==================== ofdm_spi_rx_deframer_flat
**ofdm_spi_rx_deframer_flat: track usage over the die**

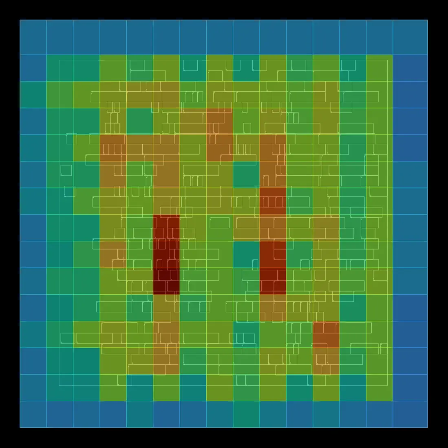

File: src/rtl/ofdm_pkg.sv
// -----------------------------------------------------------------------------
// ofdm_pkg
// Constants and types shared by the OFDM transmit and receive sides of the SPI
// DAC link: sample width, FFT size, cyclic-prefix length, symbol length, the
// width of the in-symbol index, and the SPI frame FSM state encodings.
// -----------------------------------------------------------------------------
package ofdm_pkg;

    localparam int DATA_W  = 16;          // bits per SPI frame / sample
    localparam int N       = 8;           // useful samples per symbol
    localparam int CP      = 4;           // cyclic-prefix samples per symbol
    localparam int SYM_LEN = N + CP;      // words per symbol on the wire
    localparam int INDEX_W = 8;           // width of the useful-sample index

    localparam int POS_W = $clog2(SYM_LEN);
    // Bit counter must reach DATA_W+1 so an over-long frame is distinguishable.
    localparam int CNT_W = $clog2(DATA_W + 2);

    typedef enum logic [1:0] {
        IDLE   = 2'd0,
        SHIFT  = 2'd1,
        COMMIT = 2'd2
    } frame_state_t;

    // Symbol position successor, wrapping after the last word of a symbol.
    function automatic logic [POS_W-1:0] next_pos(input logic [POS_W-1:0] p);
        return (p == POS_W'(SYM_LEN - 1)) ? '0 : p + 1'b1;
    endfunction

endpackage

File: src/rtl/ofdm_spi_rx_deframer_if.sv
// -----------------------------------------------------------------------------
// ofdm_spi_rx_deframer_if
// Valid/ready sample stream carrying one useful OFDM sample per transfer.
//   m_data  : received sample
//   m_index : position of the sample within the useful part of the symbol
//   m_valid : data/index/last are valid
//   m_last  : marks index N-1
//   m_ready : sink accepts when m_valid && m_ready
// master = producer (deframer), slave = consumer (FFT front end).
// -----------------------------------------------------------------------------
interface ofdm_spi_rx_deframer_if;
    import ofdm_pkg::*;

    logic [DATA_W-1:0]  m_data;
    logic [INDEX_W-1:0] m_index;
    logic               m_valid;
    logic               m_last;
    logic               m_ready;

    modport master (output m_data, m_index, m_valid, m_last, input  m_ready);
    modport slave  (input  m_data, m_index, m_valid, m_last, output m_ready);

endinterface

File: src/rtl/spi_sync_edge.sv
// -----------------------------------------------------------------------------
// spi_sync_edge
// Multi-flop synchroniser for one asynchronous input, followed by rise/fall
// detection on the synchronised level. Flops reset to IDLE_VAL so that the
// idle line level does not look like an edge when reset is released.
// Ports:
//   clk, reset : system clock, asynchronous active-low reset
//   din        : asynchronous input
//   level      : synchronised level
//   rise, fall : one-cycle pulses on synchronised edges
// -----------------------------------------------------------------------------
module spi_sync_edge #(
    parameter int   STAGES   = 2,
    parameter logic IDLE_VAL = 1'b0
) (
    input  logic clk,
    input  logic reset,
    input  logic din,
    output logic level,
    output logic rise,
    output logic fall
);

    logic [STAGES-1:0] sync_q;
    logic              prev_q;

    // NOTE: non-blocking assignments here so every flop samples the pre-edge
    // value of its neighbour; blocking would collapse the chain into one stage.
    always_ff @(posedge clk or negedge reset) begin
        if (!reset) begin
            sync_q <= {STAGES{IDLE_VAL}};
            prev_q <= IDLE_VAL;
        end else begin
            sync_q <= (sync_q << 1) | STAGES'(din);
            prev_q <= sync_q[STAGES-1];
        end
    end

    assign level = sync_q[STAGES-1];
    assign rise  = level & ~prev_q;
    assign fall  = ~level & prev_q;

endmodule

File: src/rtl/ofdm_spi_rx_deframer.sv
// -----------------------------------------------------------------------------
// ofdm_spi_rx_deframer
// SPI responder for the transmitter's DAC link. Deserialises DATA_W-bit
// MSB-first frames, tracks the word position within each OFDM symbol, drops
// the cyclic prefix and emits the N useful samples as a valid/ready stream
// with index and last.
// Ports:
//   clk, reset        : system clock (>= 4x sclk), async active-low reset
//   sclk, cs_n, mosi  : SPI link, asynchronous to clk
//   resync            : one-cycle pulse; next complete word is position 0
//   m (master)        : m_data / m_index / m_valid / m_last / m_ready
//   frame_err         : pulse, frame closed with bit count != DATA_W
//   overrun           : pulse, useful word dropped due to backpressure
// -----------------------------------------------------------------------------
module ofdm_spi_rx_deframer
    import ofdm_pkg::*;
#(
    parameter int SYNC_STAGES = 2
) (
    input  logic                   clk,
    input  logic                   reset,
    input  logic                   sclk,
    input  logic                   cs_n,
    input  logic                   mosi,
    input  logic                   resync,
    ofdm_spi_rx_deframer_if.master m,
    output logic                   frame_err,
    output logic                   overrun
);

    logic sclk_level, sclk_rise, sclk_fall;
    logic cs_level, cs_rise, cs_fall;

    spi_sync_edge #(.STAGES(SYNC_STAGES), .IDLE_VAL(1'b0)) u_sclk_sync (
        .clk(clk), .reset(reset), .din(sclk),
        .level(sclk_level), .rise(sclk_rise), .fall(sclk_fall)
    );

    spi_sync_edge #(.STAGES(SYNC_STAGES), .IDLE_VAL(1'b1)) u_cs_sync (
        .clk(clk), .reset(reset), .din(cs_n),
        .level(cs_level), .rise(cs_rise), .fall(cs_fall)
    );

    logic unused_sync;
    assign unused_sync = ^{sclk_level, sclk_fall, cs_level};

    // mosi gets the same depth as sclk, so at a synchronised sclk rise the
    // synchronised mosi is the bit that was on the wire at the real edge.
    logic [SYNC_STAGES-1:0] mosi_sync_q;
    logic                   mosi_s;

    always_ff @(posedge clk or negedge reset) begin
        if (!reset) mosi_sync_q <= '0;
        else        mosi_sync_q <= (mosi_sync_q << 1) | SYNC_STAGES'(mosi);
    end

    assign mosi_s = mosi_sync_q[SYNC_STAGES-1];

    frame_state_t      state;
    logic [CNT_W-1:0]  bit_cnt;
    logic [DATA_W-1:0] shift_q;
    logic [POS_W-1:0]  pos;
    logic              resync_pend;
    logic [POS_W-1:0]  word_pos;

    // A resync in the COMMIT cycle itself already applies to the committing word.
    assign word_pos = (resync || resync_pend) ? '0 : pos;

    always_ff @(posedge clk or negedge reset) begin
        if (!reset) begin
            state       <= IDLE;
            bit_cnt     <= '0;
            shift_q     <= '0;
            pos         <= '0;
            resync_pend <= 1'b0;
            m.m_data    <= '0;
            m.m_index   <= '0;
            m.m_valid   <= 1'b0;
            m.m_last    <= 1'b0;
            frame_err   <= 1'b0;
            overrun     <= 1'b0;
        end else begin
            frame_err <= 1'b0;
            overrun   <= 1'b0;

            if (m.m_valid && m.m_ready) m.m_valid <= 1'b0;
            if (resync)                 resync_pend <= 1'b1;

            case (state)
                IDLE: begin
                    if (cs_fall) begin
                        state   <= SHIFT;
                        bit_cnt <= '0;
                        shift_q <= '0;
                    end
                end

                SHIFT: begin
                    if (sclk_rise) begin
                        shift_q <= {shift_q[DATA_W-2:0], mosi_s};
                        if (bit_cnt != CNT_W'(DATA_W + 1)) bit_cnt <= bit_cnt + 1'b1;
                    end
                    if (cs_rise) state <= COMMIT;
                end

                COMMIT: begin
                    state <= IDLE;
                    if (bit_cnt == CNT_W'(DATA_W)) begin
                        pos         <= next_pos(word_pos);
                        resync_pend <= 1'b0;
                        if (word_pos >= POS_W'(CP)) begin
                            // Position advances even when the word is dropped,
                            // keeping symbol alignment under backpressure.
                            if (!m.m_valid || m.m_ready) begin
                                m.m_data  <= shift_q;
                                m.m_index <= INDEX_W'(word_pos - POS_W'(CP));
                                m.m_last  <= (word_pos == POS_W'(SYM_LEN - 1));
                                m.m_valid <= 1'b1;
                            end else begin
                                overrun <= 1'b1;
                            end
                        end
                    end else begin
                        frame_err <= 1'b1;
                    end
                end

                default: state <= IDLE;
            endcase
        end
    end

endmodule

File: src/flat_wrapper.sv
// flat-port wrapper written by rule: the top's interface ports become plain ports
module ofdm_spi_rx_deframer_flat import ofdm_pkg::*;
#(
    parameter int SYNC_STAGES = 2
)
  (clk, reset, sclk, cs_n, mosi, resync, frame_err, overrun, m_m_data, m_m_index, m_m_valid, m_m_last, m_m_ready);
  ofdm_spi_rx_deframer_if m_i ();
  input  logic clk;
  input  logic reset;
  input  logic sclk;
  input  logic cs_n;
  input  logic mosi;
  input  logic resync;
  output logic frame_err;
  output logic overrun;
  output wire logic [$bits(m_i.m_data)-1:0] m_m_data;
  output wire logic [$bits(m_i.m_index)-1:0] m_m_index;
  output wire logic [$bits(m_i.m_valid)-1:0] m_m_valid;
  output wire logic [$bits(m_i.m_last)-1:0] m_m_last;
  input wire logic [$bits(m_i.m_ready)-1:0] m_m_ready;
  assign m_m_data = m_i.m_data;
  assign m_m_index = m_i.m_index;
  assign m_m_valid = m_i.m_valid;
  assign m_m_last = m_i.m_last;
  assign m_i.m_ready = m_m_ready;
  ofdm_spi_rx_deframer #(.SYNC_STAGES(SYNC_STAGES)) u_core (.clk(clk), .reset(reset), .sclk(sclk), .cs_n(cs_n), .mosi(mosi), .resync(resync), .m(m_i), .frame_err(frame_err), .overrun(overrun));
endmodule
File: config.mk
export PLATFORM = sky130hd
export DESIGN_NAME = ofdm_spi_rx_deframer_flat
export DESIGN_NICKNAME = d
export VERILOG_FILES = /design/src/rtl/ofdm_pkg.sv /design/src/rtl/ofdm_spi_rx_deframer_if.sv /design/src/rtl/spi_sync_edge.sv /design/src/rtl/ofdm_spi_rx_deframer.sv /design/src/flat_wrapper.sv
export SDC_FILE = /design/constraint.sdc
export NUM_CORES = 1
export LEC_CHECK = 0
export ABC_CLOCK_PERIOD_IN_PS = 2000
export CAP_MARGIN = 20
export CORE_MARGIN = 10
export CORE_UTILIZATION = 35
export DETAILED_ROUTE_END_ITERATION = 10
export PLACE_DENSITY_LB_ADDON = 0.08
export SYNTH_ARGS = -nofsm -noshare
export SYNTH_HDL_FRONTEND = slang
export SYNTH_SLANG_ARGS = --single-unit
File: constraint.sdc
create_clock -name clk -period 2 [get_ports clk]
set_input_delay 0.4 -clock clk [delete_from_list [all_inputs] [get_ports clk]]
set_output_delay 0.4 -clock clk [all_outputs]
set_load 0.05 [all_outputs]
==================== dose_scheduler
## config.mk

```make
export PLATFORM = sky130hd
export DESIGN_NAME = dose_scheduler
export DESIGN_NICKNAME = d
export VERILOG_FILES = /design/src/rtl/dose_scheduler.sv
export SDC_FILE = /design/constraint.sdc
export NUM_CORES = 1
export LEC_CHECK = 0
export ABC_AREA = 1
export CAP_MARGIN = 25
export CORE_UTILIZATION = 45
export DETAILED_ROUTE_END_ITERATION = 6
export PLACE_DENSITY = 0.67
export REMOVE_ABC_BUFFERS = 1
export SETUP_SLACK_MARGIN = 0.15
export SLEW_MARGIN = 20
export SYNTH_ARGS = -nofsm -noshare
export SYNTH_HDL_FRONTEND = slang
export SYNTH_SLANG_ARGS = --single-unit
```

## constraint.sdc

```tcl
create_clock -name clk -period 2.4 [get_ports clk]
set_input_delay 0.48 -clock clk [delete_from_list [all_inputs] [get_ports clk]]
set_output_delay 0.48 -clock clk [all_outputs]
set_load 0.03 [all_outputs]
```

## src/rtl/dose_scheduler.sv

```systemverilog
// -----------------------------------------------------------------------------
// dose_scheduler
//
// Medication reminder sequencer. Holds NUM_SLOTS programmable dose times and
// compares them against a free-running time-of-day counter that advances on
// each tick strobe. Slots that fall due are latched as pending. A fixed-priority
// arbiter (lowest index first) picks one pending slot. The scheduler then
// raises an alarm and waits for the patient to acknowledge. If no acknowledge
// arrives, it escalates through timed retries. It finally emits one event
// record per dose downstream.
//
// Ports
//   clk, rst      : clock, synchronous active-high reset (dominates all inputs)
//   ena           : global enable; low freezes every register
//   tick          : single-cycle time-advance strobe
//   cfg_we        : slot configuration write strobe
//   cfg_slot      : slot index written by cfg_we
//   cfg_time      : dose time written into the slot
//   cfg_en        : slot enable written into the slot (0 also drops pending)
//   ack           : patient acknowledge, level sampled every enabled cycle
//   log_ready     : downstream accepts the record
//   time_now      : current time-of-day counter
//   alarm         : alert active
//   alarm_slot    : slot currently being alerted
//   attempt       : current alert attempt, 1-based, 0 when not alerting
//   log_valid     : record available
//   log_data      : {missed, slot, time_now when the outcome was decided}
//   overrun       : sticky, a slot fell due while it was still pending
//   dbg_state_o   : FSM state (IDLE=0, ALERT=1, LOG=2) for observation
//
// Log handshake: a record transfers on every cycle where log_valid and
// log_ready are both high (with ena high). log_valid never drops and log_data
// never changes while a record is waiting. log_ready may be high before
// log_valid and has no effect until a record is presented.
// -----------------------------------------------------------------------------
module dose_scheduler #(
  parameter int NUM_SLOTS   = 4,
  parameter int SLOT_W      = 2,
  parameter int TIME_W      = 8,
  parameter int ACK_TIMEOUT = 16,
  parameter int MAX_RETRIES = 3
) (
  input  logic                     clk,
  input  logic                     rst,
  input  logic                     ena,
  input  logic                     tick,
  input  logic                     cfg_we,
  input  logic [SLOT_W-1:0]        cfg_slot,
  input  logic [TIME_W-1:0]        cfg_time,
  input  logic                     cfg_en,
  input  logic                     ack,
  input  logic                     log_ready,
  output logic [TIME_W-1:0]        time_now,
  output logic                     alarm,
  output logic [SLOT_W-1:0]        alarm_slot,
  output logic [2:0]               attempt,
  output logic                     log_valid,
  output logic [SLOT_W+TIME_W:0]   log_data,
  output logic                     overrun,
  output logic [1:0]               dbg_state_o
);

  localparam int TMR_W = (ACK_TIMEOUT > 2) ? $clog2(ACK_TIMEOUT) : 1;
  localparam logic [TMR_W-1:0] TMR_LAST = TMR_W'(ACK_TIMEOUT - 1);
  localparam logic [2:0]       ATT_MAX  = 3'(MAX_RETRIES);

  typedef enum logic [1:0] {
    ST_IDLE  = 2'd0,
    ST_ALERT = 2'd1,
    ST_LOG   = 2'd2
  } state_t;

  // ---------------------------------------------------------------------------
  // State
  // ---------------------------------------------------------------------------
  state_t                   state_q;
  logic [TIME_W-1:0]        time_q;
  logic [TIME_W-1:0]        slot_time_q [NUM_SLOTS];
  logic [NUM_SLOTS-1:0]     slot_en_q;
  logic [NUM_SLOTS-1:0]     pending_q;
  logic                     overrun_q;
  logic                     alarm_q;
  logic [SLOT_W-1:0]        alarm_slot_q;
  logic [2:0]               attempt_q;
  logic [TMR_W-1:0]         timer_q;
  logic                     log_valid_q;
  logic [SLOT_W+TIME_W:0]   log_data_q;

  // ---------------------------------------------------------------------------
  // Next-state helpers
  // ---------------------------------------------------------------------------
  logic [NUM_SLOTS-1:0]     due_vec;
  logic [NUM_SLOTS-1:0]     cfg_clr_vec;
  logic [NUM_SLOTS-1:0]     cand_vec;
  logic                     sel_valid;
  logic [SLOT_W-1:0]        sel_idx;
  logic                     tmr_expire;
  logic                     give_up;
  logic                     resolve;
  logic [NUM_SLOTS-1:0]     pending_d;
  logic                     overrun_d;
  logic [TIME_W-1:0]        time_d;

  always_comb begin
    due_vec     = '0;
    cfg_clr_vec = '0;
    for (int i = 0; i < NUM_SLOTS; i++) begin
      // Compare against the pre-increment time so a slot set to T fires on
      // the tick that moves the clock away from T.
      due_vec[i]     = tick & slot_en_q[i] & (slot_time_q[i] == time_q);
      cfg_clr_vec[i] = cfg_we & ~cfg_en & (cfg_slot == SLOT_W'(i));
    end
  end

  // Lowest index wins. A slot being disabled this very cycle is not picked.
  always_comb begin
    cand_vec  = pending_q & ~cfg_clr_vec;
    sel_valid = 1'b0;
    sel_idx   = '0;
    for (int i = NUM_SLOTS - 1; i >= 0; i--) begin
      if (cand_vec[i]) begin
        sel_valid = 1'b1;
        sel_idx   = SLOT_W'(i);
      end
    end
  end

  always_comb begin
    tmr_expire = tick & (timer_q == TMR_LAST);
    give_up    = tmr_expire & (attempt_q >= ATT_MAX);
    // The alerted slot is resolved by an acknowledge or by running out of
    // attempts; acknowledge takes precedence in the FSM below.
    resolve    = (state_q == ST_ALERT) & (ack | give_up);
  end

  // Pending update order: resolution clears, a fresh due sets again (it is a
  // new dose), and a cfg disable clears last so it wins over both.
  always_comb begin
    pending_d = pending_q;
    if (resolve) begin
      pending_d[alarm_slot_q] = 1'b0;
    end
    pending_d = pending_d | due_vec;
    pending_d = pending_d & ~cfg_clr_vec;
  end

  always_comb begin
    overrun_d = overrun_q | (|(due_vec & pending_q));
    time_d    = tick ? time_q + 1'b1 : time_q;
  end

  // ---------------------------------------------------------------------------
  // Sequential logic: time base, slot table, pending set and the alert FSM
  // ---------------------------------------------------------------------------
  always_ff @(posedge clk) begin
    if (rst) begin
      state_q      <= ST_IDLE;
      time_q       <= '0;
      slot_en_q    <= '0;
      pending_q    <= '0;
      overrun_q    <= 1'b0;
      alarm_q      <= 1'b0;
      alarm_slot_q <= '0;
      attempt_q    <= '0;
      timer_q      <= '0;
      log_valid_q  <= 1'b0;
      log_data_q   <= '0;
      for (int i = 0; i < NUM_SLOTS; i++) begin
        slot_time_q[i] <= '0;
      end
    end else if (ena) begin
      time_q    <= time_d;
      pending_q <= pending_d;
      overrun_q <= overrun_d;

      if (cfg_we) begin
        slot_time_q[cfg_slot] <= cfg_time;
        slot_en_q[cfg_slot]   <= cfg_en;
      end

      case (state_q)
        ST_IDLE: begin
          if (sel_valid) begin
            state_q      <= ST_ALERT;
            alarm_q      <= 1'b1;
            alarm_slot_q <= sel_idx;
            attempt_q    <= 3'd1;
            timer_q      <= '0;
          end
        end

        ST_ALERT: begin
          if (ack) begin
            state_q     <= ST_LOG;
            alarm_q     <= 1'b0;
            attempt_q   <= '0;
            log_valid_q <= 1'b1;
            log_data_q  <= {1'b0, alarm_slot_q, time_q};
          end else if (tick) begin
            if (tmr_expire) begin
              if (give_up) begin
                state_q     <= ST_LOG;
                alarm_q     <= 1'b0;
                attempt_q   <= '0;
                log_valid_q <= 1'b1;
                log_data_q  <= {1'b1, alarm_slot_q, time_q};
              end else begin
                attempt_q <= attempt_q + 3'd1;
                timer_q   <= '0;
              end
            end else begin
              timer_q <= timer_q + 1'b1;
            end
          end
        end

        ST_LOG: begin
          if (log_ready) begin
            state_q     <= ST_IDLE;
            log_valid_q <= 1'b0;
          end
        end

        default: begin
          state_q     <= ST_IDLE;
          alarm_q     <= 1'b0;
          attempt_q   <= '0;
          log_valid_q <= 1'b0;
        end
      endcase
    end
  end

  // ---------------------------------------------------------------------------
  // Outputs
  // ---------------------------------------------------------------------------
  assign time_now    = time_q;
  assign alarm       = alarm_q;
  assign alarm_slot  = alarm_slot_q;
  assign attempt     = attempt_q;
  assign log_valid   = log_valid_q;
  assign log_data    = log_data_q;
  assign overrun     = overrun_q;
  assign dbg_state_o = state_q;

endmodule

```

==================== ws2812_tx_flat
`src/rtl/ws2812_tx_if.sv`:
```
// Bus bundle between the LED frame transmitter and its host/RAM side.
// The master side drives the frame request and the RAM read data. The slave
// side is the transmitter, which drives status, the RAM read port and the line.
interface ws2812_tx_if #(
  parameter int BITS   = 24,
  parameter int AWIDTH = 3
);
  logic              start;
  logic              busy;
  logic              done;
  logic              re;
  logic [AWIDTH-1:0] raddr;
  logic [BITS-1:0]   rdata;
  logic              dout;

  modport master (
    output start,
    output rdata,
    input  busy,
    input  done,
    input  re,
    input  raddr,
    input  dout
  );

  modport slave (
    input  start,
    input  rdata,
    output busy,
    output done,
    output re,
    output raddr,
    output dout
  );
endinterface

```
`src/rtl/ws2812_tx.sv`:
```
// WS2812 one-wire frame transmitter. On start it walks RAM words
// 0..NLEDS-1 and sends each one MSB first with pulse-width coding. It then
// holds the line low for the latch period and pulses done.
// Every output is a flop. Next values are computed one cycle ahead so that
// the line changes exactly on the bit-cell boundaries.
module ws2812_tx #(
  parameter int NLEDS   = 8,
  parameter int BITS    = 24,
  parameter int AWIDTH  = $clog2(NLEDS),
  parameter int T_BIT   = 15,
  parameter int T0H     = 4,
  parameter int T1H     = 8,
  parameter int T_RESET = 600
) (
  input  logic         clk,
  input  logic         rst_n,
  ws2812_tx_if.slave   bus
);

  localparam int CMAX = (T_BIT > T_RESET) ? T_BIT : T_RESET;
  localparam int CW   = $clog2(CMAX + 1);
  localparam int BW   = $clog2(BITS + 1);

  localparam logic [CW-1:0]     BIT_LAST   = CW'(T_BIT - 1);
  localparam logic [CW-1:0]     LATCH_LAST = CW'(T_RESET - 1);
  localparam logic [CW-1:0]     T0H_C      = CW'(T0H);
  localparam logic [CW-1:0]     T1H_C      = CW'(T1H);
  localparam logic [BW-1:0]     BITS_LAST  = BW'(BITS - 1);
  localparam logic [AWIDTH-1:0] LED_LAST   = AWIDTH'(NLEDS - 1);

  typedef enum logic [2:0] {
    IDLE,
    FETCH,
    LOAD,
    SEND,
    LATCH
  } state_t;

  state_t            state_q, state_d;
  logic [CW-1:0]     cyc_q, cyc_d;
  logic [BW-1:0]     bit_q, bit_d;
  logic [AWIDTH-1:0] led_q, led_d;
  logic [BITS-1:0]   shreg_q, shreg_d;
  logic              busy_q, busy_d;
  logic              done_q, done_d;
  logic              re_q, re_d;
  logic [AWIDTH-1:0] raddr_q, raddr_d;
  logic              dout_q, dout_d;

  logic [CW-1:0]     cyc_inc;
  logic [CW-1:0]     hi_len;

  assign cyc_inc = cyc_q + 1'b1;
  // High time of the bit currently in the MSB of the shift register.
  assign hi_len  = shreg_q[BITS-1] ? T1H_C : T0H_C;

  // Next-state and next-output computation for the frame sequencer.
  always_comb begin
    state_d = state_q;
    cyc_d   = cyc_q;
    bit_d   = bit_q;
    led_d   = led_q;
    shreg_d = shreg_q;
    busy_d  = busy_q;
    done_d  = 1'b0;
    re_d    = 1'b0;
    raddr_d = raddr_q;
    dout_d  = 1'b0;

    case (state_q)
      IDLE: begin
        if (bus.start) begin
          state_d = FETCH;
          busy_d  = 1'b1;
          led_d   = '0;
          re_d    = 1'b1;
          raddr_d = '0;
        end
      end

      // The read was issued on entry. The RAM answers during LOAD.
      FETCH: begin
        state_d = LOAD;
      end

      // Every bit cell opens high (T0H > 0), so the line rises on entry to SEND.
      LOAD: begin
        shreg_d = bus.rdata;
        bit_d   = '0;
        cyc_d   = '0;
        state_d = SEND;
        dout_d  = 1'b1;
      end

      SEND: begin
        if (cyc_q == BIT_LAST) begin
          cyc_d = '0;
          if (bit_q == BITS_LAST) begin
            if (led_q == LED_LAST) begin
              state_d = LATCH;
              done_d  = (T_RESET == 1);
            end else begin
              led_d   = led_q + 1'b1;
              raddr_d = led_q + 1'b1;
              re_d    = 1'b1;
              state_d = FETCH;
            end
          end else begin
            bit_d   = bit_q + 1'b1;
            shreg_d = {shreg_q[BITS-2:0], 1'b0};
            dout_d  = 1'b1;
          end
        end else begin
          cyc_d  = cyc_inc;
          dout_d = (cyc_inc < hi_len);
        end
      end

      // done is raised so that it shows during the last latch cycle.
      LATCH: begin
        if (cyc_q == LATCH_LAST) begin
          state_d = IDLE;
          cyc_d   = '0;
          busy_d  = 1'b0;
        end else begin
          cyc_d  = cyc_inc;
          done_d = (cyc_inc == LATCH_LAST);
        end
      end

      default: begin
        state_d = IDLE;
        busy_d  = 1'b0;
      end
    endcase
  end

  // State, counters and registered outputs. Reset is asynchronous and forces the line low.
  always_ff @(posedge clk or negedge rst_n) begin
    if (!rst_n) begin
      state_q <= IDLE;
      cyc_q   <= '0;
      bit_q   <= '0;
      led_q   <= '0;
      shreg_q <= '0;
      busy_q  <= 1'b0;
      done_q  <= 1'b0;
      re_q    <= 1'b0;
      raddr_q <= '0;
      dout_q  <= 1'b0;
    end else begin
      state_q <= state_d;
      cyc_q   <= cyc_d;
      bit_q   <= bit_d;
      led_q   <= led_d;
      shreg_q <= shreg_d;
      busy_q  <= busy_d;
      done_q  <= done_d;
      re_q    <= re_d;
      raddr_q <= raddr_d;
      dout_q  <= dout_d;
    end
  end

  assign bus.busy  = busy_q;
  assign bus.done  = done_q;
  assign bus.re    = re_q;
  assign bus.raddr = raddr_q;
  assign bus.dout  = dout_q;

endmodule

```
`src/flat_wrapper.sv`:
```
// flat-port wrapper written by rule: the top's interface ports become plain ports
module ws2812_tx_flat 
#(
  parameter int NLEDS   = 8,
  parameter int BITS    = 24,
  parameter int AWIDTH  = $clog2(NLEDS),
  parameter int T_BIT   = 15,
  parameter int T0H     = 4,
  parameter int T1H     = 8,
  parameter int T_RESET = 600
)
  (clk, rst_n, bus_start, bus_rdata, bus_busy, bus_done, bus_re, bus_raddr, bus_dout);
  ws2812_tx_if #(.BITS(BITS), .AWIDTH(AWIDTH)) bus_i ();
  input  logic clk;
  input  logic rst_n;
  input wire logic [$bits(bus_i.start)-1:0] bus_start;
  input wire logic [$bits(bus_i.rdata)-1:0] bus_rdata;
  output wire logic [$bits(bus_i.busy)-1:0] bus_busy;
  output wire logic [$bits(bus_i.done)-1:0] bus_done;
  output wire logic [$bits(bus_i.re)-1:0] bus_re;
  output wire logic [$bits(bus_i.raddr)-1:0] bus_raddr;
  output wire logic [$bits(bus_i.dout)-1:0] bus_dout;
  assign bus_i.start = bus_start;
  assign bus_i.rdata = bus_rdata;
  assign bus_busy = bus_i.busy;
  assign bus_done = bus_i.done;
  assign bus_re = bus_i.re;
  assign bus_raddr = bus_i.raddr;
  assign bus_dout = bus_i.dout;
  ws2812_tx #(.NLEDS(NLEDS), .BITS(BITS), .AWIDTH(AWIDTH), .T_BIT(T_BIT), .T0H(T0H), .T1H(T1H), .T_RESET(T_RESET)) u_core (.clk(clk), .rst_n(rst_n), .bus(bus_i));
endmodule
```
`config.mk`:
```
export PLATFORM = sky130hd
export DESIGN_NAME = ws2812_tx_flat
export DESIGN_NICKNAME = d
export VERILOG_FILES = /design/src/rtl/ws2812_tx_if.sv /design/src/rtl/ws2812_tx.sv /design/src/flat_wrapper.sv
export SDC_FILE = /design/constraint.sdc
export NUM_CORES = 1
export LEC_CHECK = 0
export CAP_MARGIN = 20
export CORE_MARGIN = 2
export CORE_UTILIZATION = 30
export CTS_CLUSTER_DIAMETER = 60
export DETAILED_ROUTE_END_ITERATION = 8
export GPL_TIMING_DRIVEN = 0
export SETUP_SLACK_MARGIN = 0.2
export SLEW_MARGIN = 25
export SYNTH_ARGS = -nofsm -noshare
export SYNTH_HDL_FRONTEND = slang
export SYNTH_SLANG_ARGS = --single-unit
```
`constraint.sdc`:
```
create_clock -name clk -period 5.3 [get_ports clk]
set_input_delay 0.795 -clock clk [delete_from_list [all_inputs] [get_ports clk]]
set_output_delay 0.795 -clock clk [all_outputs]
set_load 0.005 [all_outputs]
```
**dose_scheduler: wire density map**

Bar = 20 um. The die is cut into 18 by 18 equal tiles; dark blue is low, red is high, scaled to the fullest tile. Values are wire area over tile area, all layers added.
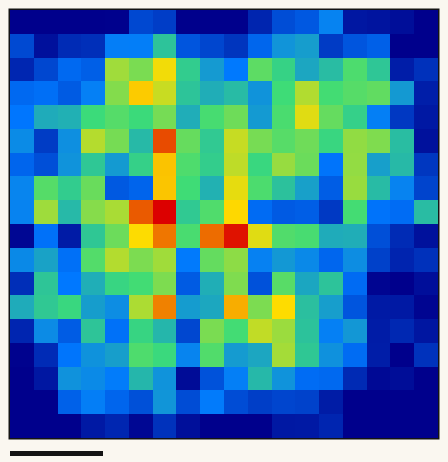
25% of the tiles are over half the peak. The fullest tile reaches 0.52. 11% of the tiles are nearly empty. The emptiest ninth of the die: lower right. The densest ninth of the die: center. The mean over all tiles is 0.16.
WL/cell: 13.9 um
WL final: 8770 um
via count: 3,140

==> results_slide.txt, dose_scheduler <==
Key Metrics from the Run

Cells and area
  – Most frequent cells in the layout: nand2_1, nor2_1, inv_1
  – Reg area: 0.00178 mm2
  – Ant diodes: 0
  – Cell class ranked first by area: flip-flops and latches
  – Filler instances: 741

Route
  – DRC: 0
  – Top routing layer in use: met4
  – Met3 WL: 442 um

CTS
  – Clock slew at reported path FFs: 0.07 ns
  – Root Driver: clkbuf_8

Logic synthesis
  – Flops out of synthesis: approximately 73
  – Post-synth EDFFs: 32
  – Asr flop ratio synth: 0%
  – Synth cell count leaders: nand2_1, nor2_1, inv_1
  – Area leader share: 26.3%
  – Post-synth top area cell: edfxtp_1
  – Main area contributors: edfxtp_1, dfxtp_1, nand2_1, nor2_1, inv_1
  – Count leader, synth: nand2_1
  – Mapped Cells: 468

Placement
  – Cell total after placement: 613
  – Routability congestion estimate: just under 0.9

Final timing
  – Fmax: 470 MHz
  – RSZ-0062 raised after global routing: no
  – Max-slew headroom: between 60% and 70%
  – Final Cycle Share: between 80% and 90%

Worst hold path
  – HP Start: alarm$_SDFFE_PP0P_

Die
  – I/O pin cnt: 47
  – Die area: 0.00849 mm2

GRT
  – GR Util met1: approximately 28%
  – Largest net degree at the start of global routing: 28

Critical path
  – Crit path max-delay family: buffers and inverters
  – Reg2reg start: attempt[0]$_SDFFE_PP0P_
  – Max stage delay on crit path: approximately 0.76 ns
  – Required @ worst endpoint: 1.92 ns

Run status
  – Status: complete, no violations

Run
  – OpenROAD warnings: 25
-- dose_scheduler: metrics by stage --
stage          power, W  instance area, um2  setup slack [ns]  utilization (%)
6_report        0.00237                4400             0.271             56.3
3_3_place_gp    0.00158                4240             0.103             54.2
5_1_grt         0.00248                4400             0.188             56.3
4_1_cts         0.00240                4400             0.254             56.3
3_5_place_dp    0.00158                4240            0.0961             54.2
2_1_floorplan   0.00149                3600             0.607                -
-- dose_scheduler: power by group --
part           internal (W)  total, W  switching, W  leakage [nW]
sequential          0.00134   0.00136     0.0000212         0.640
clock              0.000405  0.000822      0.000417        0.0817
combinational     0.0000703  0.000192      0.000122          1.10
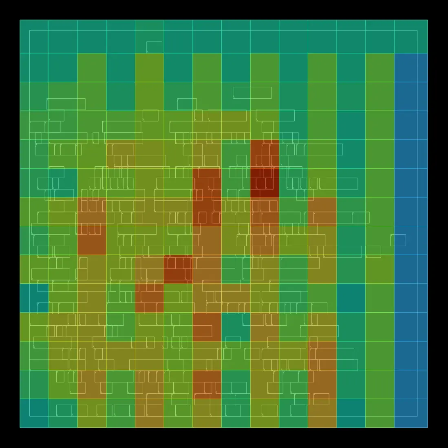
**Above:** ws2812_tx_flat (track usage over the die).
busiest grt layer: met2
grt met3 use: 2.52%

**ws2812_tx_flat: cell sizes after repair**

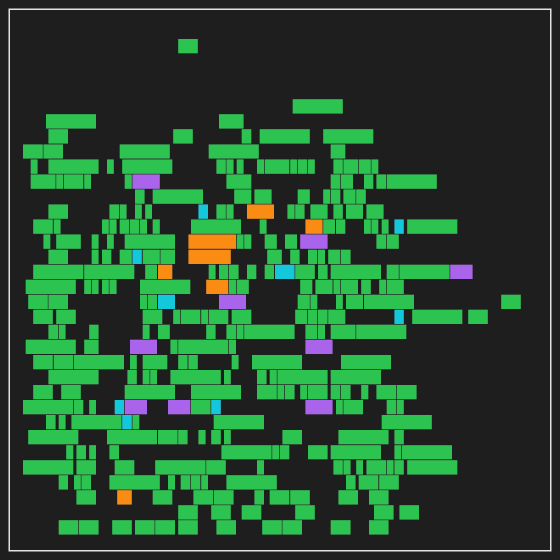
Key: x6 and larger = purple [cells 9, share 2.8%, most used clkbuf_8]; x3 and x4 = orange [cells 7, share 2.2%, most used buf_4]; x1 and smaller = green [cells 292, share 92%, most used nand2_1]; x2 = cyan [cells 9, share 2.8%, most used buf_2]
nonclk buf count: 47
Final WS setup: 3.09 ns
fin area: 0.00319 mm2

==> results_slide.txt, ws2812_tx_flat <==
Key Metrics from the Run

GRT
  – GR Util met1: 17.7%
  – Met2 usage: 20.2%
  – Number of global-route vias before repair: roughly 2,100
  – Gr usage total: 12.8%
  – Global-route wire length before repair: 9990 um
  – Initial antenna violation count: 0
  – Total global routing overflow: 0

Power and ir drop
  – Biggest consumer: registers
  – Seq pwr: 0.000590 W
  – Clk. pwr: 0.000235 W

Final timing
  – RSZ-0062 raised after global routing: no
  – Final Max Slew Viols: 0
  – WHS: 0.491 ns

Logic synthesis
  – Flops out of synthesis: 49
  – Mapped Cells: between 200 and 300
  – Synth cell count leaders: nand2_1, dfrtp_1, mux2i_1
  – Area leader share: 46.6%
  – Register area share after synthesis: 46.6%
  – # Cells Yosys: 276
  – Main area contributors: dfrtp_1, mux2i_1, nand2_1, o21ai_0, ha_1
  – Post-Syn Area per Cell: roughly 9.5 um2
  – Synth warn: 0
  – Unique cell types: between 40 and 50
  – Asr flop ratio synth: 100%

Placement
  – DP Area: approximately 0.0031 mm2
  – Dpl ws: 3.10 ns
  – Routability congestion estimate: 0.819
  – Cell total after placement: roughly 420

Critical path
  – CP max FO: 10
  – Reg-to-Reg End: u_core.shreg_q[11]$_DFFE_PN0P_
  – Crit path capture: u_core.shreg_q[11]$_DFFE_PN0P_
  – Worst R2R Path Depth: 8
  – Crit path kind: reg -> reg
  – CP endpoint kind: flop
  – Critical-path cell list: inv_1 > ha_1 > or4b_4 > nor4_4 > o21ai_2 > buf_2 > nand2_1 > o21ai_0

Cells and area
  – Cell class ranked first by area: combinational gates
  – Clock buffers: 6
  – Multi-input logic portion of the cell area: a little over 40%
  – Share of cells above drive strength 1: under 10%
  – Most frequent cells in the layout: nand2_1, dfrtp_1, clkdlybuf4s50_1
  – Reg area: 0.00123 mm2
  – Filler instances: 873

Route
  – Met1 WL: roughly 2700 um
  – Top routing layer in use: met4
  – Via count: approximately 2,100
  – DR pass1 iterations: 4
  – Met3 WL: 135 um
  – DRC: 0
  – Vias per cell: 4.97

Die
  – Die area: 0.00954 mm2
  – Die Width: 97.7 um

CTS
  – # resized after CTS: 0

Run status
  – Status: complete, no violations
## ws2812_tx_flat: cells by family after synthesis
kind of cell	count (synthesis)	synth area share [%]
and+or+nand+nor	103	19.9
buffers and inverters	22	4.42
muxes	29	11.0
adders and majority gates	7	3.33
AOI/OAI and AO/OA	62	13.5
DFF	49	46.6
xor gates and xnor gates	4	1.33
## ws2812_tx_flat: sequential cells by signal (all words and copies together) (netlist names)
register and flops:
u_core.shreg_q 24, u_core.bus.re 1, u_core.bus.done 1, u_core.bus.raddr 3, u_core.bus.busy 1, u_core.bus.dout 1, u_core.state_q 3, u_core.bit_q 5
u_core.cyc_q 10
**ofdm_spi_rx_deframer_flat: cell classes on the final placement**

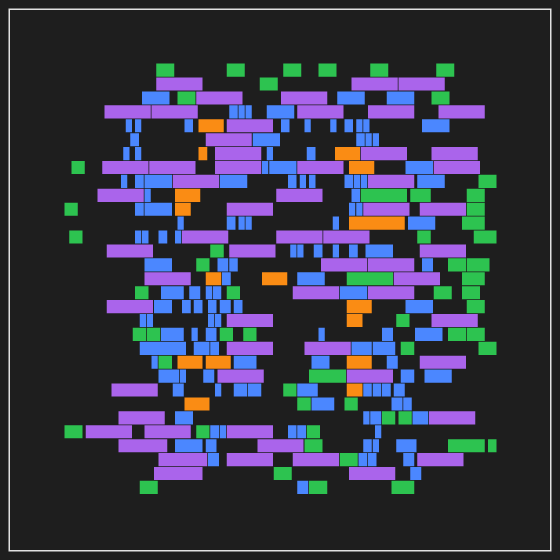
Key: clock drivers and dummy loads = orange [cells 16]; remaining logic cells = blue [cells 136]; remaining buffers and delay cells = green [cells 58]; registers = purple [cells 61]

Notes on 'track usage over the die' of ofdm_spi_rx_deframer_flat above:
busiest grt layer: met2
GR Util met1: 12.1%
gr usage total: 9.19%

==> results_slide.txt, ofdm_spi_rx_deframer_flat <==
Key Metrics from the Run

Cells and area
  – Fraction of area in registers: between 40% and 50%
  – Most frequent cells in the layout: dfrtp_1, nand2_1, clkdlybuf4s50_1
  – Fin area: 0.00341 mm2
  – Clock buffers: 10
  – Clock buf/inv share: 6.09%
  – Seq_cells: roughly 61
  – Final Util: 47.6%
  – Reg area: 0.00153 mm2

Final timing
  – Final WS setup: 0.0374 ns
  – Worst-Margin Slew: 0.506 ns
  – Fmax: 510 MHz
  – Final hold violation count: 0
  – Fin Clk Skew: 0.0107 ns
  – Final setup TNS: 0 ns
  – Final setup vio count: 0

Critical path
  – Crit path kind: reg -> reg
  – CP endpoint kind: flop
  – Crit path capture: u_core.m.m_data[9]$_DFFE_PN0P_
  – Crit path from: u_core.bit_cnt[1]$_DFFE_PN0P_
  – Crit path arrival time: between 2 and 2.5 ns
  – Worst R2R Path Depth: 7

Logic synthesis
  – Register area share after synthesis: 59.7%
  – Adder share: 2.44%
  – Synth warn: 0
  – Post-Syn Area per Cell: 12.2 um2
  – Synth cell count leaders: dfrtp_1, nand2_1, nand3_1

Route
  – DRC: 0
  – Antenna-violating nets left: 0
  – Via count: 1,660
  – DR iter-0 viols: ~79
  – Vias per cell: ~4.5
  – WL final: 5080 um

Placement
  – Cell total after placement: ~350
  – DP Area: 0.00308 mm2

CTS
  – H-tree depth: 3
  – # resized after CTS: 1
  – Maximum clock path buffer count: 2
  – CTS tree: built
  – Clk latency late pin: 0.34 ns
  – Clock slew at reported path FFs: 0.07 ns
  – Hold Buf Count CTS: 0

GRT
  – Largest net degree at the start of global routing: 62
  – Number of global-route vias before repair: 1,674
  – Initial antenna violation count: 0

Die
  – Core area: between 0.007 and 0.008 mm2
  – Die Width: 106 um

Power and ir drop
  – Leak: 1.78 nW
  – P_int: ~0.0021 W

Run status
  – Status: complete, no violations
-- ofdm_spi_rx_deframer_flat: critical path, stage by stage (launching register included) --
cell and delay, ns:
dfrtp_1 0.39, inv_2 0.08, ha_4 0.12, and4bb_1 0.21, nand3b_1 0.10, or3b_4 0.46
clkbuf_16 0.19, mux2_4 0.29
-- ofdm_spi_rx_deframer_flat: power groups by stage --
stage	sequential [W]	clock (W)	combinational, W
after global placement	0.00135	0	0.000297
after global routing	0.00133	0.00124	0.000383
after floorplan	0.00136	0	0.000132
final	0.00133	0.00113	0.000331
after detailed placement	0.00135	0	0.000298
after CTS	0.00132	0.00116	0.000301

==> layout pictures side by side <==
Cell density map.
shot_01.png
Bar = 20 um. The die is cut into 9 by 9 equal tiles; dark blue is low, red is high, 0 to 100% covered.
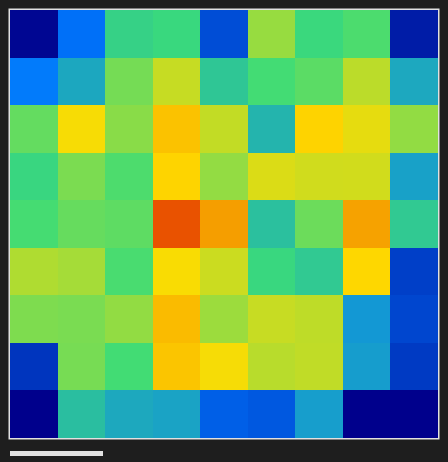
shot_02.png
Bar = 20 um. The die is cut into 11 by 11 equal tiles; dark blue is low, red is high, 0 to 100% covered.
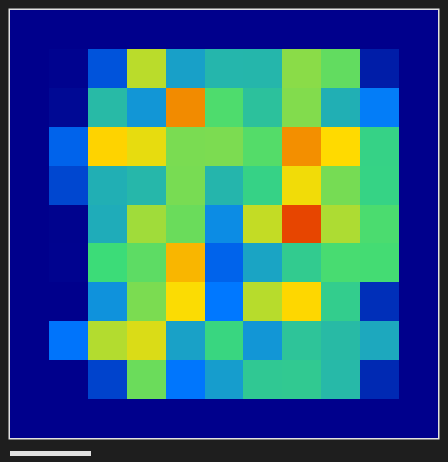
shot_03.png
Bar = 20 um. The die is cut into 10 by 10 equal tiles; dark blue is low, red is high, 0 to 100% covered.
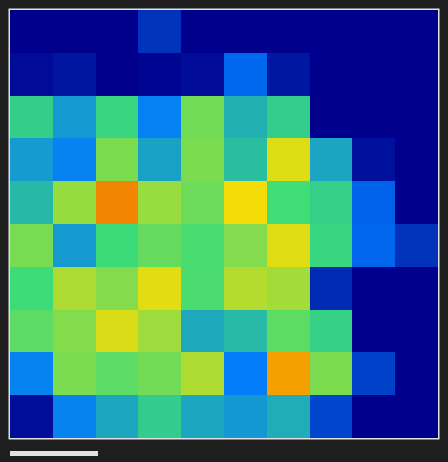
Of these, highest utilization: shot_01.png
| picture | from |
|---|---|
| shot_02.png | ofdm_spi_rx_deframer_flat |
| shot_03.png | ws2812_tx_flat |
| shot_01.png | dose_scheduler |


==================== instr_fetch_sequencer_flat
**instr_fetch_sequencer_flat: wire density map**

Bar = 20 um. The die is cut into 25 by 25 equal tiles; dark blue is low, red is high, scaled to the fullest tile. Values are wire area over tile area, all layers added.
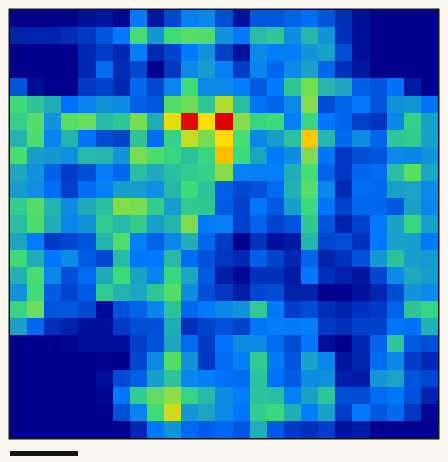

**config.mk**
```make
export PLATFORM = sky130hd
export DESIGN_NAME = instr_fetch_sequencer_flat
export DESIGN_NICKNAME = d
export VERILOG_FILES = /design/src/rtl/mips_pkg.sv /design/src/rtl/instr_fetch_sequencer_if.sv /design/src/rtl/fetch_next_pc.sv /design/src/rtl/instr_fetch_sequencer.sv /design/src/flat_wrapper.sv
export SDC_FILE = /design/constraint.sdc
export NUM_CORES = 1
export LEC_CHECK = 0
export ABC_AREA = 0
export CORE_UTILIZATION = 40
export DETAILED_ROUTE_END_ITERATION = 6
export DONT_BUFFER_PORTS = 1
export PLACE_DENSITY_LB_ADDON = 0.3
export SKIP_LAST_GASP = 1
export SLEW_MARGIN = 20
export SYNTH_ARGS = -nofsm -noshare
export SYNTH_HDL_FRONTEND = slang
export SYNTH_SLANG_ARGS = --single-unit
```
**constraint.sdc**
```tcl
create_clock -name clk -period 3.61 [get_ports clk]
set_input_delay 0.5415 -clock clk [delete_from_list [all_inputs] [get_ports clk]]
set_output_delay 0.5415 -clock clk [all_outputs]
set_load 0.02 [all_outputs]
```
**src/rtl/mips_pkg.sv**
```systemverilog
// rtl/mips_pkg.sv - shared MIPS opcode/funct constants and fetch state type
package mips_pkg;

    localparam logic [5:0] OP_R    = 6'h00;
    localparam logic [5:0] OP_J    = 6'h02;
    localparam logic [5:0] OP_BEQ  = 6'h04;
    localparam logic [5:0] OP_BNE  = 6'h05;
    localparam logic [5:0] OP_ADDI = 6'h08;
    localparam logic [5:0] OP_LW   = 6'h23;
    localparam logic [5:0] OP_SW   = 6'h2b;

    localparam logic [5:0] FN_ADD  = 6'h20;
    localparam logic [5:0] FN_SUB  = 6'h22;
    localparam logic [5:0] FN_AND  = 6'h24;
    localparam logic [5:0] FN_OR   = 6'h25;
    localparam logic [5:0] FN_SLT  = 6'h2a;

    typedef enum logic {
        RUN  = 1'b0,
        HALT = 1'b1
    } fetch_state_t;

    // True when the word is an unconditional jump resolved in fetch.
    function automatic logic is_j_op(input logic [31:0] word);
        return word[31:26] == OP_J;
    endfunction

endpackage

```
**src/rtl/instr_fetch_sequencer_if.sv**
```systemverilog
// rtl/instr_fetch_sequencer_if.sv - instruction memory port plus fetch-to-decode handshake
interface instr_fetch_sequencer_if;
    logic [31:0] imem_addr;
    logic [31:0] imem_data;
    logic        out_valid;
    logic        out_ready;
    logic [31:0] out_instr;
    logic [31:0] out_pc;

    modport master (
        output imem_addr,
        input  imem_data,
        output out_valid,
        input  out_ready,
        output out_instr,
        output out_pc
    );

    modport slave (
        input  imem_addr,
        output imem_data,
        input  out_valid,
        output out_ready,
        input  out_instr,
        input  out_pc
    );
endinterface

```
**src/rtl/fetch_next_pc.sv**
```systemverilog
// rtl/fetch_next_pc.sv - sequential / J-target next-PC computation
module fetch_next_pc
    import mips_pkg::*;
(
    input  logic [31:0] pc,
    input  logic [31:0] imem_data,
    output logic [31:0] next_pc,
    output logic        is_jump
);

    logic [31:0] pc_plus4;

    // J keeps the upper nibble of the delay-slot address, as MIPS defines it.
    always_comb begin
        pc_plus4 = pc + 32'd4;
        is_jump  = is_j_op(imem_data);
        next_pc  = is_jump ? {pc_plus4[31:28], imem_data[25:0], 2'b00} : pc_plus4;
    end

endmodule

```
**src/rtl/instr_fetch_sequencer.sv**
```systemverilog
// rtl/instr_fetch_sequencer.sv - PC sequencer with one-entry fetch register toward decode
module instr_fetch_sequencer
    import mips_pkg::*;
#(
    parameter logic [31:0] RESET_PC = 32'd0
) (
    input  logic                           clk,
    input  logic                           rst,
    instr_fetch_sequencer_if.master        bus,
    input  logic                           redirect_valid,
    input  logic [31:0]                    redirect_target,
    input  logic                           halt_req,
    output logic                           halted,
    output logic                           align_err,
    output logic [31:0]                    fetch_count
);

    fetch_state_t state_q;
    fetch_state_t state_d;

    logic [31:0] pc_q;
    logic        out_valid_q;
    logic [31:0] out_instr_q;
    logic [31:0] out_pc_q;
    logic        align_err_q;
    logic [31:0] fetch_count_q;

    logic [31:0] next_pc;
    logic        jump_unused;   // reserved for the branch predictor

    logic        handshake;
    logic        ld;
    logic        redir_ok;
    logic        redir_bad;

    fetch_next_pc u_next_pc (
        .pc        (pc_q),
        .imem_data (bus.imem_data),
        .next_pc   (next_pc),
        .is_jump   (jump_unused)
    );

    // State register.
    always_ff @(posedge clk) begin
        if (rst) begin
            state_q <= RUN;
        end else begin
            state_q <= state_d;
        end
    end

    // Next state: a misaligned redirect or a halt request parks the sequencer.
    always_comb begin
        state_d = state_q;
        if (state_q == RUN && (redir_bad || halt_req)) begin
            state_d = HALT;
        end
    end

    // Control decode: redirect outranks loading; nothing is loaded in HALT.
    always_comb begin
        handshake = out_valid_q & bus.out_ready;
        ld        = 1'b0;
        redir_ok  = 1'b0;
        redir_bad = 1'b0;
        halted    = (state_q == HALT);
        if (state_q == RUN) begin
            if (redirect_valid) begin
                if (redirect_target[1:0] != 2'b00) begin
                    redir_bad = 1'b1;
                end else begin
                    redir_ok = 1'b1;
                end
            end else begin
                ld = ~out_valid_q | bus.out_ready;
            end
        end
    end

    // PC and fetch register update.
    always_ff @(posedge clk) begin
        if (rst) begin
            pc_q        <= RESET_PC;
            out_valid_q <= 1'b0;
            out_instr_q <= 32'd0;
            out_pc_q    <= 32'd0;
            align_err_q <= 1'b0;
        end else if (redir_ok) begin
            pc_q        <= redirect_target;
            out_valid_q <= 1'b0;
        end else if (redir_bad) begin
            out_valid_q <= 1'b0;
            align_err_q <= 1'b1;
        end else if (ld) begin
            out_instr_q <= bus.imem_data;
            out_pc_q    <= pc_q;
            out_valid_q <= 1'b1;
            pc_q        <= next_pc;
        end else if (state_q == HALT && handshake) begin
            out_valid_q <= 1'b0;
        end
    end

    // Completed handshakes, including one that coincides with a flush.
    always_ff @(posedge clk) begin
        if (rst) begin
            fetch_count_q <= 32'd0;
        end else if (handshake) begin
            fetch_count_q <= fetch_count_q + 32'd1;
        end
    end

    assign bus.imem_addr = pc_q;
    assign bus.out_valid = out_valid_q;
    assign bus.out_instr = out_instr_q;
    assign bus.out_pc    = out_pc_q;
    assign align_err     = align_err_q;
    assign fetch_count   = fetch_count_q;

endmodule

```
**src/flat_wrapper.sv**
```systemverilog
// flat-port wrapper written by rule: the top's interface ports become plain ports
module instr_fetch_sequencer_flat import mips_pkg::*;
#(
    parameter logic [31:0] RESET_PC = 32'd0
)
  (clk, rst, redirect_valid, redirect_target, halt_req, halted, align_err, fetch_count, bus_imem_addr, bus_imem_data, bus_out_valid, bus_out_ready, bus_out_instr, bus_out_pc);
  instr_fetch_sequencer_if bus_i ();
  input  logic clk;
  input  logic rst;
  input  logic redirect_valid;
  input  logic [31:0] redirect_target;
  input  logic halt_req;
  output logic halted;
  output logic align_err;
  output logic [31:0] fetch_count;
  output wire logic [$bits(bus_i.imem_addr)-1:0] bus_imem_addr;
  input wire logic [$bits(bus_i.imem_data)-1:0] bus_imem_data;
  output wire logic [$bits(bus_i.out_valid)-1:0] bus_out_valid;
  input wire logic [$bits(bus_i.out_ready)-1:0] bus_out_ready;
  output wire logic [$bits(bus_i.out_instr)-1:0] bus_out_instr;
  output wire logic [$bits(bus_i.out_pc)-1:0] bus_out_pc;
  assign bus_imem_addr = bus_i.imem_addr;
  assign bus_i.imem_data = bus_imem_data;
  assign bus_out_valid = bus_i.out_valid;
  assign bus_i.out_ready = bus_out_ready;
  assign bus_out_instr = bus_i.out_instr;
  assign bus_out_pc = bus_i.out_pc;
  instr_fetch_sequencer #(.RESET_PC(RESET_PC)) u_core (.clk(clk), .rst(rst), .bus(bus_i), .redirect_valid(redirect_valid), .redirect_target(redirect_target), .halt_req(halt_req), .halted(halted), .align_err(align_err), .fetch_count(fetch_count));
endmodule
```
==================== quiz_ctrl
File: config.mk
export PLATFORM = sky130hd
export DESIGN_NAME = quiz_ctrl
export DESIGN_NICKNAME = d
export VERILOG_FILES = /design/src/rtl/quiz_pkg.sv /design/src/rtl/q_select.sv /design/src/rtl/quiz_ctrl.sv
export SDC_FILE = /design/constraint.sdc
export NUM_CORES = 1
export LEC_CHECK = 0
export CORE_MARGIN = 3
export CORE_UTILIZATION = 58
export DETAILED_ROUTE_END_ITERATION = 12
export MAX_ROUTING_LAYER = met4
export PLACE_DENSITY_LB_ADDON = 0.05
export SLEW_MARGIN = 40
export SYNTH_ARGS = -nofsm -noshare
export SYNTH_HDL_FRONTEND = slang
export SYNTH_SLANG_ARGS = --single-unit
File: constraint.sdc
create_clock -name CLK -period 3.3 [get_ports CLK]
set_input_delay 0.66 -clock CLK [delete_from_list [all_inputs] [get_ports CLK]]
set_output_delay 0.66 -clock CLK [all_outputs]
set_load 0.01 [all_outputs]
File: src/rtl/quiz_pkg.sv
// Shared types and constants for the factorization quiz round sequencer.
// Holds the FSM state encoding, database word field positions and LFSR setup.
package quiz_pkg;

  typedef enum logic [2:0] {
    S_IDLE   = 3'd0,
    S_ISSUE  = 3'd1,
    S_WAITQ  = 3'd2,
    S_LOAD   = 3'd3,
    S_ANSWER = 3'd4,
    S_JUDGE  = 3'd5,
    S_FINISH = 3'd6
  } state_t;

  localparam int Q_DIG_HI = 23;
  localparam int Q_DIG_LO = 12;
  localparam int ANS_HI   = 11;
  localparam int ANS_LO   = 0;

  localparam logic [3:0] LFSR_SEED = 4'b0001;
  // Feedback taps for x^4+x^3+1 (bits 3 and 2 of a left-shifting register)
  localparam logic [3:0] LFSR_TAPS = 4'b1100;

  function automatic logic [3:0] lfsr_next(input logic [3:0] cur);
    return {cur[2:0], ^(cur & LFSR_TAPS)};
  endfunction

endpackage

File: src/rtl/q_select.sv
// Question number selection: free-running LFSR mapped into 1..NUM_Q with
// repeat avoidance, or a plain 1,2,3,... sequence when RANDOM is 0.
module q_select
  import quiz_pkg::*;
#(
  parameter int NUM_Q  = 10,
  parameter int RANDOM = 1
) (
  input  logic       CLK,
  input  logic       RST_N,
  input  logic       clear,
  input  logic       take,
  output logic [3:0] sel
);

  localparam logic [3:0] NUM_Q_L = 4'(NUM_Q);

  logic [3:0] lfsr_r;
  logic [3:0] prev_r;
  logic [3:0] seq_r;
  logic [3:0] mapped_s;
  logic [3:0] rand_s;

  // Fold the LFSR value into range and step past last round's number
  always_comb begin
    mapped_s = lfsr_r;
    rand_s   = lfsr_r;
    sel      = seq_r;
    if (lfsr_r > NUM_Q_L) begin
      mapped_s = lfsr_r - NUM_Q_L;
    end else begin
      mapped_s = lfsr_r;
    end
    if (mapped_s == prev_r) begin
      rand_s = (mapped_s == NUM_Q_L) ? 4'd1 : mapped_s + 4'd1;
    end else begin
      rand_s = mapped_s;
    end
    if (RANDOM != 0) begin
      sel = rand_s;
    end else begin
      sel = seq_r;
    end
  end

  // LFSR runs every cycle; previous number and sequence advance per issued round
  always_ff @(posedge CLK or negedge RST_N) begin
    if (!RST_N) begin
      lfsr_r <= LFSR_SEED;
      prev_r <= 4'd0;
      seq_r  <= 4'd1;
    end else begin
      lfsr_r <= lfsr_next(lfsr_r);
      if (clear) begin
        prev_r <= 4'd0;
        seq_r  <= 4'd1;
      end else if (take) begin
        prev_r <= sel;
        seq_r  <= (seq_r == NUM_Q_L) ? 4'd1 : seq_r + 4'd1;
      end
    end
  end

endmodule

File: src/rtl/quiz_ctrl.sv
// Round sequencer for the 1-player factorization quiz: fetches questions,
// times each answer window, judges the submission and keeps score.
module quiz_ctrl
  import quiz_pkg::*;
#(
  parameter int NUM_Q   = 10,
  parameter int ROUNDS  = 5,
  parameter int TIMEOUT = 500_000_000,
  parameter int RANDOM  = 1
) (
  input  logic        CLK,
  input  logic        RST_N,
  input  logic        START,
  input  logic [11:0] ANS_IN,
  input  logic        ANS_VALID,
  input  logic [23:0] QUESTION,
  output logic [3:0]  NUM_OUT,
  output logic [11:0] Q_DIGITS,
  output logic        BUSY,
  output logic        CORRECT,
  output logic        WRONG,
  output logic        TIMED_OUT,
  output logic [3:0]  SCORE,
  output logic [3:0]  ROUND,
  output logic        DONE
);

  localparam int CNT_W = (TIMEOUT > 2) ? $clog2(TIMEOUT) : 1;
  localparam logic [CNT_W-1:0] CNT_LAST = CNT_W'(TIMEOUT - 1);
  localparam logic [3:0] ROUNDS_L = 4'(ROUNDS);

  state_t           state_r;
  logic [CNT_W-1:0] cnt_r;
  logic [11:0]      ans_key_r;
  logic [11:0]      ans_cap_r;
  logic             no_score_r;
  logic [3:0]       num_out_r;
  logic [11:0]      q_digits_r;
  logic             busy_r;
  logic             correct_r;
  logic             wrong_r;
  logic             timed_out_r;
  logic [3:0]       score_r;
  logic [3:0]       round_r;
  logic             done_r;
  logic [3:0]       sel_s;
  logic             clear_s;
  logic             take_s;

  q_select #(
    .NUM_Q (NUM_Q),
    .RANDOM(RANDOM)
  ) u_q_select (
    .CLK  (CLK),
    .RST_N(RST_N),
    .clear(clear_s),
    .take (take_s),
    .sel  (sel_s)
  );

  // Game start and question issue strobes for the selector
  always_comb begin
    clear_s = 1'b0;
    take_s  = 1'b0;
    if (START && (state_r == S_IDLE || state_r == S_FINISH)) begin
      clear_s = 1'b1;
    end else begin
      clear_s = 1'b0;
    end
    if (state_r == S_ISSUE) begin
      take_s = 1'b1;
    end else begin
      take_s = 1'b0;
    end
  end

  // Round sequencing FSM with registered outputs
  always_ff @(posedge CLK or negedge RST_N) begin
    if (!RST_N) begin
      state_r     <= S_IDLE;
      cnt_r       <= '0;
      ans_key_r   <= 12'd0;
      ans_cap_r   <= 12'd0;
      no_score_r  <= 1'b0;
      num_out_r   <= 4'd0;
      q_digits_r  <= 12'd0;
      busy_r      <= 1'b0;
      correct_r   <= 1'b0;
      wrong_r     <= 1'b0;
      timed_out_r <= 1'b0;
      score_r     <= 4'd0;
      round_r     <= 4'd0;
      done_r      <= 1'b0;
    end else begin
      correct_r   <= 1'b0;
      wrong_r     <= 1'b0;
      timed_out_r <= 1'b0;
      case (state_r)
        S_IDLE, S_FINISH: begin
          if (START) begin
            score_r    <= 4'd0;
            round_r    <= 4'd1;
            done_r     <= 1'b0;
            busy_r     <= 1'b1;
            q_digits_r <= 12'd0;
            state_r    <= S_ISSUE;
          end
        end
        S_ISSUE: begin
          num_out_r <= sel_s;
          state_r   <= S_WAITQ;
        end
        S_WAITQ: begin
          state_r <= S_LOAD;
        end
        S_LOAD: begin
          q_digits_r <= QUESTION[Q_DIG_HI:Q_DIG_LO];
          ans_key_r  <= QUESTION[ANS_HI:ANS_LO];
          cnt_r      <= '0;
          state_r    <= S_ANSWER;
        end
        S_ANSWER: begin
          // A submission on the terminal count cycle still counts as an answer
          if (ANS_VALID) begin
            ans_cap_r  <= ANS_IN;
            no_score_r <= 1'b0;
            state_r    <= S_JUDGE;
          end else if (cnt_r == CNT_LAST) begin
            timed_out_r <= 1'b1;
            no_score_r  <= 1'b1;
            state_r     <= S_JUDGE;
          end else begin
            cnt_r <= cnt_r + 1'b1;
          end
        end
        S_JUDGE: begin
          if (!no_score_r) begin
            if (ans_cap_r == ans_key_r) begin
              correct_r <= 1'b1;
              score_r   <= score_r + 4'd1;
            end else begin
              wrong_r <= 1'b1;
            end
          end
          if (round_r == ROUNDS_L) begin
            done_r    <= 1'b1;
            busy_r    <= 1'b0;
            num_out_r <= 4'd0;
            state_r   <= S_FINISH;
          end else begin
            round_r <= round_r + 4'd1;
            state_r <= S_ISSUE;
          end
        end
        default: begin
          state_r <= S_IDLE;
        end
      endcase
    end
  end

  assign NUM_OUT   = num_out_r;
  assign Q_DIGITS  = q_digits_r;
  assign BUSY      = busy_r;
  assign CORRECT   = correct_r;
  assign WRONG     = wrong_r;
  assign TIMED_OUT = timed_out_r;
  assign SCORE     = score_r;
  assign ROUND     = round_r;
  assign DONE      = done_r;

endmodule

**instr_fetch_sequencer_flat: track usage over the die**

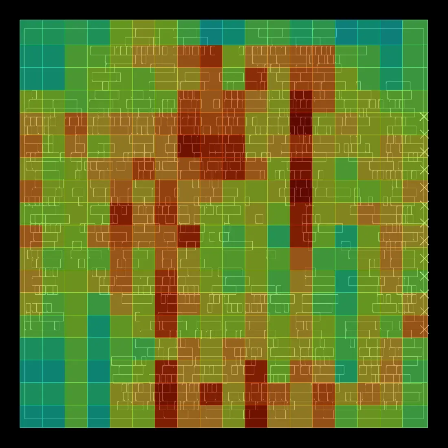
grt met3 use: 8.90%
busiest grt layer: met2

**instr_fetch_sequencer_flat: cell sizes after repair**

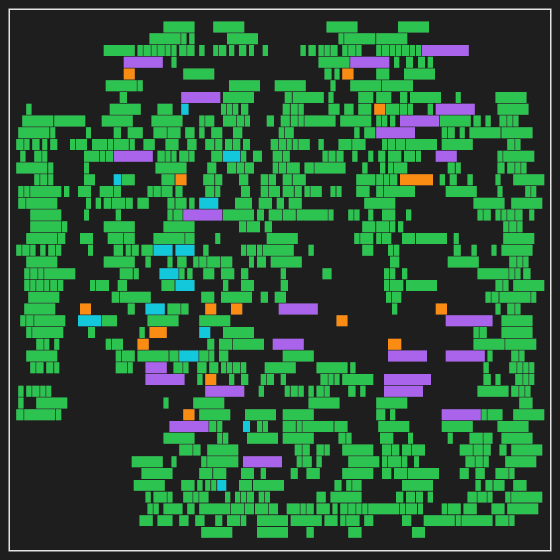
Key: x2 = cyan [cells 14, share 1.8%, most used nor4_2]; x6 and larger = purple [cells 23, share 3.0%, most used clkbuf_16]; x3 and x4 = orange [cells 15, share 2.0%]; x1 and smaller = green [cells 712, share 93%, most used nand2_1]
nonclk buf count: 7
fin area: 0.00676 mm2
Area Growth Syn to Fin: 11.7%

Notes on 'wire density map' of instr_fetch_sequencer_flat above:
The emptiest ninth of the die: lower left. 7.8% of the tiles are over half the peak. The mean over all tiles is 0.20. 12% of the tiles are nearly empty. The fullest tile reaches 0.82.

==> results_slide.txt, instr_fetch_sequencer_flat <==
Key Metrics from the Run

Run status
  – Status: complete, but fails checks
  – Failing checks: DRC

Logic synthesis
  – Mapped Cells: 780
  – Unique cell types: about 54
  – And+or+nand+nor area frac: 28.4%

Final timing
  – Final WS setup: between 1 and 1.5 ns
  – Fin Clk Skew: 0.00701 ns
  – Final Cycle Share: 72.1%

Placement
  – DP Area: 0.00614 mm2

Route
  – DRC: 26

Worst hold path
  – Hold Path Class: in -> reg

GRT
  – Initial antenna violation count: 0
  – GR Util met1: between 20% and 30%
  – Number of global-route vias before repair: around 5,400

Die
  – Die area: 0.0156 mm2
  – Fp_density: 41.3%

Cells and area
  – Final Util: 46.1%
[instr_fetch_sequencer_flat: stage by stage]
stage / power (W) / hold slack (ns)
finish: 0.00358 / 0.189
global route: 0.00369 / 0.182
CTS: 0.00361 / 0.174
detailed placement: 0.00184 / 0.541
global placement: 0.00183 / 0.537
floorplan: 0.00180 / 0.535
[instr_fetch_sequencer_flat: report_power, final]
| part | internal, W | switching (W) | total [W] |
|---|---|---|---|
| registers | 0.00149 | 0.000120 | 0.00161 |
| logic | 0.0000756 | 0.000124 | 0.000199 |
| clock network | 0.00112 | 0.000655 | 0.00177 |
| total | 0.00269 | 0.000899 | 0.00358 |
**quiz_ctrl: cell classes on the final placement**

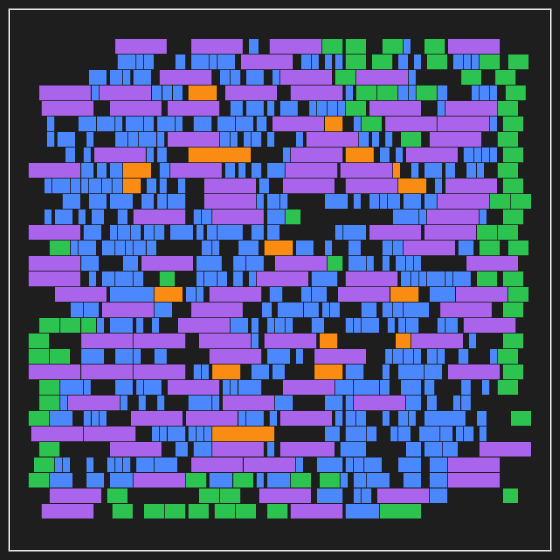
Key: remaining logic cells = blue [cells 355]; clock drivers and dummy loads = orange [cells 16]; remaining buffers and delay cells = green [cells 73]; registers = purple [cells 94]

==> results_slide.txt, quiz_ctrl <==
Key Metrics from the Run

Power and ir drop
  – Total Power: 0.00378 W

Route
  – Top routing layer in use: met4
  – Met3 WL: 439 um
  – WL final: ~9500 um

Logic synthesis
  – Flops out of synthesis: 94
  – Mapped Nets: between 500 and 600
  – Post-synth top area cell: dfrtp_1

GRT
  – Grt met3 use: between 4 and 5%
  – Met2 usage: 37.7%

Run status
  – Status: complete, no violations

Cells and area
  – Ant diodes: 0
  – Share of cells above drive strength 1: 9.67%
  – Non-Filler Instances: 637

Die
  – Die area: 0.00898 mm2
  – Die H: 94.8 um

Final timing
  – Max-slew headroom: 46.0%
  – Final Critical Period: 2.50 ns

CTS
  – Clk latency late pin: roughly 0.37 ns

Critical path
  – CP max-delay cell: o31ai_4

Worst hold path
  – Hold Path Class: in -> async
[quiz_ctrl: state kept, by name, summed over array words and instances (netlist names), 3 cells and up]
register and count:
cnt_r 29, state_r 3, u_q_select.lfsr_r 4, ROUND 4, u_q_select.prev_r 4, NUM_OUT 4
ans_cap_r 12, SCORE 4, Q_DIGITS 12, ans_key_r 12
[quiz_ctrl: area by class of cell]
class / instances / area, um2
sequential: 94 / 2350
fill: 540 / 1870
timing repair buffer: 73 / 728
clock inverter: 6 / 93.8
inverter: 10 / 37.5
clock buffer: 10 / 128
multi-input combinational: 345 / 2110
tap: 99 / 124

==================== accum_core
**accum_core: cell density map**

Bar = 50 um. The die is cut into 23 by 24 equal tiles; dark blue is low, red is high, 0 to 100% covered.
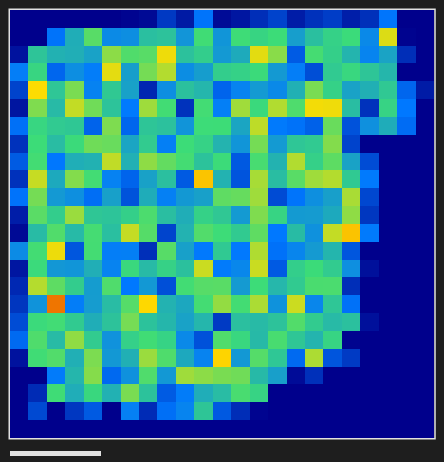

File: config.mk
export PLATFORM = sky130hd
export DESIGN_NAME = accum_core
export DESIGN_NICKNAME = d
export VERILOG_FILES = /design/src/rtl/accum_core.sv
export SDC_FILE = /design/constraint.sdc
export NUM_CORES = 1
export LEC_CHECK = 0
export ABC_AREA = 1
export CAP_MARGIN = 30
export CORE_AREA = 4 4 229 231
export CTS_CLUSTER_SIZE = 14
export DETAILED_ROUTE_END_ITERATION = 10
export DIE_AREA = 0 0 233 235
export GPL_TIMING_DRIVEN = 0
export PLACE_DENSITY = 0.45
export SETUP_SLACK_MARGIN = 0.1
export SLEW_MARGIN = 30
export SYNTH_ARGS = -nofsm -noshare
export SYNTH_HDL_FRONTEND = slang
export SYNTH_SLANG_ARGS = --single-unit
File: constraint.sdc
create_clock -name clk -period 7.8 [get_ports clk]
set_input_delay 1.56 -clock clk [delete_from_list [all_inputs] [get_ports clk]]
set_output_delay 1.56 -clock clk [all_outputs]
set_load 0.02 [all_outputs]
File: src/rtl/accum_core.sv
// accum_core: multi-cycle accumulator processor core.
// BOOT -> FETCH -> EXEC [-> MEM] -> FETCH ... with a req/ack memory port.
// All memory-port outputs and halted are registered, so an asynchronous reset
// drops mem_req in the same instant it is asserted.
module accum_core #(
    parameter int unsigned DATA_W     = 8,
    parameter int unsigned REG_ADDR_W = 5,
    parameter int unsigned ADDR_W     = 8,
    parameter int unsigned HALT_REG   = 31
) (
    input  logic              clk,
    input  logic              rst_n,
    output logic              mem_req,
    output logic              mem_we,
    output logic [ADDR_W-1:0] mem_addr,
    output logic [DATA_W-1:0] mem_wdata,
    input  logic [DATA_W-1:0] mem_rdata,
    input  logic              mem_ack,
    output logic              halted,
    output logic [ADDR_W-1:0] pc,
    output logic [DATA_W-1:0] acc
);
    localparam int unsigned NumRegs = 2 ** REG_ADDR_W;
    localparam int unsigned FieldW  = DATA_W - 3;
    localparam logic [REG_ADDR_W-1:0] HaltIdx = REG_ADDR_W'(HALT_REG);

    localparam logic [2:0] OpLda = 3'b000;
    localparam logic [2:0] OpLdi = 3'b001;
    localparam logic [2:0] OpAdd = 3'b010;
    localparam logic [2:0] OpSub = 3'b011;
    localparam logic [2:0] OpLw  = 3'b100;
    localparam logic [2:0] OpSw  = 3'b101;
    localparam logic [2:0] OpBnz = 3'b110;
    localparam logic [2:0] OpHlt = 3'b111;

    typedef enum logic [2:0] {StBoot, StFetch, StExec, StMem, StHalt} state_e;

    state_e                           state_q;
    logic [DATA_W-1:0]                ir_q;
    logic [NumRegs-1:0][DATA_W-1:0]   regs_q;

    logic [2:0]            op;
    logic [FieldW-1:0]     f;
    logic [REG_ADDR_W-1:0] r;
    logic [DATA_W-1:0]     r_val;
    logic [DATA_W-1:0]     ldi_val;
    logic [DATA_W-1:0]     alu_val;
    logic [ADDR_W-1:0]     exec_pc;
    logic                  exec_halt;
    logic                  lw_halt;

    assign op      = ir_q[DATA_W-1 -: 3];
    assign f       = ir_q[FieldW-1:0];
    assign r       = f[REG_ADDR_W-1:0];
    assign r_val   = regs_q[r];
    assign ldi_val = {{3{f[FieldW-1]}}, f};

    // Execute-stage results: ALU value, next fetch address and halt-register detection.
    always_comb begin
        alu_val   = (op == OpSub) ? (acc - r_val) : (acc + r_val);
        exec_pc   = ((op == OpBnz) && (acc != '0)) ? r_val[ADDR_W-1:0] : pc;
        exec_halt = (op == OpHlt) ||
                    (((op == OpAdd) || (op == OpSub)) && (r == HaltIdx) && (alu_val != '0));
        // Only meaningful in MEM for a load; mem_we is 0 exactly for LW there.
        lw_halt   = !mem_we && (r == HaltIdx) && (mem_rdata != '0);
    end

    // Sequencer: state, architectural registers and registered memory-port outputs.
    always_ff @(posedge clk or negedge rst_n) begin
        if (!rst_n) begin
            state_q   <= StBoot;
            ir_q      <= '0;
            regs_q    <= '0;
            pc        <= '0;
            acc       <= '0;
            mem_req   <= 1'b0;
            mem_we    <= 1'b0;
            mem_addr  <= '0;
            mem_wdata <= '0;
            halted    <= 1'b0;
        end else begin
            unique case (state_q)
                StBoot: begin
                    state_q  <= StFetch;
                    mem_req  <= 1'b1;
                    mem_we   <= 1'b0;
                    mem_addr <= pc;
                end
                StFetch: begin
                    if (mem_ack) begin
                        ir_q    <= mem_rdata;
                        pc      <= pc + 1'b1;
                        mem_req <= 1'b0;
                        state_q <= StExec;
                    end
                end
                StExec: begin
                    unique case (op)
                        OpLda:        acc       <= r_val;
                        OpLdi:        acc       <= ldi_val;
                        OpAdd, OpSub: regs_q[r] <= alu_val;
                        OpBnz:        pc        <= exec_pc;
                        default:      ;
                    endcase
                    if ((op == OpLw) || (op == OpSw)) begin
                        state_q   <= StMem;
                        mem_req   <= 1'b1;
                        mem_we    <= (op == OpSw);
                        mem_addr  <= acc[ADDR_W-1:0];
                        mem_wdata <= r_val;
                    end else if (exec_halt) begin
                        state_q <= StHalt;
                        halted  <= 1'b1;
                    end else begin
                        state_q  <= StFetch;
                        mem_req  <= 1'b1;
                        mem_we   <= 1'b0;
                        mem_addr <= exec_pc;
                    end
                end
                StMem: begin
                    if (mem_ack) begin
                        if (!mem_we) begin
                            regs_q[r] <= mem_rdata;
                        end
                        mem_we <= 1'b0;
                        if (lw_halt) begin
                            state_q <= StHalt;
                            mem_req <= 1'b0;
                            halted  <= 1'b1;
                        end else begin
                            // Straight into the next fetch: LW/SW take three cycles.
                            state_q  <= StFetch;
                            mem_addr <= pc;
                        end
                    end
                end
                StHalt: begin
                    mem_req <= 1'b0;
                    halted  <= 1'b1;
                end
                default: state_q <= StBoot;
            endcase
        end
    end

endmodule
==================== stream_upsize
[src/rtl/stream_pkg.sv]
// Shared defaults for the stream width converters (stream_upsize, stream_downsize).
package stream_pkg;

    localparam int unsigned T_DATA_WIDTH_DEF = 8;
    localparam int unsigned T_DATA_RATIO_DEF = 4;

    // Lane counter width for a given ratio; never narrower than one bit.
    function automatic int unsigned cnt_width(input int unsigned ratio);
        return (ratio < 2) ? 1 : $clog2(ratio);
    endfunction

    localparam int unsigned CNT_W_DEF = cnt_width(T_DATA_RATIO_DEF);

    // Lane counter type at the default ratio.
    typedef logic [CNT_W_DEF-1:0] cnt_t;

endpackage

[src/rtl/stream_reg_slice.sv]
// Output register for the upsizer: holds one wide beat plus its valid/ready handshake.
// Optional macro STREAM_UPSIZE_KEEP_EN adds the per-lane keep mask.
module stream_reg_slice
    import stream_pkg::*;
#(
    parameter int unsigned T_DATA_WIDTH = T_DATA_WIDTH_DEF,
    parameter int unsigned T_DATA_RATIO = T_DATA_RATIO_DEF
) (
    input  logic                    clk,
    input  logic                    rst,
    input  logic                    i_load,
    input  logic [T_DATA_WIDTH-1:0] i_data [T_DATA_RATIO-1:0],
`ifdef STREAM_UPSIZE_KEEP_EN
    input  logic [T_DATA_RATIO-1:0] i_keep,
    output logic [T_DATA_RATIO-1:0] o_keep,
`endif
    input  logic                    i_last,
    input  logic                    i_ready,
    output logic                    o_ready,
    output logic                    o_valid,
    output logic [T_DATA_WIDTH-1:0] o_data [T_DATA_RATIO-1:0],
    output logic                    o_last
);

    logic                    r_valid;
    logic                    r_last;
    logic [T_DATA_WIDTH-1:0] r_data [T_DATA_RATIO-1:0];
`ifdef STREAM_UPSIZE_KEEP_EN
    logic [T_DATA_RATIO-1:0] r_keep;
`endif

    // Beat register: a load replaces the current beat; otherwise a handshake empties it.
    always_ff @(posedge clk or posedge rst) begin
        if (rst) begin
            r_valid <= 1'b0;
            r_last  <= 1'b0;
            for (int i = 0; i < int'(T_DATA_RATIO); i++) begin
                r_data[i] <= '0;
            end
`ifdef STREAM_UPSIZE_KEEP_EN
            r_keep  <= '0;
`endif
        end else if (i_load) begin
            r_valid <= 1'b1;
            r_last  <= i_last;
            r_data  <= i_data;
`ifdef STREAM_UPSIZE_KEEP_EN
            r_keep  <= i_keep;
`endif
        end else if (i_ready) begin
            r_valid <= 1'b0;
        end
    end

    // Ready only looks at the register state and downstream ready, never at the input word.
    always_comb begin
        o_ready = !r_valid || i_ready;
        o_valid = r_valid;
        o_last  = r_last;
        o_data  = r_data;
`ifdef STREAM_UPSIZE_KEEP_EN
        o_keep  = r_keep;
`endif
    end

endmodule

[src/rtl/stream_upsize.sv]
// Narrow-to-wide stream packer: gathers T_DATA_RATIO words (or fewer at packet end) into one beat.
// Optional macro STREAM_UPSIZE_KEEP_EN adds the m_keep_o lane mask.
module stream_upsize
    import stream_pkg::*;
#(
    parameter int unsigned T_DATA_WIDTH = T_DATA_WIDTH_DEF,
    parameter int unsigned T_DATA_RATIO = T_DATA_RATIO_DEF
) (
    input  logic                    clk,
    input  logic                    rst,
    input  logic [T_DATA_WIDTH-1:0] s_data_i,
    input  logic                    s_last_i,
    input  logic                    s_valid_i,
    output logic                    s_ready_o,
    output logic [T_DATA_WIDTH-1:0] m_data_o [T_DATA_RATIO-1:0],
`ifdef STREAM_UPSIZE_KEEP_EN
    output logic [T_DATA_RATIO-1:0] m_keep_o,
`endif
    output logic                    m_last_o,
    output logic                    m_valid_o,
    input  logic                    m_ready_i
);

    localparam int unsigned CNT_W = cnt_width(T_DATA_RATIO);

    logic [CNT_W-1:0]        r_cnt;
    logic [T_DATA_WIDTH-1:0] r_acc [T_DATA_RATIO-2:0];

    logic                    w_ready;
    logic                    w_accept;
    logic                    w_complete;
    logic [T_DATA_WIDTH-1:0] w_beat [T_DATA_RATIO-1:0];
`ifdef STREAM_UPSIZE_KEEP_EN
    logic [T_DATA_RATIO-1:0] w_keep;
`endif

    // Handshake decode and assembly of the beat that a completing word would produce.
    always_comb begin
        w_accept   = s_valid_i && w_ready;
        w_complete = w_accept && ((r_cnt == CNT_W'(T_DATA_RATIO - 1)) || s_last_i);
        for (int i = 0; i < int'(T_DATA_RATIO); i++) begin
            w_beat[i] = '0;
        end
        for (int i = 0; i < int'(T_DATA_RATIO) - 1; i++) begin
            if (i < int'(r_cnt)) begin
                w_beat[i] = r_acc[i];
            end
        end
        for (int i = 0; i < int'(T_DATA_RATIO); i++) begin
            if (i == int'(r_cnt)) begin
                w_beat[i] = s_data_i;
            end
        end
`ifdef STREAM_UPSIZE_KEEP_EN
        for (int i = 0; i < int'(T_DATA_RATIO); i++) begin
            w_keep[i] = (i <= int'(r_cnt));
        end
`endif
    end

    // Counter and accumulator: park non-completing words, restart the count on completion.
    always_ff @(posedge clk or posedge rst) begin
        if (rst) begin
            r_cnt <= '0;
            for (int i = 0; i < int'(T_DATA_RATIO) - 1; i++) begin
                r_acc[i] <= '0;
            end
        end else if (w_complete) begin
            r_cnt <= '0;
        end else if (w_accept) begin
            r_acc[r_cnt] <= s_data_i;
            r_cnt        <= r_cnt + CNT_W'(1);
        end
    end

    stream_reg_slice #(
        .T_DATA_WIDTH (T_DATA_WIDTH),
        .T_DATA_RATIO (T_DATA_RATIO)
    ) u_reg_slice (
        .clk     (clk),
        .rst     (rst),
        .i_load  (w_complete),
        .i_data  (w_beat),
`ifdef STREAM_UPSIZE_KEEP_EN
        .i_keep  (w_keep),
        .o_keep  (m_keep_o),
`endif
        .i_last  (s_last_i),
        .i_ready (m_ready_i),
        .o_ready (w_ready),
        .o_valid (m_valid_o),
        .o_data  (m_data_o),
        .o_last  (m_last_o)
    );

    assign s_ready_o = w_ready;

endmodule

[config.mk]
export PLATFORM = sky130hd
export DESIGN_NAME = stream_upsize
export DESIGN_NICKNAME = d
export VERILOG_FILES = /design/src/rtl/stream_pkg.sv /design/src/rtl/stream_reg_slice.sv /design/src/rtl/stream_upsize.sv
export SDC_FILE = /design/constraint.sdc
export NUM_CORES = 1
export LEC_CHECK = 0
export ABC_CLOCK_PERIOD_IN_PS = 2500
export CAP_MARGIN = 25
export CORE_MARGIN = 2
export CORE_UTILIZATION = 31
export DETAILED_ROUTE_END_ITERATION = 7
export PLACE_DENSITY = 0.6
export SYNTH_ARGS = -nofsm -noshare
export SYNTH_HDL_FRONTEND = slang
export SYNTH_SLANG_ARGS = --single-unit
[constraint.sdc]
create_clock -name clk -period 2.5 [get_ports clk]
set_input_delay 0.375 -clock clk [delete_from_list [all_inputs] [get_ports clk]]
set_output_delay 0.375 -clock clk [all_outputs]
set_load 0.005 [all_outputs]
==================== fetch_pc_unit_flat
## config.mk

```make
export PLATFORM = sky130hd
export DESIGN_NAME = fetch_pc_unit_flat
export DESIGN_NICKNAME = d
export VERILOG_FILES = /design/src/rtl/fetch_pc_unit_if.sv /design/src/rtl/fetch_pc_unit.sv /design/src/flat_wrapper.sv
export SDC_FILE = /design/constraint.sdc
export NUM_CORES = 1
export LEC_CHECK = 0
export CORE_ASPECT_RATIO = 0.5
export CORE_MARGIN = 3
export CORE_UTILIZATION = 30
export DETAILED_ROUTE_END_ITERATION = 16
export SYNTH_ARGS = -nofsm -noshare
export SYNTH_HDL_FRONTEND = slang
export SYNTH_SLANG_ARGS = --single-unit
```

## constraint.sdc

```tcl
create_clock -name clk -period 3.14 [get_ports clk]
set_clock_uncertainty 0.05 [all_clocks]
set_input_delay 0.628 -clock clk [delete_from_list [all_inputs] [get_ports clk]]
set_output_delay 0.628 -clock clk [all_outputs]
set_load 0.02 [all_outputs]
```

## src/rtl/fetch_pc_unit_if.sv

```systemverilog
// Fetch-side bus bundle: instruction-memory request/response channel plus
// the fetched-instruction handshake towards decode.
//   master : the fetch unit (drives request, address and instruction outputs)
//   slave  : memory + decode side (drives grant, read data and decode_ready)
// Signals:
//   imem_req / imem_addr           fetch request and word address
//   imem_gnt                       memory accepted the request this cycle
//   imem_rvalid / imem_rdata       read response
//   instr_valid / instr / instr_pc fetched instruction and its address
//   decode_ready                   decode accepts instr when instr_valid=1
interface fetch_pc_unit_if;
  logic        imem_req;
  logic [31:0] imem_addr;
  logic        imem_gnt;
  logic        imem_rvalid;
  logic [31:0] imem_rdata;
  logic        instr_valid;
  logic [31:0] instr;
  logic [31:0] instr_pc;
  logic        decode_ready;

  modport master (
    output imem_req,
    output imem_addr,
    input  imem_gnt,
    input  imem_rvalid,
    input  imem_rdata,
    output instr_valid,
    output instr,
    output instr_pc,
    input  decode_ready
  );

  modport slave (
    input  imem_req,
    input  imem_addr,
    output imem_gnt,
    output imem_rvalid,
    output imem_rdata,
    input  instr_valid,
    input  instr,
    input  instr_pc,
    output decode_ready
  );
endinterface

```

## src/rtl/fetch_pc_unit.sv

```systemverilog
// Program-counter register and instruction-fetch sequencer.
// Holds the architectural PC, issues one instruction-memory request at a time
// and presents each fetched word to decode via a valid/ready handshake.
// Redirects from execute take priority in every state and flush in-flight work;
// a response still outstanding at redirect time is drained and discarded.
// Ports:
//   clk            clock, rising edge
//   rst            synchronous active-low reset
//   pc_out         current PC, feeds PC adder operand a (b tied to 4)
//   pc_plus4       PC adder result (pc_out + 4, modulo 2^32)
//   redirect_valid one-cycle redirect request from execute
//   redirect_pc    redirect target
//   misalign_err   registered one-cycle pulse when redirect_pc[1:0] != 0
//   bus            fetch_pc_unit_if master modport (imem + decode handshake)
// All outputs are registers or decoded from the state register.
module fetch_pc_unit #(
  parameter logic [31:0] RESET_PC = 32'h0000_0000
) (
  input  logic                   clk,
  input  logic                   rst,
  output logic [31:0]            pc_out,
  input  logic [31:0]            pc_plus4,
  input  logic                   redirect_valid,
  input  logic [31:0]            redirect_pc,
  output logic                   misalign_err,
  fetch_pc_unit_if.master        bus
);

  localparam logic [31:0] Nop = 32'h0000_0013;

  typedef enum logic [2:0] {
    StIdle = 3'd0,
    StReq  = 3'd1,
    StWait = 3'd2,
    StHold = 3'd3,
    StDrop = 3'd4
  } state_e;

  state_e      state_q, state_d;
  logic [31:0] pc_q, pc_d;
  logic [31:0] addr_q, addr_d;
  logic [31:0] instr_q, instr_d;
  logic [31:0] instr_pc_q, instr_pc_d;
  logic        misalign_q, misalign_d;

  logic [31:0] redirect_tgt;

  // Target is forced to word alignment; the misalignment is reported separately.
  assign redirect_tgt = {redirect_pc[31:2], 2'b00};

  always_ff @(posedge clk) begin
    if (!rst) begin
      state_q    <= StIdle;
      pc_q       <= RESET_PC;
      addr_q     <= RESET_PC;
      instr_q    <= Nop;
      instr_pc_q <= 32'h0000_0000;
      misalign_q <= 1'b0;
    end else begin
      state_q    <= state_d;
      pc_q       <= pc_d;
      addr_q     <= addr_d;
      instr_q    <= instr_d;
      instr_pc_q <= instr_pc_d;
      misalign_q <= misalign_d;
    end
  end

  always_comb begin
    state_d    = state_q;
    pc_d       = pc_q;
    addr_d     = addr_q;
    instr_d    = instr_q;
    instr_pc_d = instr_pc_q;
    misalign_d = 1'b0;

    if (redirect_valid) begin
      pc_d       = redirect_tgt;
      addr_d     = redirect_tgt;
      misalign_d = (redirect_pc[1:0] != 2'b00);
      unique case (state_q)
        StIdle:  state_d = StReq;
        // A grant in the same cycle leaves a response in flight that must be drained.
        StReq:   state_d = bus.imem_gnt ? StDrop : StReq;
        StWait:  state_d = bus.imem_rvalid ? StReq : StDrop;
        StHold:  state_d = StReq;
        StDrop:  state_d = bus.imem_rvalid ? StReq : StDrop;
        default: state_d = StIdle;
      endcase
    end else begin
      unique case (state_q)
        StIdle: state_d = StReq;
        StReq: begin
          if (bus.imem_gnt) state_d = StWait;
        end
        StWait: begin
          if (bus.imem_rvalid) begin
            instr_d    = bus.imem_rdata;
            instr_pc_d = pc_q;
            pc_d       = pc_plus4;
            state_d    = StHold;
          end
        end
        StHold: begin
          if (bus.decode_ready) begin
            addr_d  = pc_q;
            state_d = StReq;
          end
        end
        StDrop: begin
          if (bus.imem_rvalid) state_d = StReq;
        end
        default: state_d = StIdle;
      endcase
    end
  end

  assign pc_out          = pc_q;
  assign misalign_err    = misalign_q;
  assign bus.imem_req    = (state_q == StReq);
  assign bus.imem_addr   = addr_q;
  assign bus.instr_valid = (state_q == StHold);
  assign bus.instr       = instr_q;
  assign bus.instr_pc    = instr_pc_q;

endmodule

```

## src/flat_wrapper.sv

```systemverilog
// flat-port wrapper written by rule: the top's interface ports become plain ports
module fetch_pc_unit_flat 
#(
  parameter logic [31:0] RESET_PC = 32'h0000_0000
)
  (clk, rst, pc_out, pc_plus4, redirect_valid, redirect_pc, misalign_err, bus_imem_req, bus_imem_addr, bus_imem_gnt, bus_imem_rvalid, bus_imem_rdata, bus_instr_valid, bus_instr, bus_instr_pc, bus_decode_ready);
  fetch_pc_unit_if bus_i ();
  input  logic clk;
  input  logic rst;
  output logic [31:0] pc_out;
  input  logic [31:0] pc_plus4;
  input  logic redirect_valid;
  input  logic [31:0] redirect_pc;
  output logic misalign_err;
  output wire logic [$bits(bus_i.imem_req)-1:0] bus_imem_req;
  output wire logic [$bits(bus_i.imem_addr)-1:0] bus_imem_addr;
  input wire logic [$bits(bus_i.imem_gnt)-1:0] bus_imem_gnt;
  input wire logic [$bits(bus_i.imem_rvalid)-1:0] bus_imem_rvalid;
  input wire logic [$bits(bus_i.imem_rdata)-1:0] bus_imem_rdata;
  output wire logic [$bits(bus_i.instr_valid)-1:0] bus_instr_valid;
  output wire logic [$bits(bus_i.instr)-1:0] bus_instr;
  output wire logic [$bits(bus_i.instr_pc)-1:0] bus_instr_pc;
  input wire logic [$bits(bus_i.decode_ready)-1:0] bus_decode_ready;
  assign bus_imem_req = bus_i.imem_req;
  assign bus_imem_addr = bus_i.imem_addr;
  assign bus_i.imem_gnt = bus_imem_gnt;
  assign bus_i.imem_rvalid = bus_imem_rvalid;
  assign bus_i.imem_rdata = bus_imem_rdata;
  assign bus_instr_valid = bus_i.instr_valid;
  assign bus_instr = bus_i.instr;
  assign bus_instr_pc = bus_i.instr_pc;
  assign bus_i.decode_ready = bus_decode_ready;
  fetch_pc_unit #(.RESET_PC(RESET_PC)) u_core (.clk(clk), .rst(rst), .pc_out(pc_out), .pc_plus4(pc_plus4), .redirect_valid(redirect_valid), .redirect_pc(redirect_pc), .misalign_err(misalign_err), .bus(bus_i));
endmodule
```

**stream_upsize: cell density map**

Bar = 20 um. The die is cut into 10 by 10 equal tiles; dark blue is low, red is high, 0 to 100% covered.
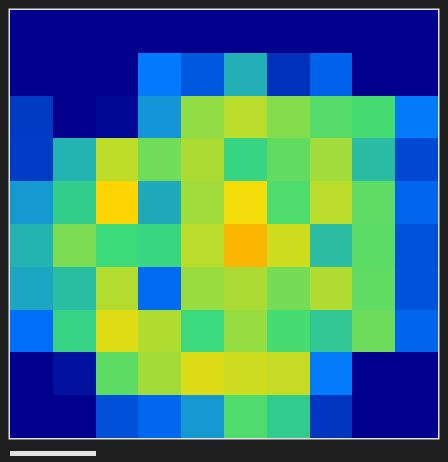
The emptiest ninth of the die: upper left. 24% of the tiles are nearly empty. The densest ninth of the die: center. The mean over all tiles is 35%. The fullest tile reaches 79%.
core area: 0.00872 mm2
Final Util: 40.8%

==> results_slide.txt, stream_upsize <==
Key Metrics from the Run

Placement
  – DP Area: 0.00338 mm2
  – Port Buffers: 47

Route
  – DRC: 0
  – WL/cell: 15.2 um
  – DR iter-0 viols: 96
  – Vias per cell: 4.54
  – DR pass1 iterations: 4

Final timing
  – Max-slew headroom: 60.8%
  – RSZ-0062 raised after global routing: no
  – Fin Clk Skew: 0.00903 ns
  – Final WS setup: 0.487 ns
  – Final setup TNS: 0 ns
  – Final Critical Period: ~2.0 ns
  – Final hold violation count: 0
  – Final Cycle Share: 80.5%

Die
  – Die Width: 99.0 um
  – Well Taps: ~110
  – Die H: 99.0 um
  – Die area: 0.00980 mm2
  – Number of core rows: 34
  – Fp_density: 32.1%

Critical path
  – CP endpoint kind: flop
  – Crit path from: r_cnt[1]$_DFFE_PP0P_
  – Crit path kind: reg -> reg
  – CP max FO: 11
  – Reg2reg setup slack: 0.49 ns

Cells and area
  – Clock buffers: 15
  – Invs w/o clock: 4
  – Nets: around 280
  – Fraction of area in registers: 42.2%
  – Most frequent cells in the layout: dfrtp_1, clkdlybuf4s50_1, mux2_2
  – Cell class ranked first by area: flip-flops and latches
  – Multi-input logic portion of the cell area: 33.3%
  – Filler instances: between 800 and 900
  – Multi-In Gates: about 130
  – Ant diodes: 0

Logic synthesis
  – Mapped Nets: 224
  – Main area contributors: dfrtp_1, mux2_2, mux2_4, nand2_1, o21ai_0
  – Asr flop ratio synth: 100%
  – Synth cell count leaders: dfrtp_1, mux2_2, nand2_1
  – Unique cell types: 21
  – Adder share: 1.79%
  – Xor+xnor area frac: 0%
  – Synthesized cell area: 0.00280 mm2
  – Count leader, synth: dfrtp_1
  – Post-synth top area cell: dfrtp_1
  – Top non-seq family: multiplexers
  – Flops out of synthesis: ~60
  – Synth warn: 0

CTS
  – CTS buffer count: 9
  – CTS tree: built
  – Root Driver: clkbuf_8
  – H-tree depth: 3

Run status
  – Status: complete, no violations

GRT
  – Largest net degree at the start of global routing: 40

Run
  – Max Cap Viol: 0
  – OpenROAD warnings: 29
stream_upsize: sequential cells by signal, indices dropped and copies added (netlist names):
register,count
r_acc,24
r_cnt,2
u_reg_slice.o_data,32
u_reg_slice.o_valid,1
u_reg_slice.o_last,1
stream_upsize: per-layer routing:
layer | share of wire (%) | GRT usage [%] | up-vias
met2 | 47 | 19.5 | 33
met3 | 3.7 | 4.04 | 6
met5 | 0 | 0 | -
li1 | - | - | 823
met4 | 1.1 | 3.79 | 0
met1 | 48 | 17.4 | 821
**fetch_pc_unit_flat: track usage over the die**

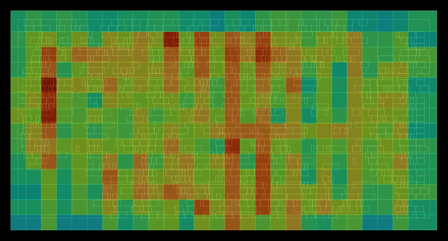
WL/cell: 15.8 um
grt met3 use: 4.37%
met2 usage: 29.8%
Final Util: 48.9%

**fetch_pc_unit_flat: cell density map**

Bar = 50 um. The die is cut into 19 by 10 equal tiles; dark blue is low, red is high, 0 to 100% covered.
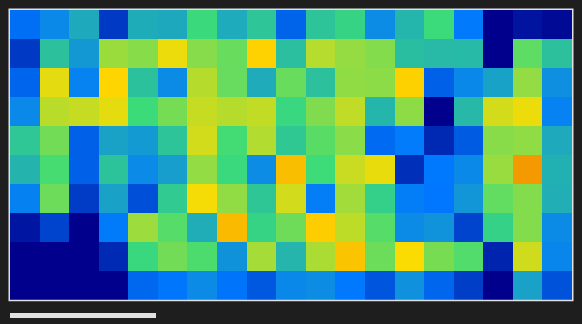
The mean over all tiles is 41%. 6.3% of the tiles are nearly empty. The emptiest ninth of the die: lower left. The fullest tile reaches 83%.

==> results_slide.txt, fetch_pc_unit_flat <==
Key Metrics from the Run

Run status
  – Status: complete, no violations

Run
  – OpenROAD warnings: 26

Logic synthesis
  – Flops out of synthesis: 132
  – Unique cell types: 32
  – And+or+nand+nor area frac: roughly 21%
  – Main area contributors: dfxtp_1, nand2_1, a21boi_1, a31oi_1, o21ai_0

CTS
  – Sink Count: 132
  – Clock slew at reported path FFs: 0.06 ns
  – CTS buffer count: 17

Critical path
  – Crit path arrival time: 1.84 ns

Cells and area
  – Buffering overhead: 29.9%
  – Dominant logic cell type in the layout: nand2_1
  – Reg area: 0.00264 mm2
  – Cell class ranked first by area: flip-flops and latches

Route
  – WL final: 17,100 um
  – DRC: 0

GRT
  – Total global routing overflow: 0
  – Largest net degree at the start of global routing: 100

Worst hold path
  – Hold Path Class: reg -> reg
## fetch_pc_unit_flat: metal layers
metal / up-vias / track usage, % / wire length, um
li1: 2538 / - / -
met1: 2324 / 22.6 / 7610
met2: 141 / 29.8 / 8410
met3: 17 / 4.37 / 900
met4: 0 / 4.92 / 176
met5: - / 0 / 0
## fetch_pc_unit_flat: state kept, by name, summed over array words and instances (netlist names)
register and cells:
u_core.misalign_err 1, u_core.state_q 3, u_core.bus.instr_pc 32, u_core.pc_out 32, u_core.bus.imem_addr 32, u_core.bus.instr 32
**accum_core: cell classes on the final placement**

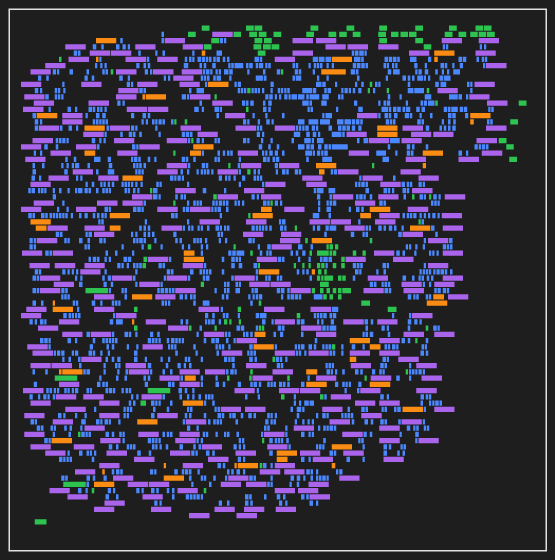
Key: remaining buffers and delay cells = green [cells 151]; remaining logic cells = blue [cells 1,625]; registers = purple [cells 302]; clock drivers and dummy loads = orange [cells 69]
number of core rows: 82
core area: 0.0501 mm2
fraction of area in registers: 42.6%

**accum_core: track usage over the die**

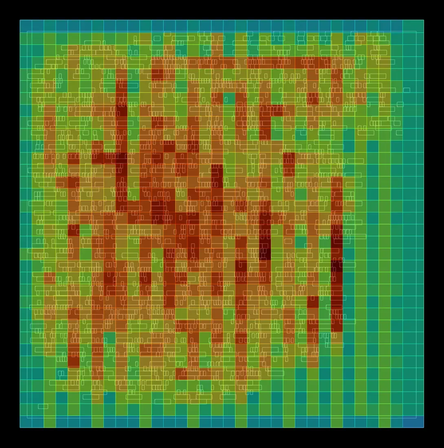
busiest grt layer: met2
grt met3 use: 5.44%
GR Util met1: 32.2%

About 'cell density map' of accum_core:
21% of the tiles are nearly empty. The mean over all tiles is 31%. The emptiest ninth of the die: lower right. 0.90% of the tiles are over 75% full. The fullest tile reaches 87%.
Final Util: 35.4%
fp_density: 30.0%

==> results_slide.txt, accum_core <==
Key Metrics from the Run

GRT
  – Gr usage total: 23.3%
  – Total global routing overflow: 0
  – Largest net degree at the start of global routing: 78

Cells and area
  – Most flops, register: regs_q
  – Most frequent cells in the layout: nand2_1, dfrtp_1, o21ai_0

Logic synthesis
  – Synth Area in Compound Gates: 13.0%
  – Ys flop type: dfrtp_1
  – Synthesized cell area: about 0.015 mm2
  – Count leader, synth: nand2_1

Route
  – Antenna-violating nets left: 0
  – DRC: 0
  – Met2 wire len: 28,000 um
  – Vias per cell: 5.08

CTS
  – Post-CTS Setup Inserts: 0
  – CTS tree: built

Placement
  – Port Buffers: 45
  – HPWL Detailed: 44,700 um
  – Routability congestion estimate: 0.956
  – DP Area: 0.0165 mm2

Final timing
  – Final setup vio count: 0
  – Worst-Margin Slew: 1.14 ns
  – Fin Clk Skew: around 0.026 ns

Run status
  – Status: complete, no violations

Run
  – Max Cap Viol: 0
==> accum_core: cell type report <==
cell class | instances | area [um2]
buffer | 101 | 467
clock buffer | 60 | 1180
clock inverter | 9 | 76.3
fill | 5436 | 32300
inverter | 111 | 417
multi-input combinational | 1514 | 6600
sequential | 302 | 7560
tap | 672 | 841
timing repair buffer | 50 | 581

## Gallery

Cell sizes after repair.
(a)
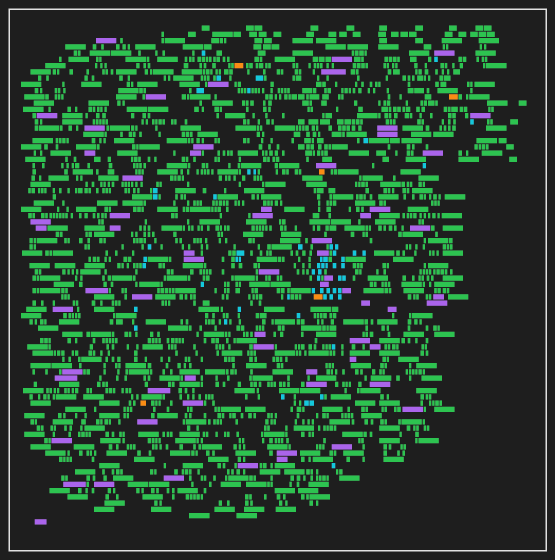
(b)
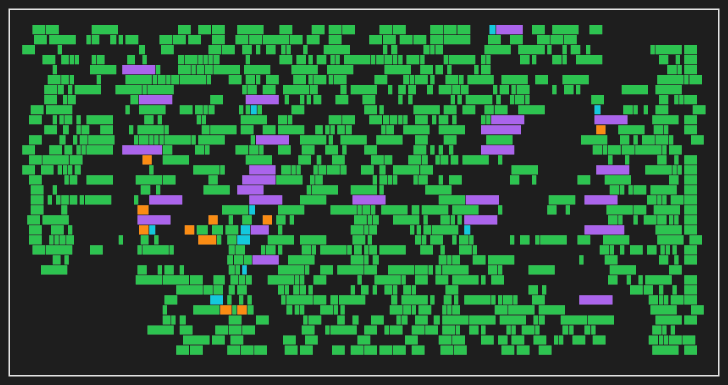
(c)
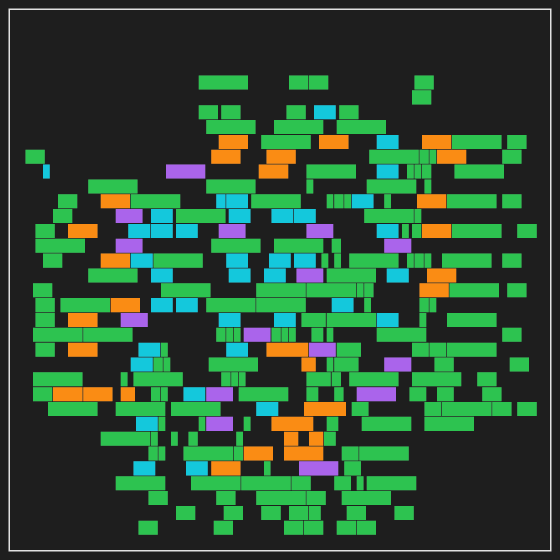
- (c) = stream_upsize
- (a) = accum_core
- (b) = fetch_pc_unit_flat
The one with the most cells is (a).
The one with the fewest cells is (c).

Key to (c):
Key: x1 and smaller = green [cells 182, share 69%, most used dfrtp_1]; x6 and larger = purple [cells 15, share 5.7%, most used clkbuf_8]; x3 and x4 = orange [cells 29, share 11%, most used mux2_4]; x2 = cyan [cells 37, share 14%, most used mux2_2]


==================== lcd_bus_monitor
**lcd_bus_monitor: cell density map**

Bar = 50 um. The die is cut into 20 by 20 equal tiles; dark blue is low, red is high, 0 to 100% covered.
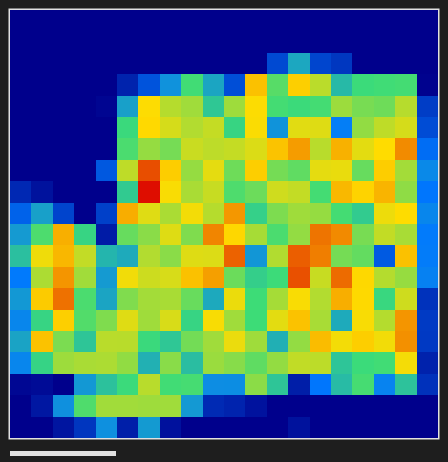

**src/rtl/lcd_bus_monitor.sv**
```systemverilog
`default_nettype none
// ============================================================================
//  Module   : lcd_bus_monitor
//  Purpose  : Receiver end of an HD44780-style 8-bit LCD write bus. Decodes
//             bus writes into a 2x16 character shadow buffer and produces
//             command/data event pulses for on-board text checking.
//  Ports    : sys_clk, sys_rst (async, active-high)
//             LCD_DATA[7:0], LCD_RS, LCD_RW, LCD_EN  - raw LCD bus inputs
//             rd_addr[4:0] -> rd_char[7:0]           - registered buffer read
//             cur_index[4:0]                         - current write index
//             data_pulse, data_char[7:0], data_index[4:0] - data write event
//             cmd_pulse, last_cmd[7:0]               - command event
//             busy                                   - CLEAR sweep running
//             overrun                                - sticky dropped-strobe flag
//  Config   : define LCD_MON_OVERRUN_EN to build the overrun detector;
//             without it overrun is tied low.
//  Revision : 1.0 - initial release
// ============================================================================
module lcd_bus_monitor #(
  parameter int SYNC_STAGES = 2,
  parameter int MIN_EN_HIGH = 4
) (
  input  logic       sys_clk,
  input  logic       sys_rst,
  input  logic [7:0] LCD_DATA,
  input  logic       LCD_RS,
  input  logic       LCD_RW,
  input  logic       LCD_EN,
  input  logic [4:0] rd_addr,
  output logic [7:0] rd_char,
  output logic [4:0] cur_index,
  output logic       data_pulse,
  output logic [7:0] data_char,
  output logic [4:0] data_index,
  output logic       cmd_pulse,
  output logic [7:0] last_cmd,
  output logic       busy,
  output logic       overrun
);

  localparam int             CNT_W   = $clog2(MIN_EN_HIGH + 1);
  localparam logic [CNT_W-1:0] CNT_MAX = CNT_W'(MIN_EN_HIGH);
  localparam logic [7:0]     BLANK   = 8'h20;
  localparam logic [4:0]     LAST_CELL = 5'd31;

  typedef enum logic [0:0] {
    ST_IDLE  = 1'b0,
    ST_CLEAR = 1'b1
  } state_t;

  // --------------------------------------------------------------------------
  // Input synchronizers. All bus bits share one chain so EN stays aligned
  // with the RS/RW/DATA values it qualifies.
  // --------------------------------------------------------------------------
  logic [10:0] sync_q [SYNC_STAGES];

  always_ff @(posedge sys_clk or posedge sys_rst) begin
    if (sys_rst) begin
      for (int i = 0; i < SYNC_STAGES; i++) sync_q[i] <= '0;
    end else begin
      sync_q[0] <= {LCD_DATA, LCD_RW, LCD_RS, LCD_EN};
      for (int i = 1; i < SYNC_STAGES; i++) sync_q[i] <= sync_q[i-1];
    end
  end

  logic       en_s;
  logic       rs_s;
  logic       rw_s;
  logic [7:0] data_s;

  assign en_s   = sync_q[SYNC_STAGES-1][0];
  assign rs_s   = sync_q[SYNC_STAGES-1][1];
  assign rw_s   = sync_q[SYNC_STAGES-1][2];
  assign data_s = sync_q[SYNC_STAGES-1][10:3];

  // --------------------------------------------------------------------------
  // EN high-time qualifier. The counter saturates at MIN_EN_HIGH, so on the
  // first low cycle it still holds the length of the preceding high pulse and
  // reaching saturation both proves a falling edge and a long-enough strobe.
  // --------------------------------------------------------------------------
  logic [CNT_W-1:0] en_cnt;
  logic             strobe;

  always_ff @(posedge sys_clk or posedge sys_rst) begin
    if (sys_rst) begin
      en_cnt <= '0;
    end else if (en_s) begin
      if (en_cnt != CNT_MAX) en_cnt <= en_cnt + 1'b1;
    end else begin
      en_cnt <= '0;
    end
  end

  assign strobe = !en_s && (en_cnt == CNT_MAX) && !rw_s;

  // --------------------------------------------------------------------------
  // Control FSM: state register
  // --------------------------------------------------------------------------
  state_t     state;
  state_t     state_next;
  logic [4:0] clr_idx;
  logic [4:0] clr_next;
  logic [4:0] idx_next;
  logic       buf_we;
  logic [4:0] buf_wa;
  logic [7:0] buf_wd;
  logic       data_evt;
  logic       cmd_evt;

  always_ff @(posedge sys_clk or posedge sys_rst) begin
    if (sys_rst) state <= ST_IDLE;
    else         state <= state_next;
  end

  // --------------------------------------------------------------------------
  // Control FSM: next state, buffer write port and event decode
  // --------------------------------------------------------------------------
  always_comb begin
    state_next = state;
    clr_next   = clr_idx;
    idx_next   = cur_index;
    buf_we     = 1'b0;
    buf_wa     = cur_index;
    buf_wd     = data_s;
    data_evt   = 1'b0;
    cmd_evt    = 1'b0;

    case (state)
      ST_IDLE: begin
        if (strobe) begin
          if (rs_s) begin
            buf_we   = 1'b1;
            data_evt = 1'b1;
            idx_next = cur_index + 5'd1;   // wraps 15->16 and 31->0 naturally
          end else begin
            cmd_evt = 1'b1;
            if (data_s == 8'h01) begin
              idx_next   = '0;
              clr_next   = '0;
              state_next = ST_CLEAR;
            end else if (data_s[7:1] == 7'b000_0001) begin
              idx_next = '0;
            end else if (data_s[7]) begin
              // Set DDRAM address: only the two visible 16-char windows map.
              if (data_s[6:4] == 3'b000)      idx_next = {1'b0, data_s[3:0]};
              else if (data_s[6:4] == 3'b100) idx_next = {1'b1, data_s[3:0]};
            end
          end
        end
      end

      ST_CLEAR: begin
        // Any strobe arriving here is dropped on purpose.
        buf_we   = 1'b1;
        buf_wa   = clr_idx;
        buf_wd   = BLANK;
        clr_next = clr_idx + 5'd1;
        if (clr_idx == LAST_CELL) state_next = ST_IDLE;
      end

      default: state_next = ST_IDLE;
    endcase
  end

  assign busy = (state == ST_CLEAR);

  // --------------------------------------------------------------------------
  // Datapath registers
  // --------------------------------------------------------------------------
  logic [7:0] buffer [32];

  always_ff @(posedge sys_clk or posedge sys_rst) begin
    if (sys_rst) begin
      for (int i = 0; i < 32; i++) buffer[i] <= BLANK;
      rd_char    <= BLANK;
      cur_index  <= '0;
      clr_idx    <= '0;
      data_pulse <= 1'b0;
      cmd_pulse  <= 1'b0;
      data_char  <= BLANK;
      data_index <= '0;
      last_cmd   <= 8'h00;
    end else begin
      if (buf_we) buffer[buf_wa] <= buf_wd;
      // Reads see the pre-write contents; no bypass of a same-cycle write.
      rd_char    <= buffer[rd_addr];
      cur_index  <= idx_next;
      clr_idx    <= clr_next;
      data_pulse <= data_evt;
      cmd_pulse  <= cmd_evt;
      if (data_evt) begin
        data_char  <= data_s;
        data_index <= cur_index;
      end
      if (cmd_evt) last_cmd <= data_s;
    end
  end

  // --------------------------------------------------------------------------
  // Optional overrun detector: an accepted strobe that cannot be serviced
  // (during CLEAR) or that lands while the previous event pulse is still high.
  // --------------------------------------------------------------------------
`ifdef LCD_MON_OVERRUN_EN
  logic ovr_evt;
  assign ovr_evt = strobe && (busy || data_pulse || cmd_pulse);

  always_ff @(posedge sys_clk or posedge sys_rst) begin
    if (sys_rst)      overrun <= 1'b0;
    else if (ovr_evt) overrun <= 1'b1;
  end
`else
  assign overrun = 1'b0;
`endif

endmodule
`default_nettype wire
```
**config.mk**
```make
export PLATFORM = sky130hd
export DESIGN_NAME = lcd_bus_monitor
export DESIGN_NICKNAME = d
export VERILOG_FILES = /design/src/rtl/lcd_bus_monitor.sv
export SDC_FILE = /design/constraint.sdc
export NUM_CORES = 1
export LEC_CHECK = 0
export CAP_MARGIN = 10
export CORE_MARGIN = 4
export CORE_UTILIZATION = 39
export CTS_BUF_LIST = sky130_fd_sc_hd__clkbuf_16
export CTS_CLUSTER_SIZE = 40
export DETAILED_ROUTE_END_ITERATION = 10
export GPL_ROUTABILITY_DRIVEN = 0
export PLACE_DENSITY = 0.67
export SYNTH_ARGS = -nofsm -noshare
export SYNTH_HDL_FRONTEND = slang
export SYNTH_SLANG_ARGS = --single-unit
```
**constraint.sdc**
```tcl
create_clock -name sys_clk -period 12.1 [get_ports sys_clk]
set_input_delay 3.025 -clock sys_clk [delete_from_list [all_inputs] [get_ports sys_clk]]
set_output_delay 3.025 -clock sys_clk [all_outputs]
set_load 0.01 [all_outputs]
```
==================== uart_rx_frame
$ cat src/rtl/uart_rx_frame.sv
// 8N1 UART receiver: start/stop checking, byte handoff via level-valid + ack, overrun and framing status.
// Latency: RX falling edge to RX_READY high is 2 + H + 9*B + 1 cycles (B = clocks per bit, H = B/2).
// No backpressure on the wire: an unacknowledged byte is overwritten by the next good byte and OVERRUN is raised.
module uart_rx_frame (
  input  logic        CLOCK_50,
  input  logic        RESET_N,
  input  logic [19:0] BAUD_DIV,
  input  logic        RX,
  input  logic        RX_ACK,
  output logic [7:0]  DATA_OUT,
  output logic        RX_READY,
  output logic        OVERRUN,
  output logic        FRAME_ERR
);

  localparam logic [2:0] S_IDLE  = 3'd0;
  localparam logic [2:0] S_START = 3'd1;
  localparam logic [2:0] S_DATA  = 3'd2;
  localparam logic [2:0] S_STOP  = 3'd3;
  localparam logic [2:0] S_BREAK = 3'd4;

  logic        r_sync1;
  logic        r_sync2;
  logic [2:0]  r_state;
  logic [19:0] r_cnt;
  logic [2:0]  r_bit_idx;
  logic [19:0] r_b;
  logic [7:0]  r_shift;
  logic [7:0]  r_data;
  logic        r_ready;
  logic        r_ovr;
  logic        r_ferr;

  logic        w_rx_s;
  logic [19:0] w_b_eff;
  logic [19:0] w_h;
  logic        w_half_done;
  logic        w_bit_done;
  logic        w_commit;
  logic        w_ferr_evt;

  // Synchronized line, effective divider (floor of 2) and the bit-timing strobes.
  assign w_rx_s      = r_sync2;
  assign w_b_eff     = (BAUD_DIV < 20'd2) ? 20'd2 : BAUD_DIV;
  assign w_h         = r_b >> 1;
  assign w_half_done = (r_cnt == (w_h - 20'd1));
  assign w_bit_done  = (r_cnt == (r_b - 20'd1));
  assign w_commit    = (r_state == S_STOP) && w_bit_done && w_rx_s;
  assign w_ferr_evt  = (r_state == S_STOP) && w_bit_done && !w_rx_s;

  // Two-flop synchronizer; idles high so reset never looks like a start bit.
  always_ff @(posedge CLOCK_50 or negedge RESET_N) begin
    if (!RESET_N) begin
      r_sync1 <= 1'b1;
      r_sync2 <= 1'b1;
    end else begin
      r_sync1 <= RX;
      r_sync2 <= r_sync1;
    end
  end

  // Frame FSM: one counter, cleared on every state entry and after each data sample.
  always_ff @(posedge CLOCK_50 or negedge RESET_N) begin
    if (!RESET_N) begin
      r_state   <= S_IDLE;
      r_cnt     <= 20'd0;
      r_bit_idx <= 3'd0;
      r_b       <= 20'd2;
      r_shift   <= 8'h00;
    end else begin
      case (r_state)
        S_IDLE: begin
          r_cnt <= 20'd0;
          if (!w_rx_s) begin
            // Divider is frozen here so mid-frame changes cannot skew sampling.
            r_b     <= w_b_eff;
            r_state <= S_START;
          end
        end
        S_START: begin
          if (w_half_done) begin
            r_cnt     <= 20'd0;
            r_bit_idx <= 3'd0;
            // A start bit that is high again at mid-bit was a glitch.
            r_state   <= w_rx_s ? S_IDLE : S_DATA;
          end else begin
            r_cnt <= r_cnt + 20'd1;
          end
        end
        S_DATA: begin
          if (w_bit_done) begin
            r_cnt     <= 20'd0;
            r_shift   <= {w_rx_s, r_shift[7:1]};
            r_bit_idx <= r_bit_idx + 3'd1;
            if (r_bit_idx == 3'd7) begin
              r_state <= S_STOP;
            end
          end else begin
            r_cnt <= r_cnt + 20'd1;
          end
        end
        S_STOP: begin
          if (w_bit_done) begin
            r_cnt   <= 20'd0;
            r_state <= w_rx_s ? S_IDLE : S_BREAK;
          end else begin
            r_cnt <= r_cnt + 20'd1;
          end
        end
        S_BREAK: begin
          // Hold off until the line recovers so a break yields a single error.
          r_cnt <= 20'd0;
          if (w_rx_s) begin
            r_state <= S_IDLE;
          end
        end
        default: begin
          r_cnt   <= 20'd0;
          r_state <= S_IDLE;
        end
      endcase
    end
  end

  // Consumer handshake: a commit beats a simultaneous ack; ack alone clears both flags.
  always_ff @(posedge CLOCK_50 or negedge RESET_N) begin
    if (!RESET_N) begin
      r_data  <= 8'h00;
      r_ready <= 1'b0;
      r_ovr   <= 1'b0;
    end else if (w_commit) begin
      r_data  <= r_shift;
      r_ready <= 1'b1;
      if (RX_ACK) begin
        r_ovr <= 1'b0;
      end else if (r_ready) begin
        r_ovr <= 1'b1;
      end
    end else if (RX_ACK) begin
      r_ready <= 1'b0;
      r_ovr   <= 1'b0;
    end
  end

  // Framing error is a single-cycle strobe on a low stop sample.
  always_ff @(posedge CLOCK_50 or negedge RESET_N) begin
    if (!RESET_N) begin
      r_ferr <= 1'b0;
    end else begin
      r_ferr <= w_ferr_evt;
    end
  end

  assign DATA_OUT  = r_data;
  assign RX_READY  = r_ready;
  assign OVERRUN   = r_ovr;
  assign FRAME_ERR = r_ferr;

endmodule

$ cat config.mk
export PLATFORM = sky130hd
export DESIGN_NAME = uart_rx_frame
export DESIGN_NICKNAME = d
export VERILOG_FILES = /design/src/rtl/uart_rx_frame.sv
export SDC_FILE = /design/constraint.sdc
export NUM_CORES = 1
export LEC_CHECK = 0
export CAP_MARGIN = 30
export CORE_MARGIN = 2
export CORE_UTILIZATION = 30
export CTS_CLUSTER_SIZE = 10
export DETAILED_ROUTE_END_ITERATION = 10
export PLACE_DENSITY = 0.56
export SLEW_MARGIN = 15
export SYNTH_ARGS = -nofsm -noshare
export SYNTH_HDL_FRONTEND = slang
export SYNTH_SLANG_ARGS = --single-unit
$ cat constraint.sdc
create_clock -name CLOCK_50 -period 3.5 [get_ports CLOCK_50]
set_clock_uncertainty 0.1 [all_clocks]
set_input_delay 0.7 -clock CLOCK_50 [delete_from_list [all_inputs] [get_ports CLOCK_50]]
set_output_delay 0.7 -clock CLOCK_50 [all_outputs]
set_load 0.03 [all_outputs]

==> layout pictures side by side <==
Track usage over the die.
image #1
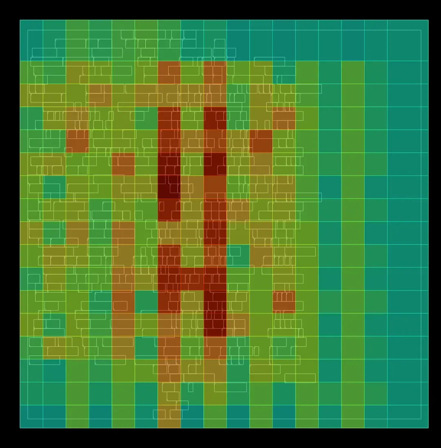
image #2
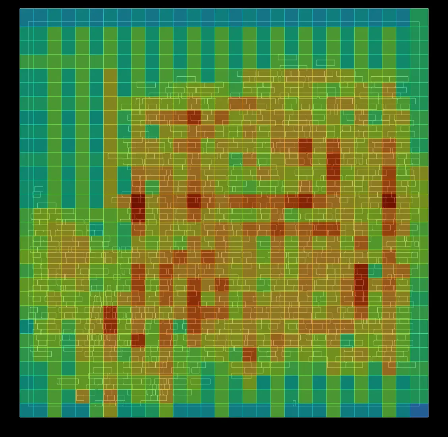
- highest utilization: image #2
- most wire per cell: image #2
- image #2 = lcd_bus_monitor
- image #1 = uart_rx_frame

**lcd_bus_monitor: cell classes on the final placement**

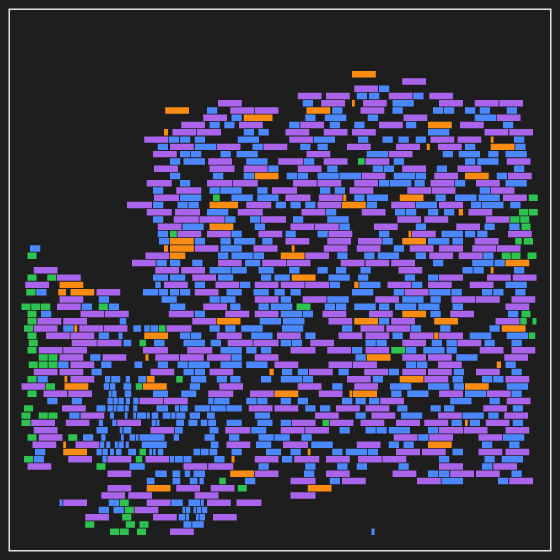
Key: remaining buffers and delay cells = green [cells 69]; remaining logic cells = blue [cells 507]; clock drivers and dummy loads = orange [cells 63]; registers = purple [cells 323]
fin area: 0.0168 mm2
number of core rows: 70
fraction of area in registers: 48.3%
Final Util: 45.6%
core area: 0.0369 mm2

## Picture notes: 'cell density map' of lcd_bus_monitor
11% of the tiles are over 75% full. The emptiest ninth of the die: upper left. 27% of the tiles are nearly empty. The fullest tile reaches 99%. The mean over all tiles is 40%.

==> results_slide.txt, lcd_bus_monitor <==
Key Metrics from the Run

Final timing
  – RSZ-0062 raised after global routing: no
  – Final Critical Period: 5.21 ns
  – Fin Clk Skew: 0.0252 ns
  – Final WS setup: 6.89 ns
  – Worst-Margin Slew: 1.16 ns
  – Final setup TNS: 0 ns

GRT
  – Initial antenna violation count: 0
  – Number of global-route vias before repair: 8,542

CTS
  – H-tree depth: 2
  – Post-CTS Setup Inserts: 0
  – Hold Buf Count CTS: 0

Die
  – Well Taps: just over 500
  – Die H: roughly 200 um
  – I/O pin cnt: approximately 56
  – Die area: 0.0409 mm2
  – Die Width: 202 um

Logic synthesis
  – Asr flop ratio synth: 100%
  – Synth Area in Compound Gates: 1.96%
  – Mapped Nets: roughly 920
  – # Cells Yosys: 892
  – Synth cell count leaders: dfrtp_1, mux2_2, mux4_2
  – Area leader share: 49.2%
  – Ys flop type: dfrtp_1
  – Post-synth EDFFs: 0

Power and ir drop
  – Clock share of power: 43.3%

Critical path
  – Reg2reg start: en_cnt[0]$_DFFE_PP0P_
  – Crit path max-delay family: buffers and inverters
  – Critical-path cell list: clkdlybuf4s50_1 > inv_8 > buf_4 > buf_4

Cells and area
  – Dominant logic cell type in the layout: dfrtp_1
  – Multi-input logic portion of the cell area: between 30% and 40%
  – Filler instances: 3,180
  – Buffering overhead: 3.93%
  – Cell class ranked first by area: flip-flops and latches
  – Most frequent cells in the layout: dfrtp_1, mux2_2, mux4_2
  – Multi-In Gates: 498

Placement
  – Dpl ws: ~6.2 ns

Run status
  – Status: complete, no violations

Route
  – Antenna-violating nets left: 0
-- lcd_bus_monitor: per-layer routing --
layer  wire length (um)  vias up  track usage, %
met5                  0        -               0
met1              15500     4257            24.7
met4                663        0            4.27
met2              15300      191            25.6
li1                   -     3443               -
met3               2100       48            3.27
-- lcd_bus_monitor: flip-flops by register name, indices dropped and copies added, names as in the netlist, 3 cells and up --
signal	flops
last_cmd	8
data_char	8
data_s	8
en_cnt	3
sync_q	11
data_index	5
buffer	256
clr_idx	5
rd_char	8
cur_index	5
**uart_rx_frame: cell classes on the final placement**

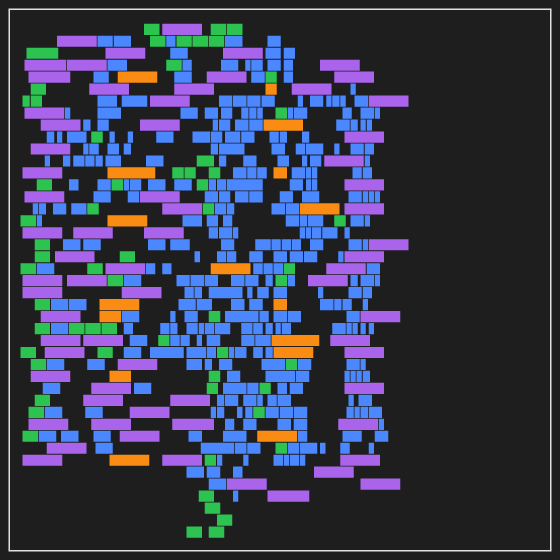
Key: clock drivers and dummy loads = orange [cells 16]; remaining logic cells = blue [cells 324]; registers = purple [cells 67]; remaining buffers and delay cells = green [cells 60]

==> results_slide.txt, uart_rx_frame <==
Key Metrics from the Run

Run status
  – Status: complete, no violations

GRT
  – Grt met3 use: 3.30%
  – Busiest grt layer: met2
  – Global-route wire length before repair: between 15,000 and 20,000 um
  – Gr usage total: 14.8%
  – Total global routing overflow: 0

Route
  – DR iter-0 viols: 171

Power and ir drop
  – Leak: 2.16 nW
  – Seq pwr: roughly 0.00094 W
  – Clk. pwr: between 0.001 and 0.0015 W

Cells and area
  – Final Util: 38.1%
  – Combinational gate area: 0.00245 mm2
  – Biggest regs: r_b: 20 flops, r_cnt: 20 flops

CTS
  – Post-CTS Setup Inserts: 0

Logic synthesis
  – Post-synth top area cell: dfrtp_1
  – Synth warn: 0

Worst hold path
  – Hold Path Class: reg -> reg

Critical path
  – Critical-path cell list: inv_1 > ha_2 > nor3b_4 > buf_4 > xnor2_1 > nand4_1 > or4_1 > nor4bb_2 > a21oi_1 > a21oi_4 > buf_4 > nor2_1
## uart_rx_frame: per-stage QoR
step / instance area [um2] / hold slack [ns] / setup WS (ns) / total power [W] / TNS [ns]
5_1_grt: 5270 / 0.264 / -0.00840 / 0.00241 / -0.0630
6_report: 5270 / 0.260 / 0.166 / 0.00231 / 0
2_1_floorplan: 4230 / 0.245 / 0.265 / 0.00118 / 0
3_5_place_dp: 4810 / 0.247 / -0.0946 / 0.00129 / -1.67
4_1_cts: 5150 / 0.261 / 0.00803 / 0.00232 / 0
3_3_place_gp: 4810 / 0.247 / 0.0209 / 0.00128 / 0


==> screenshots <==
Cell sizes after repair.
Plate I
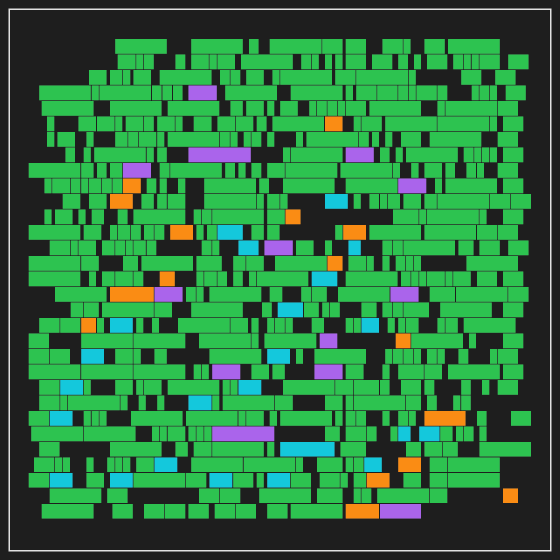
Plate II
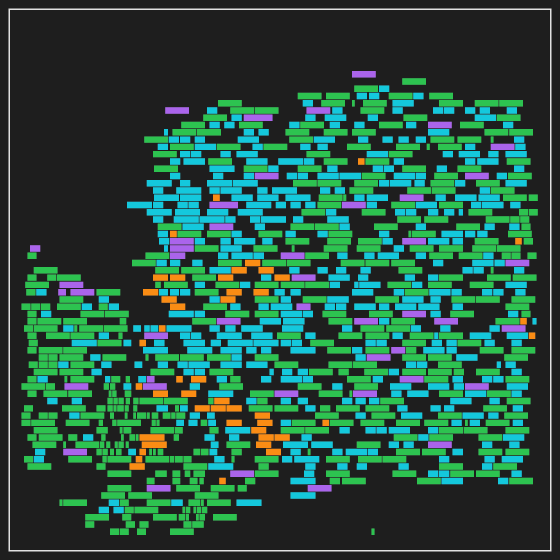
Plate III
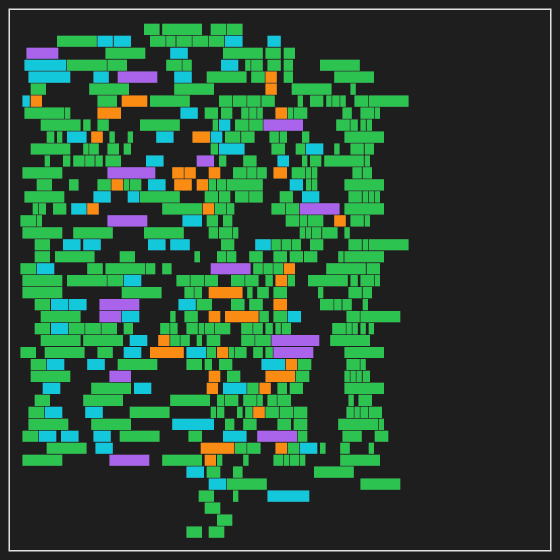
Plate IV
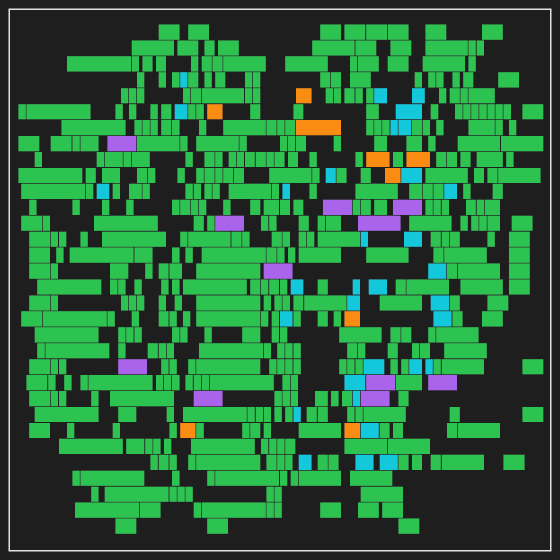
Plate V
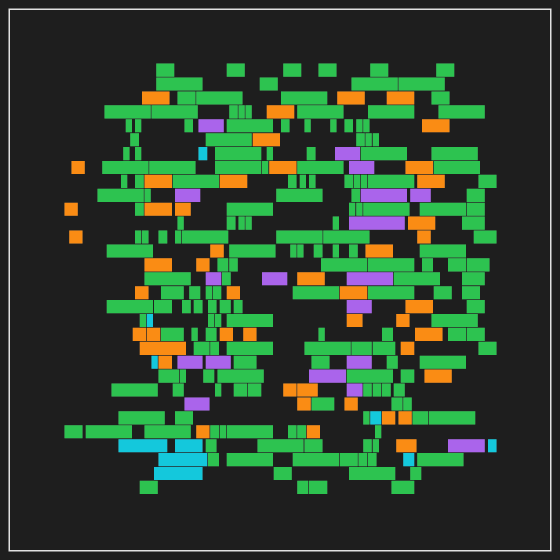
Plate I -> quiz_ctrl
Plate III -> uart_rx_frame
Plate V -> ofdm_spi_rx_deframer_flat
Plate IV -> dose_scheduler
Plate II -> lcd_bus_monitor


==> layout pictures side by side <==
Cell classes on the final placement.
picture 1
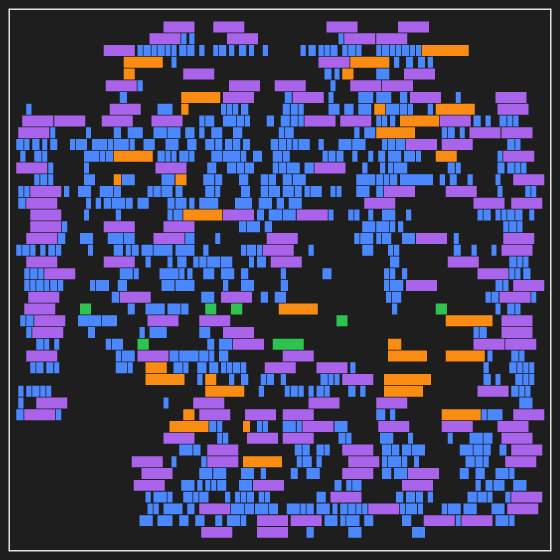
picture 2
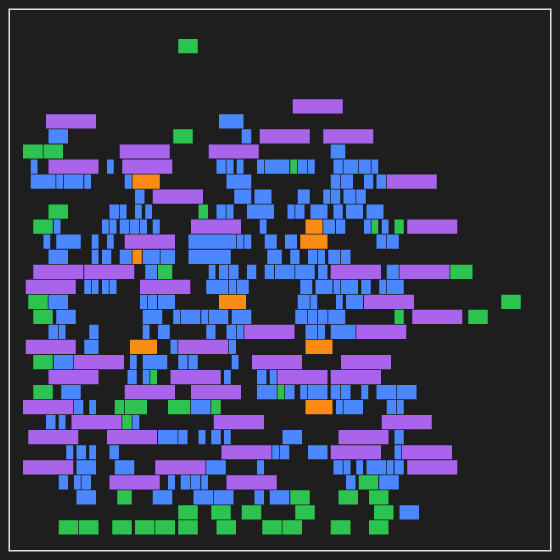
picture 3
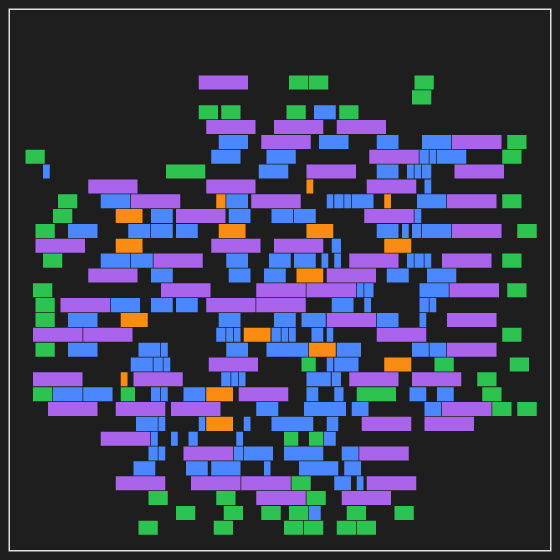
picture 4
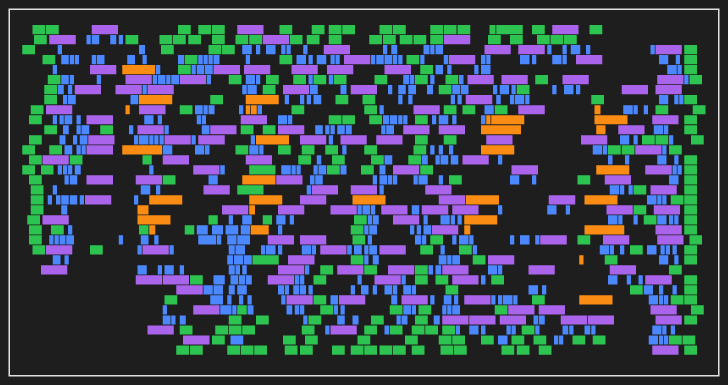
picture 5
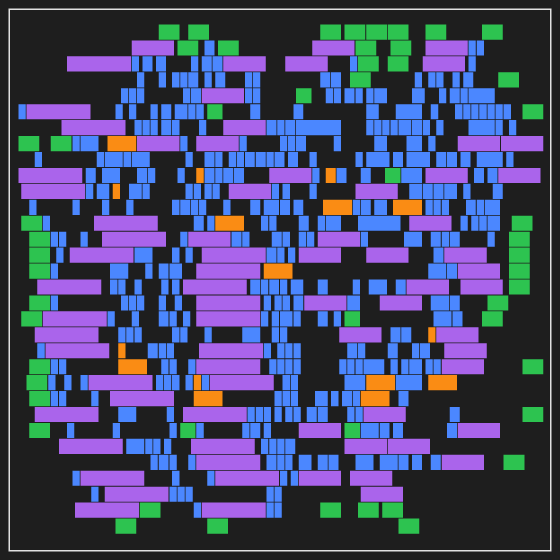
ws2812_tx_flat: picture 2
instr_fetch_sequencer_flat: picture 1
dose_scheduler: picture 5
fetch_pc_unit_flat: picture 4
stream_upsize: picture 3
Of these, fewest sequential cells: picture 2
Of these, highest utilization: picture 5

Power and IR drop assume default switching activity.
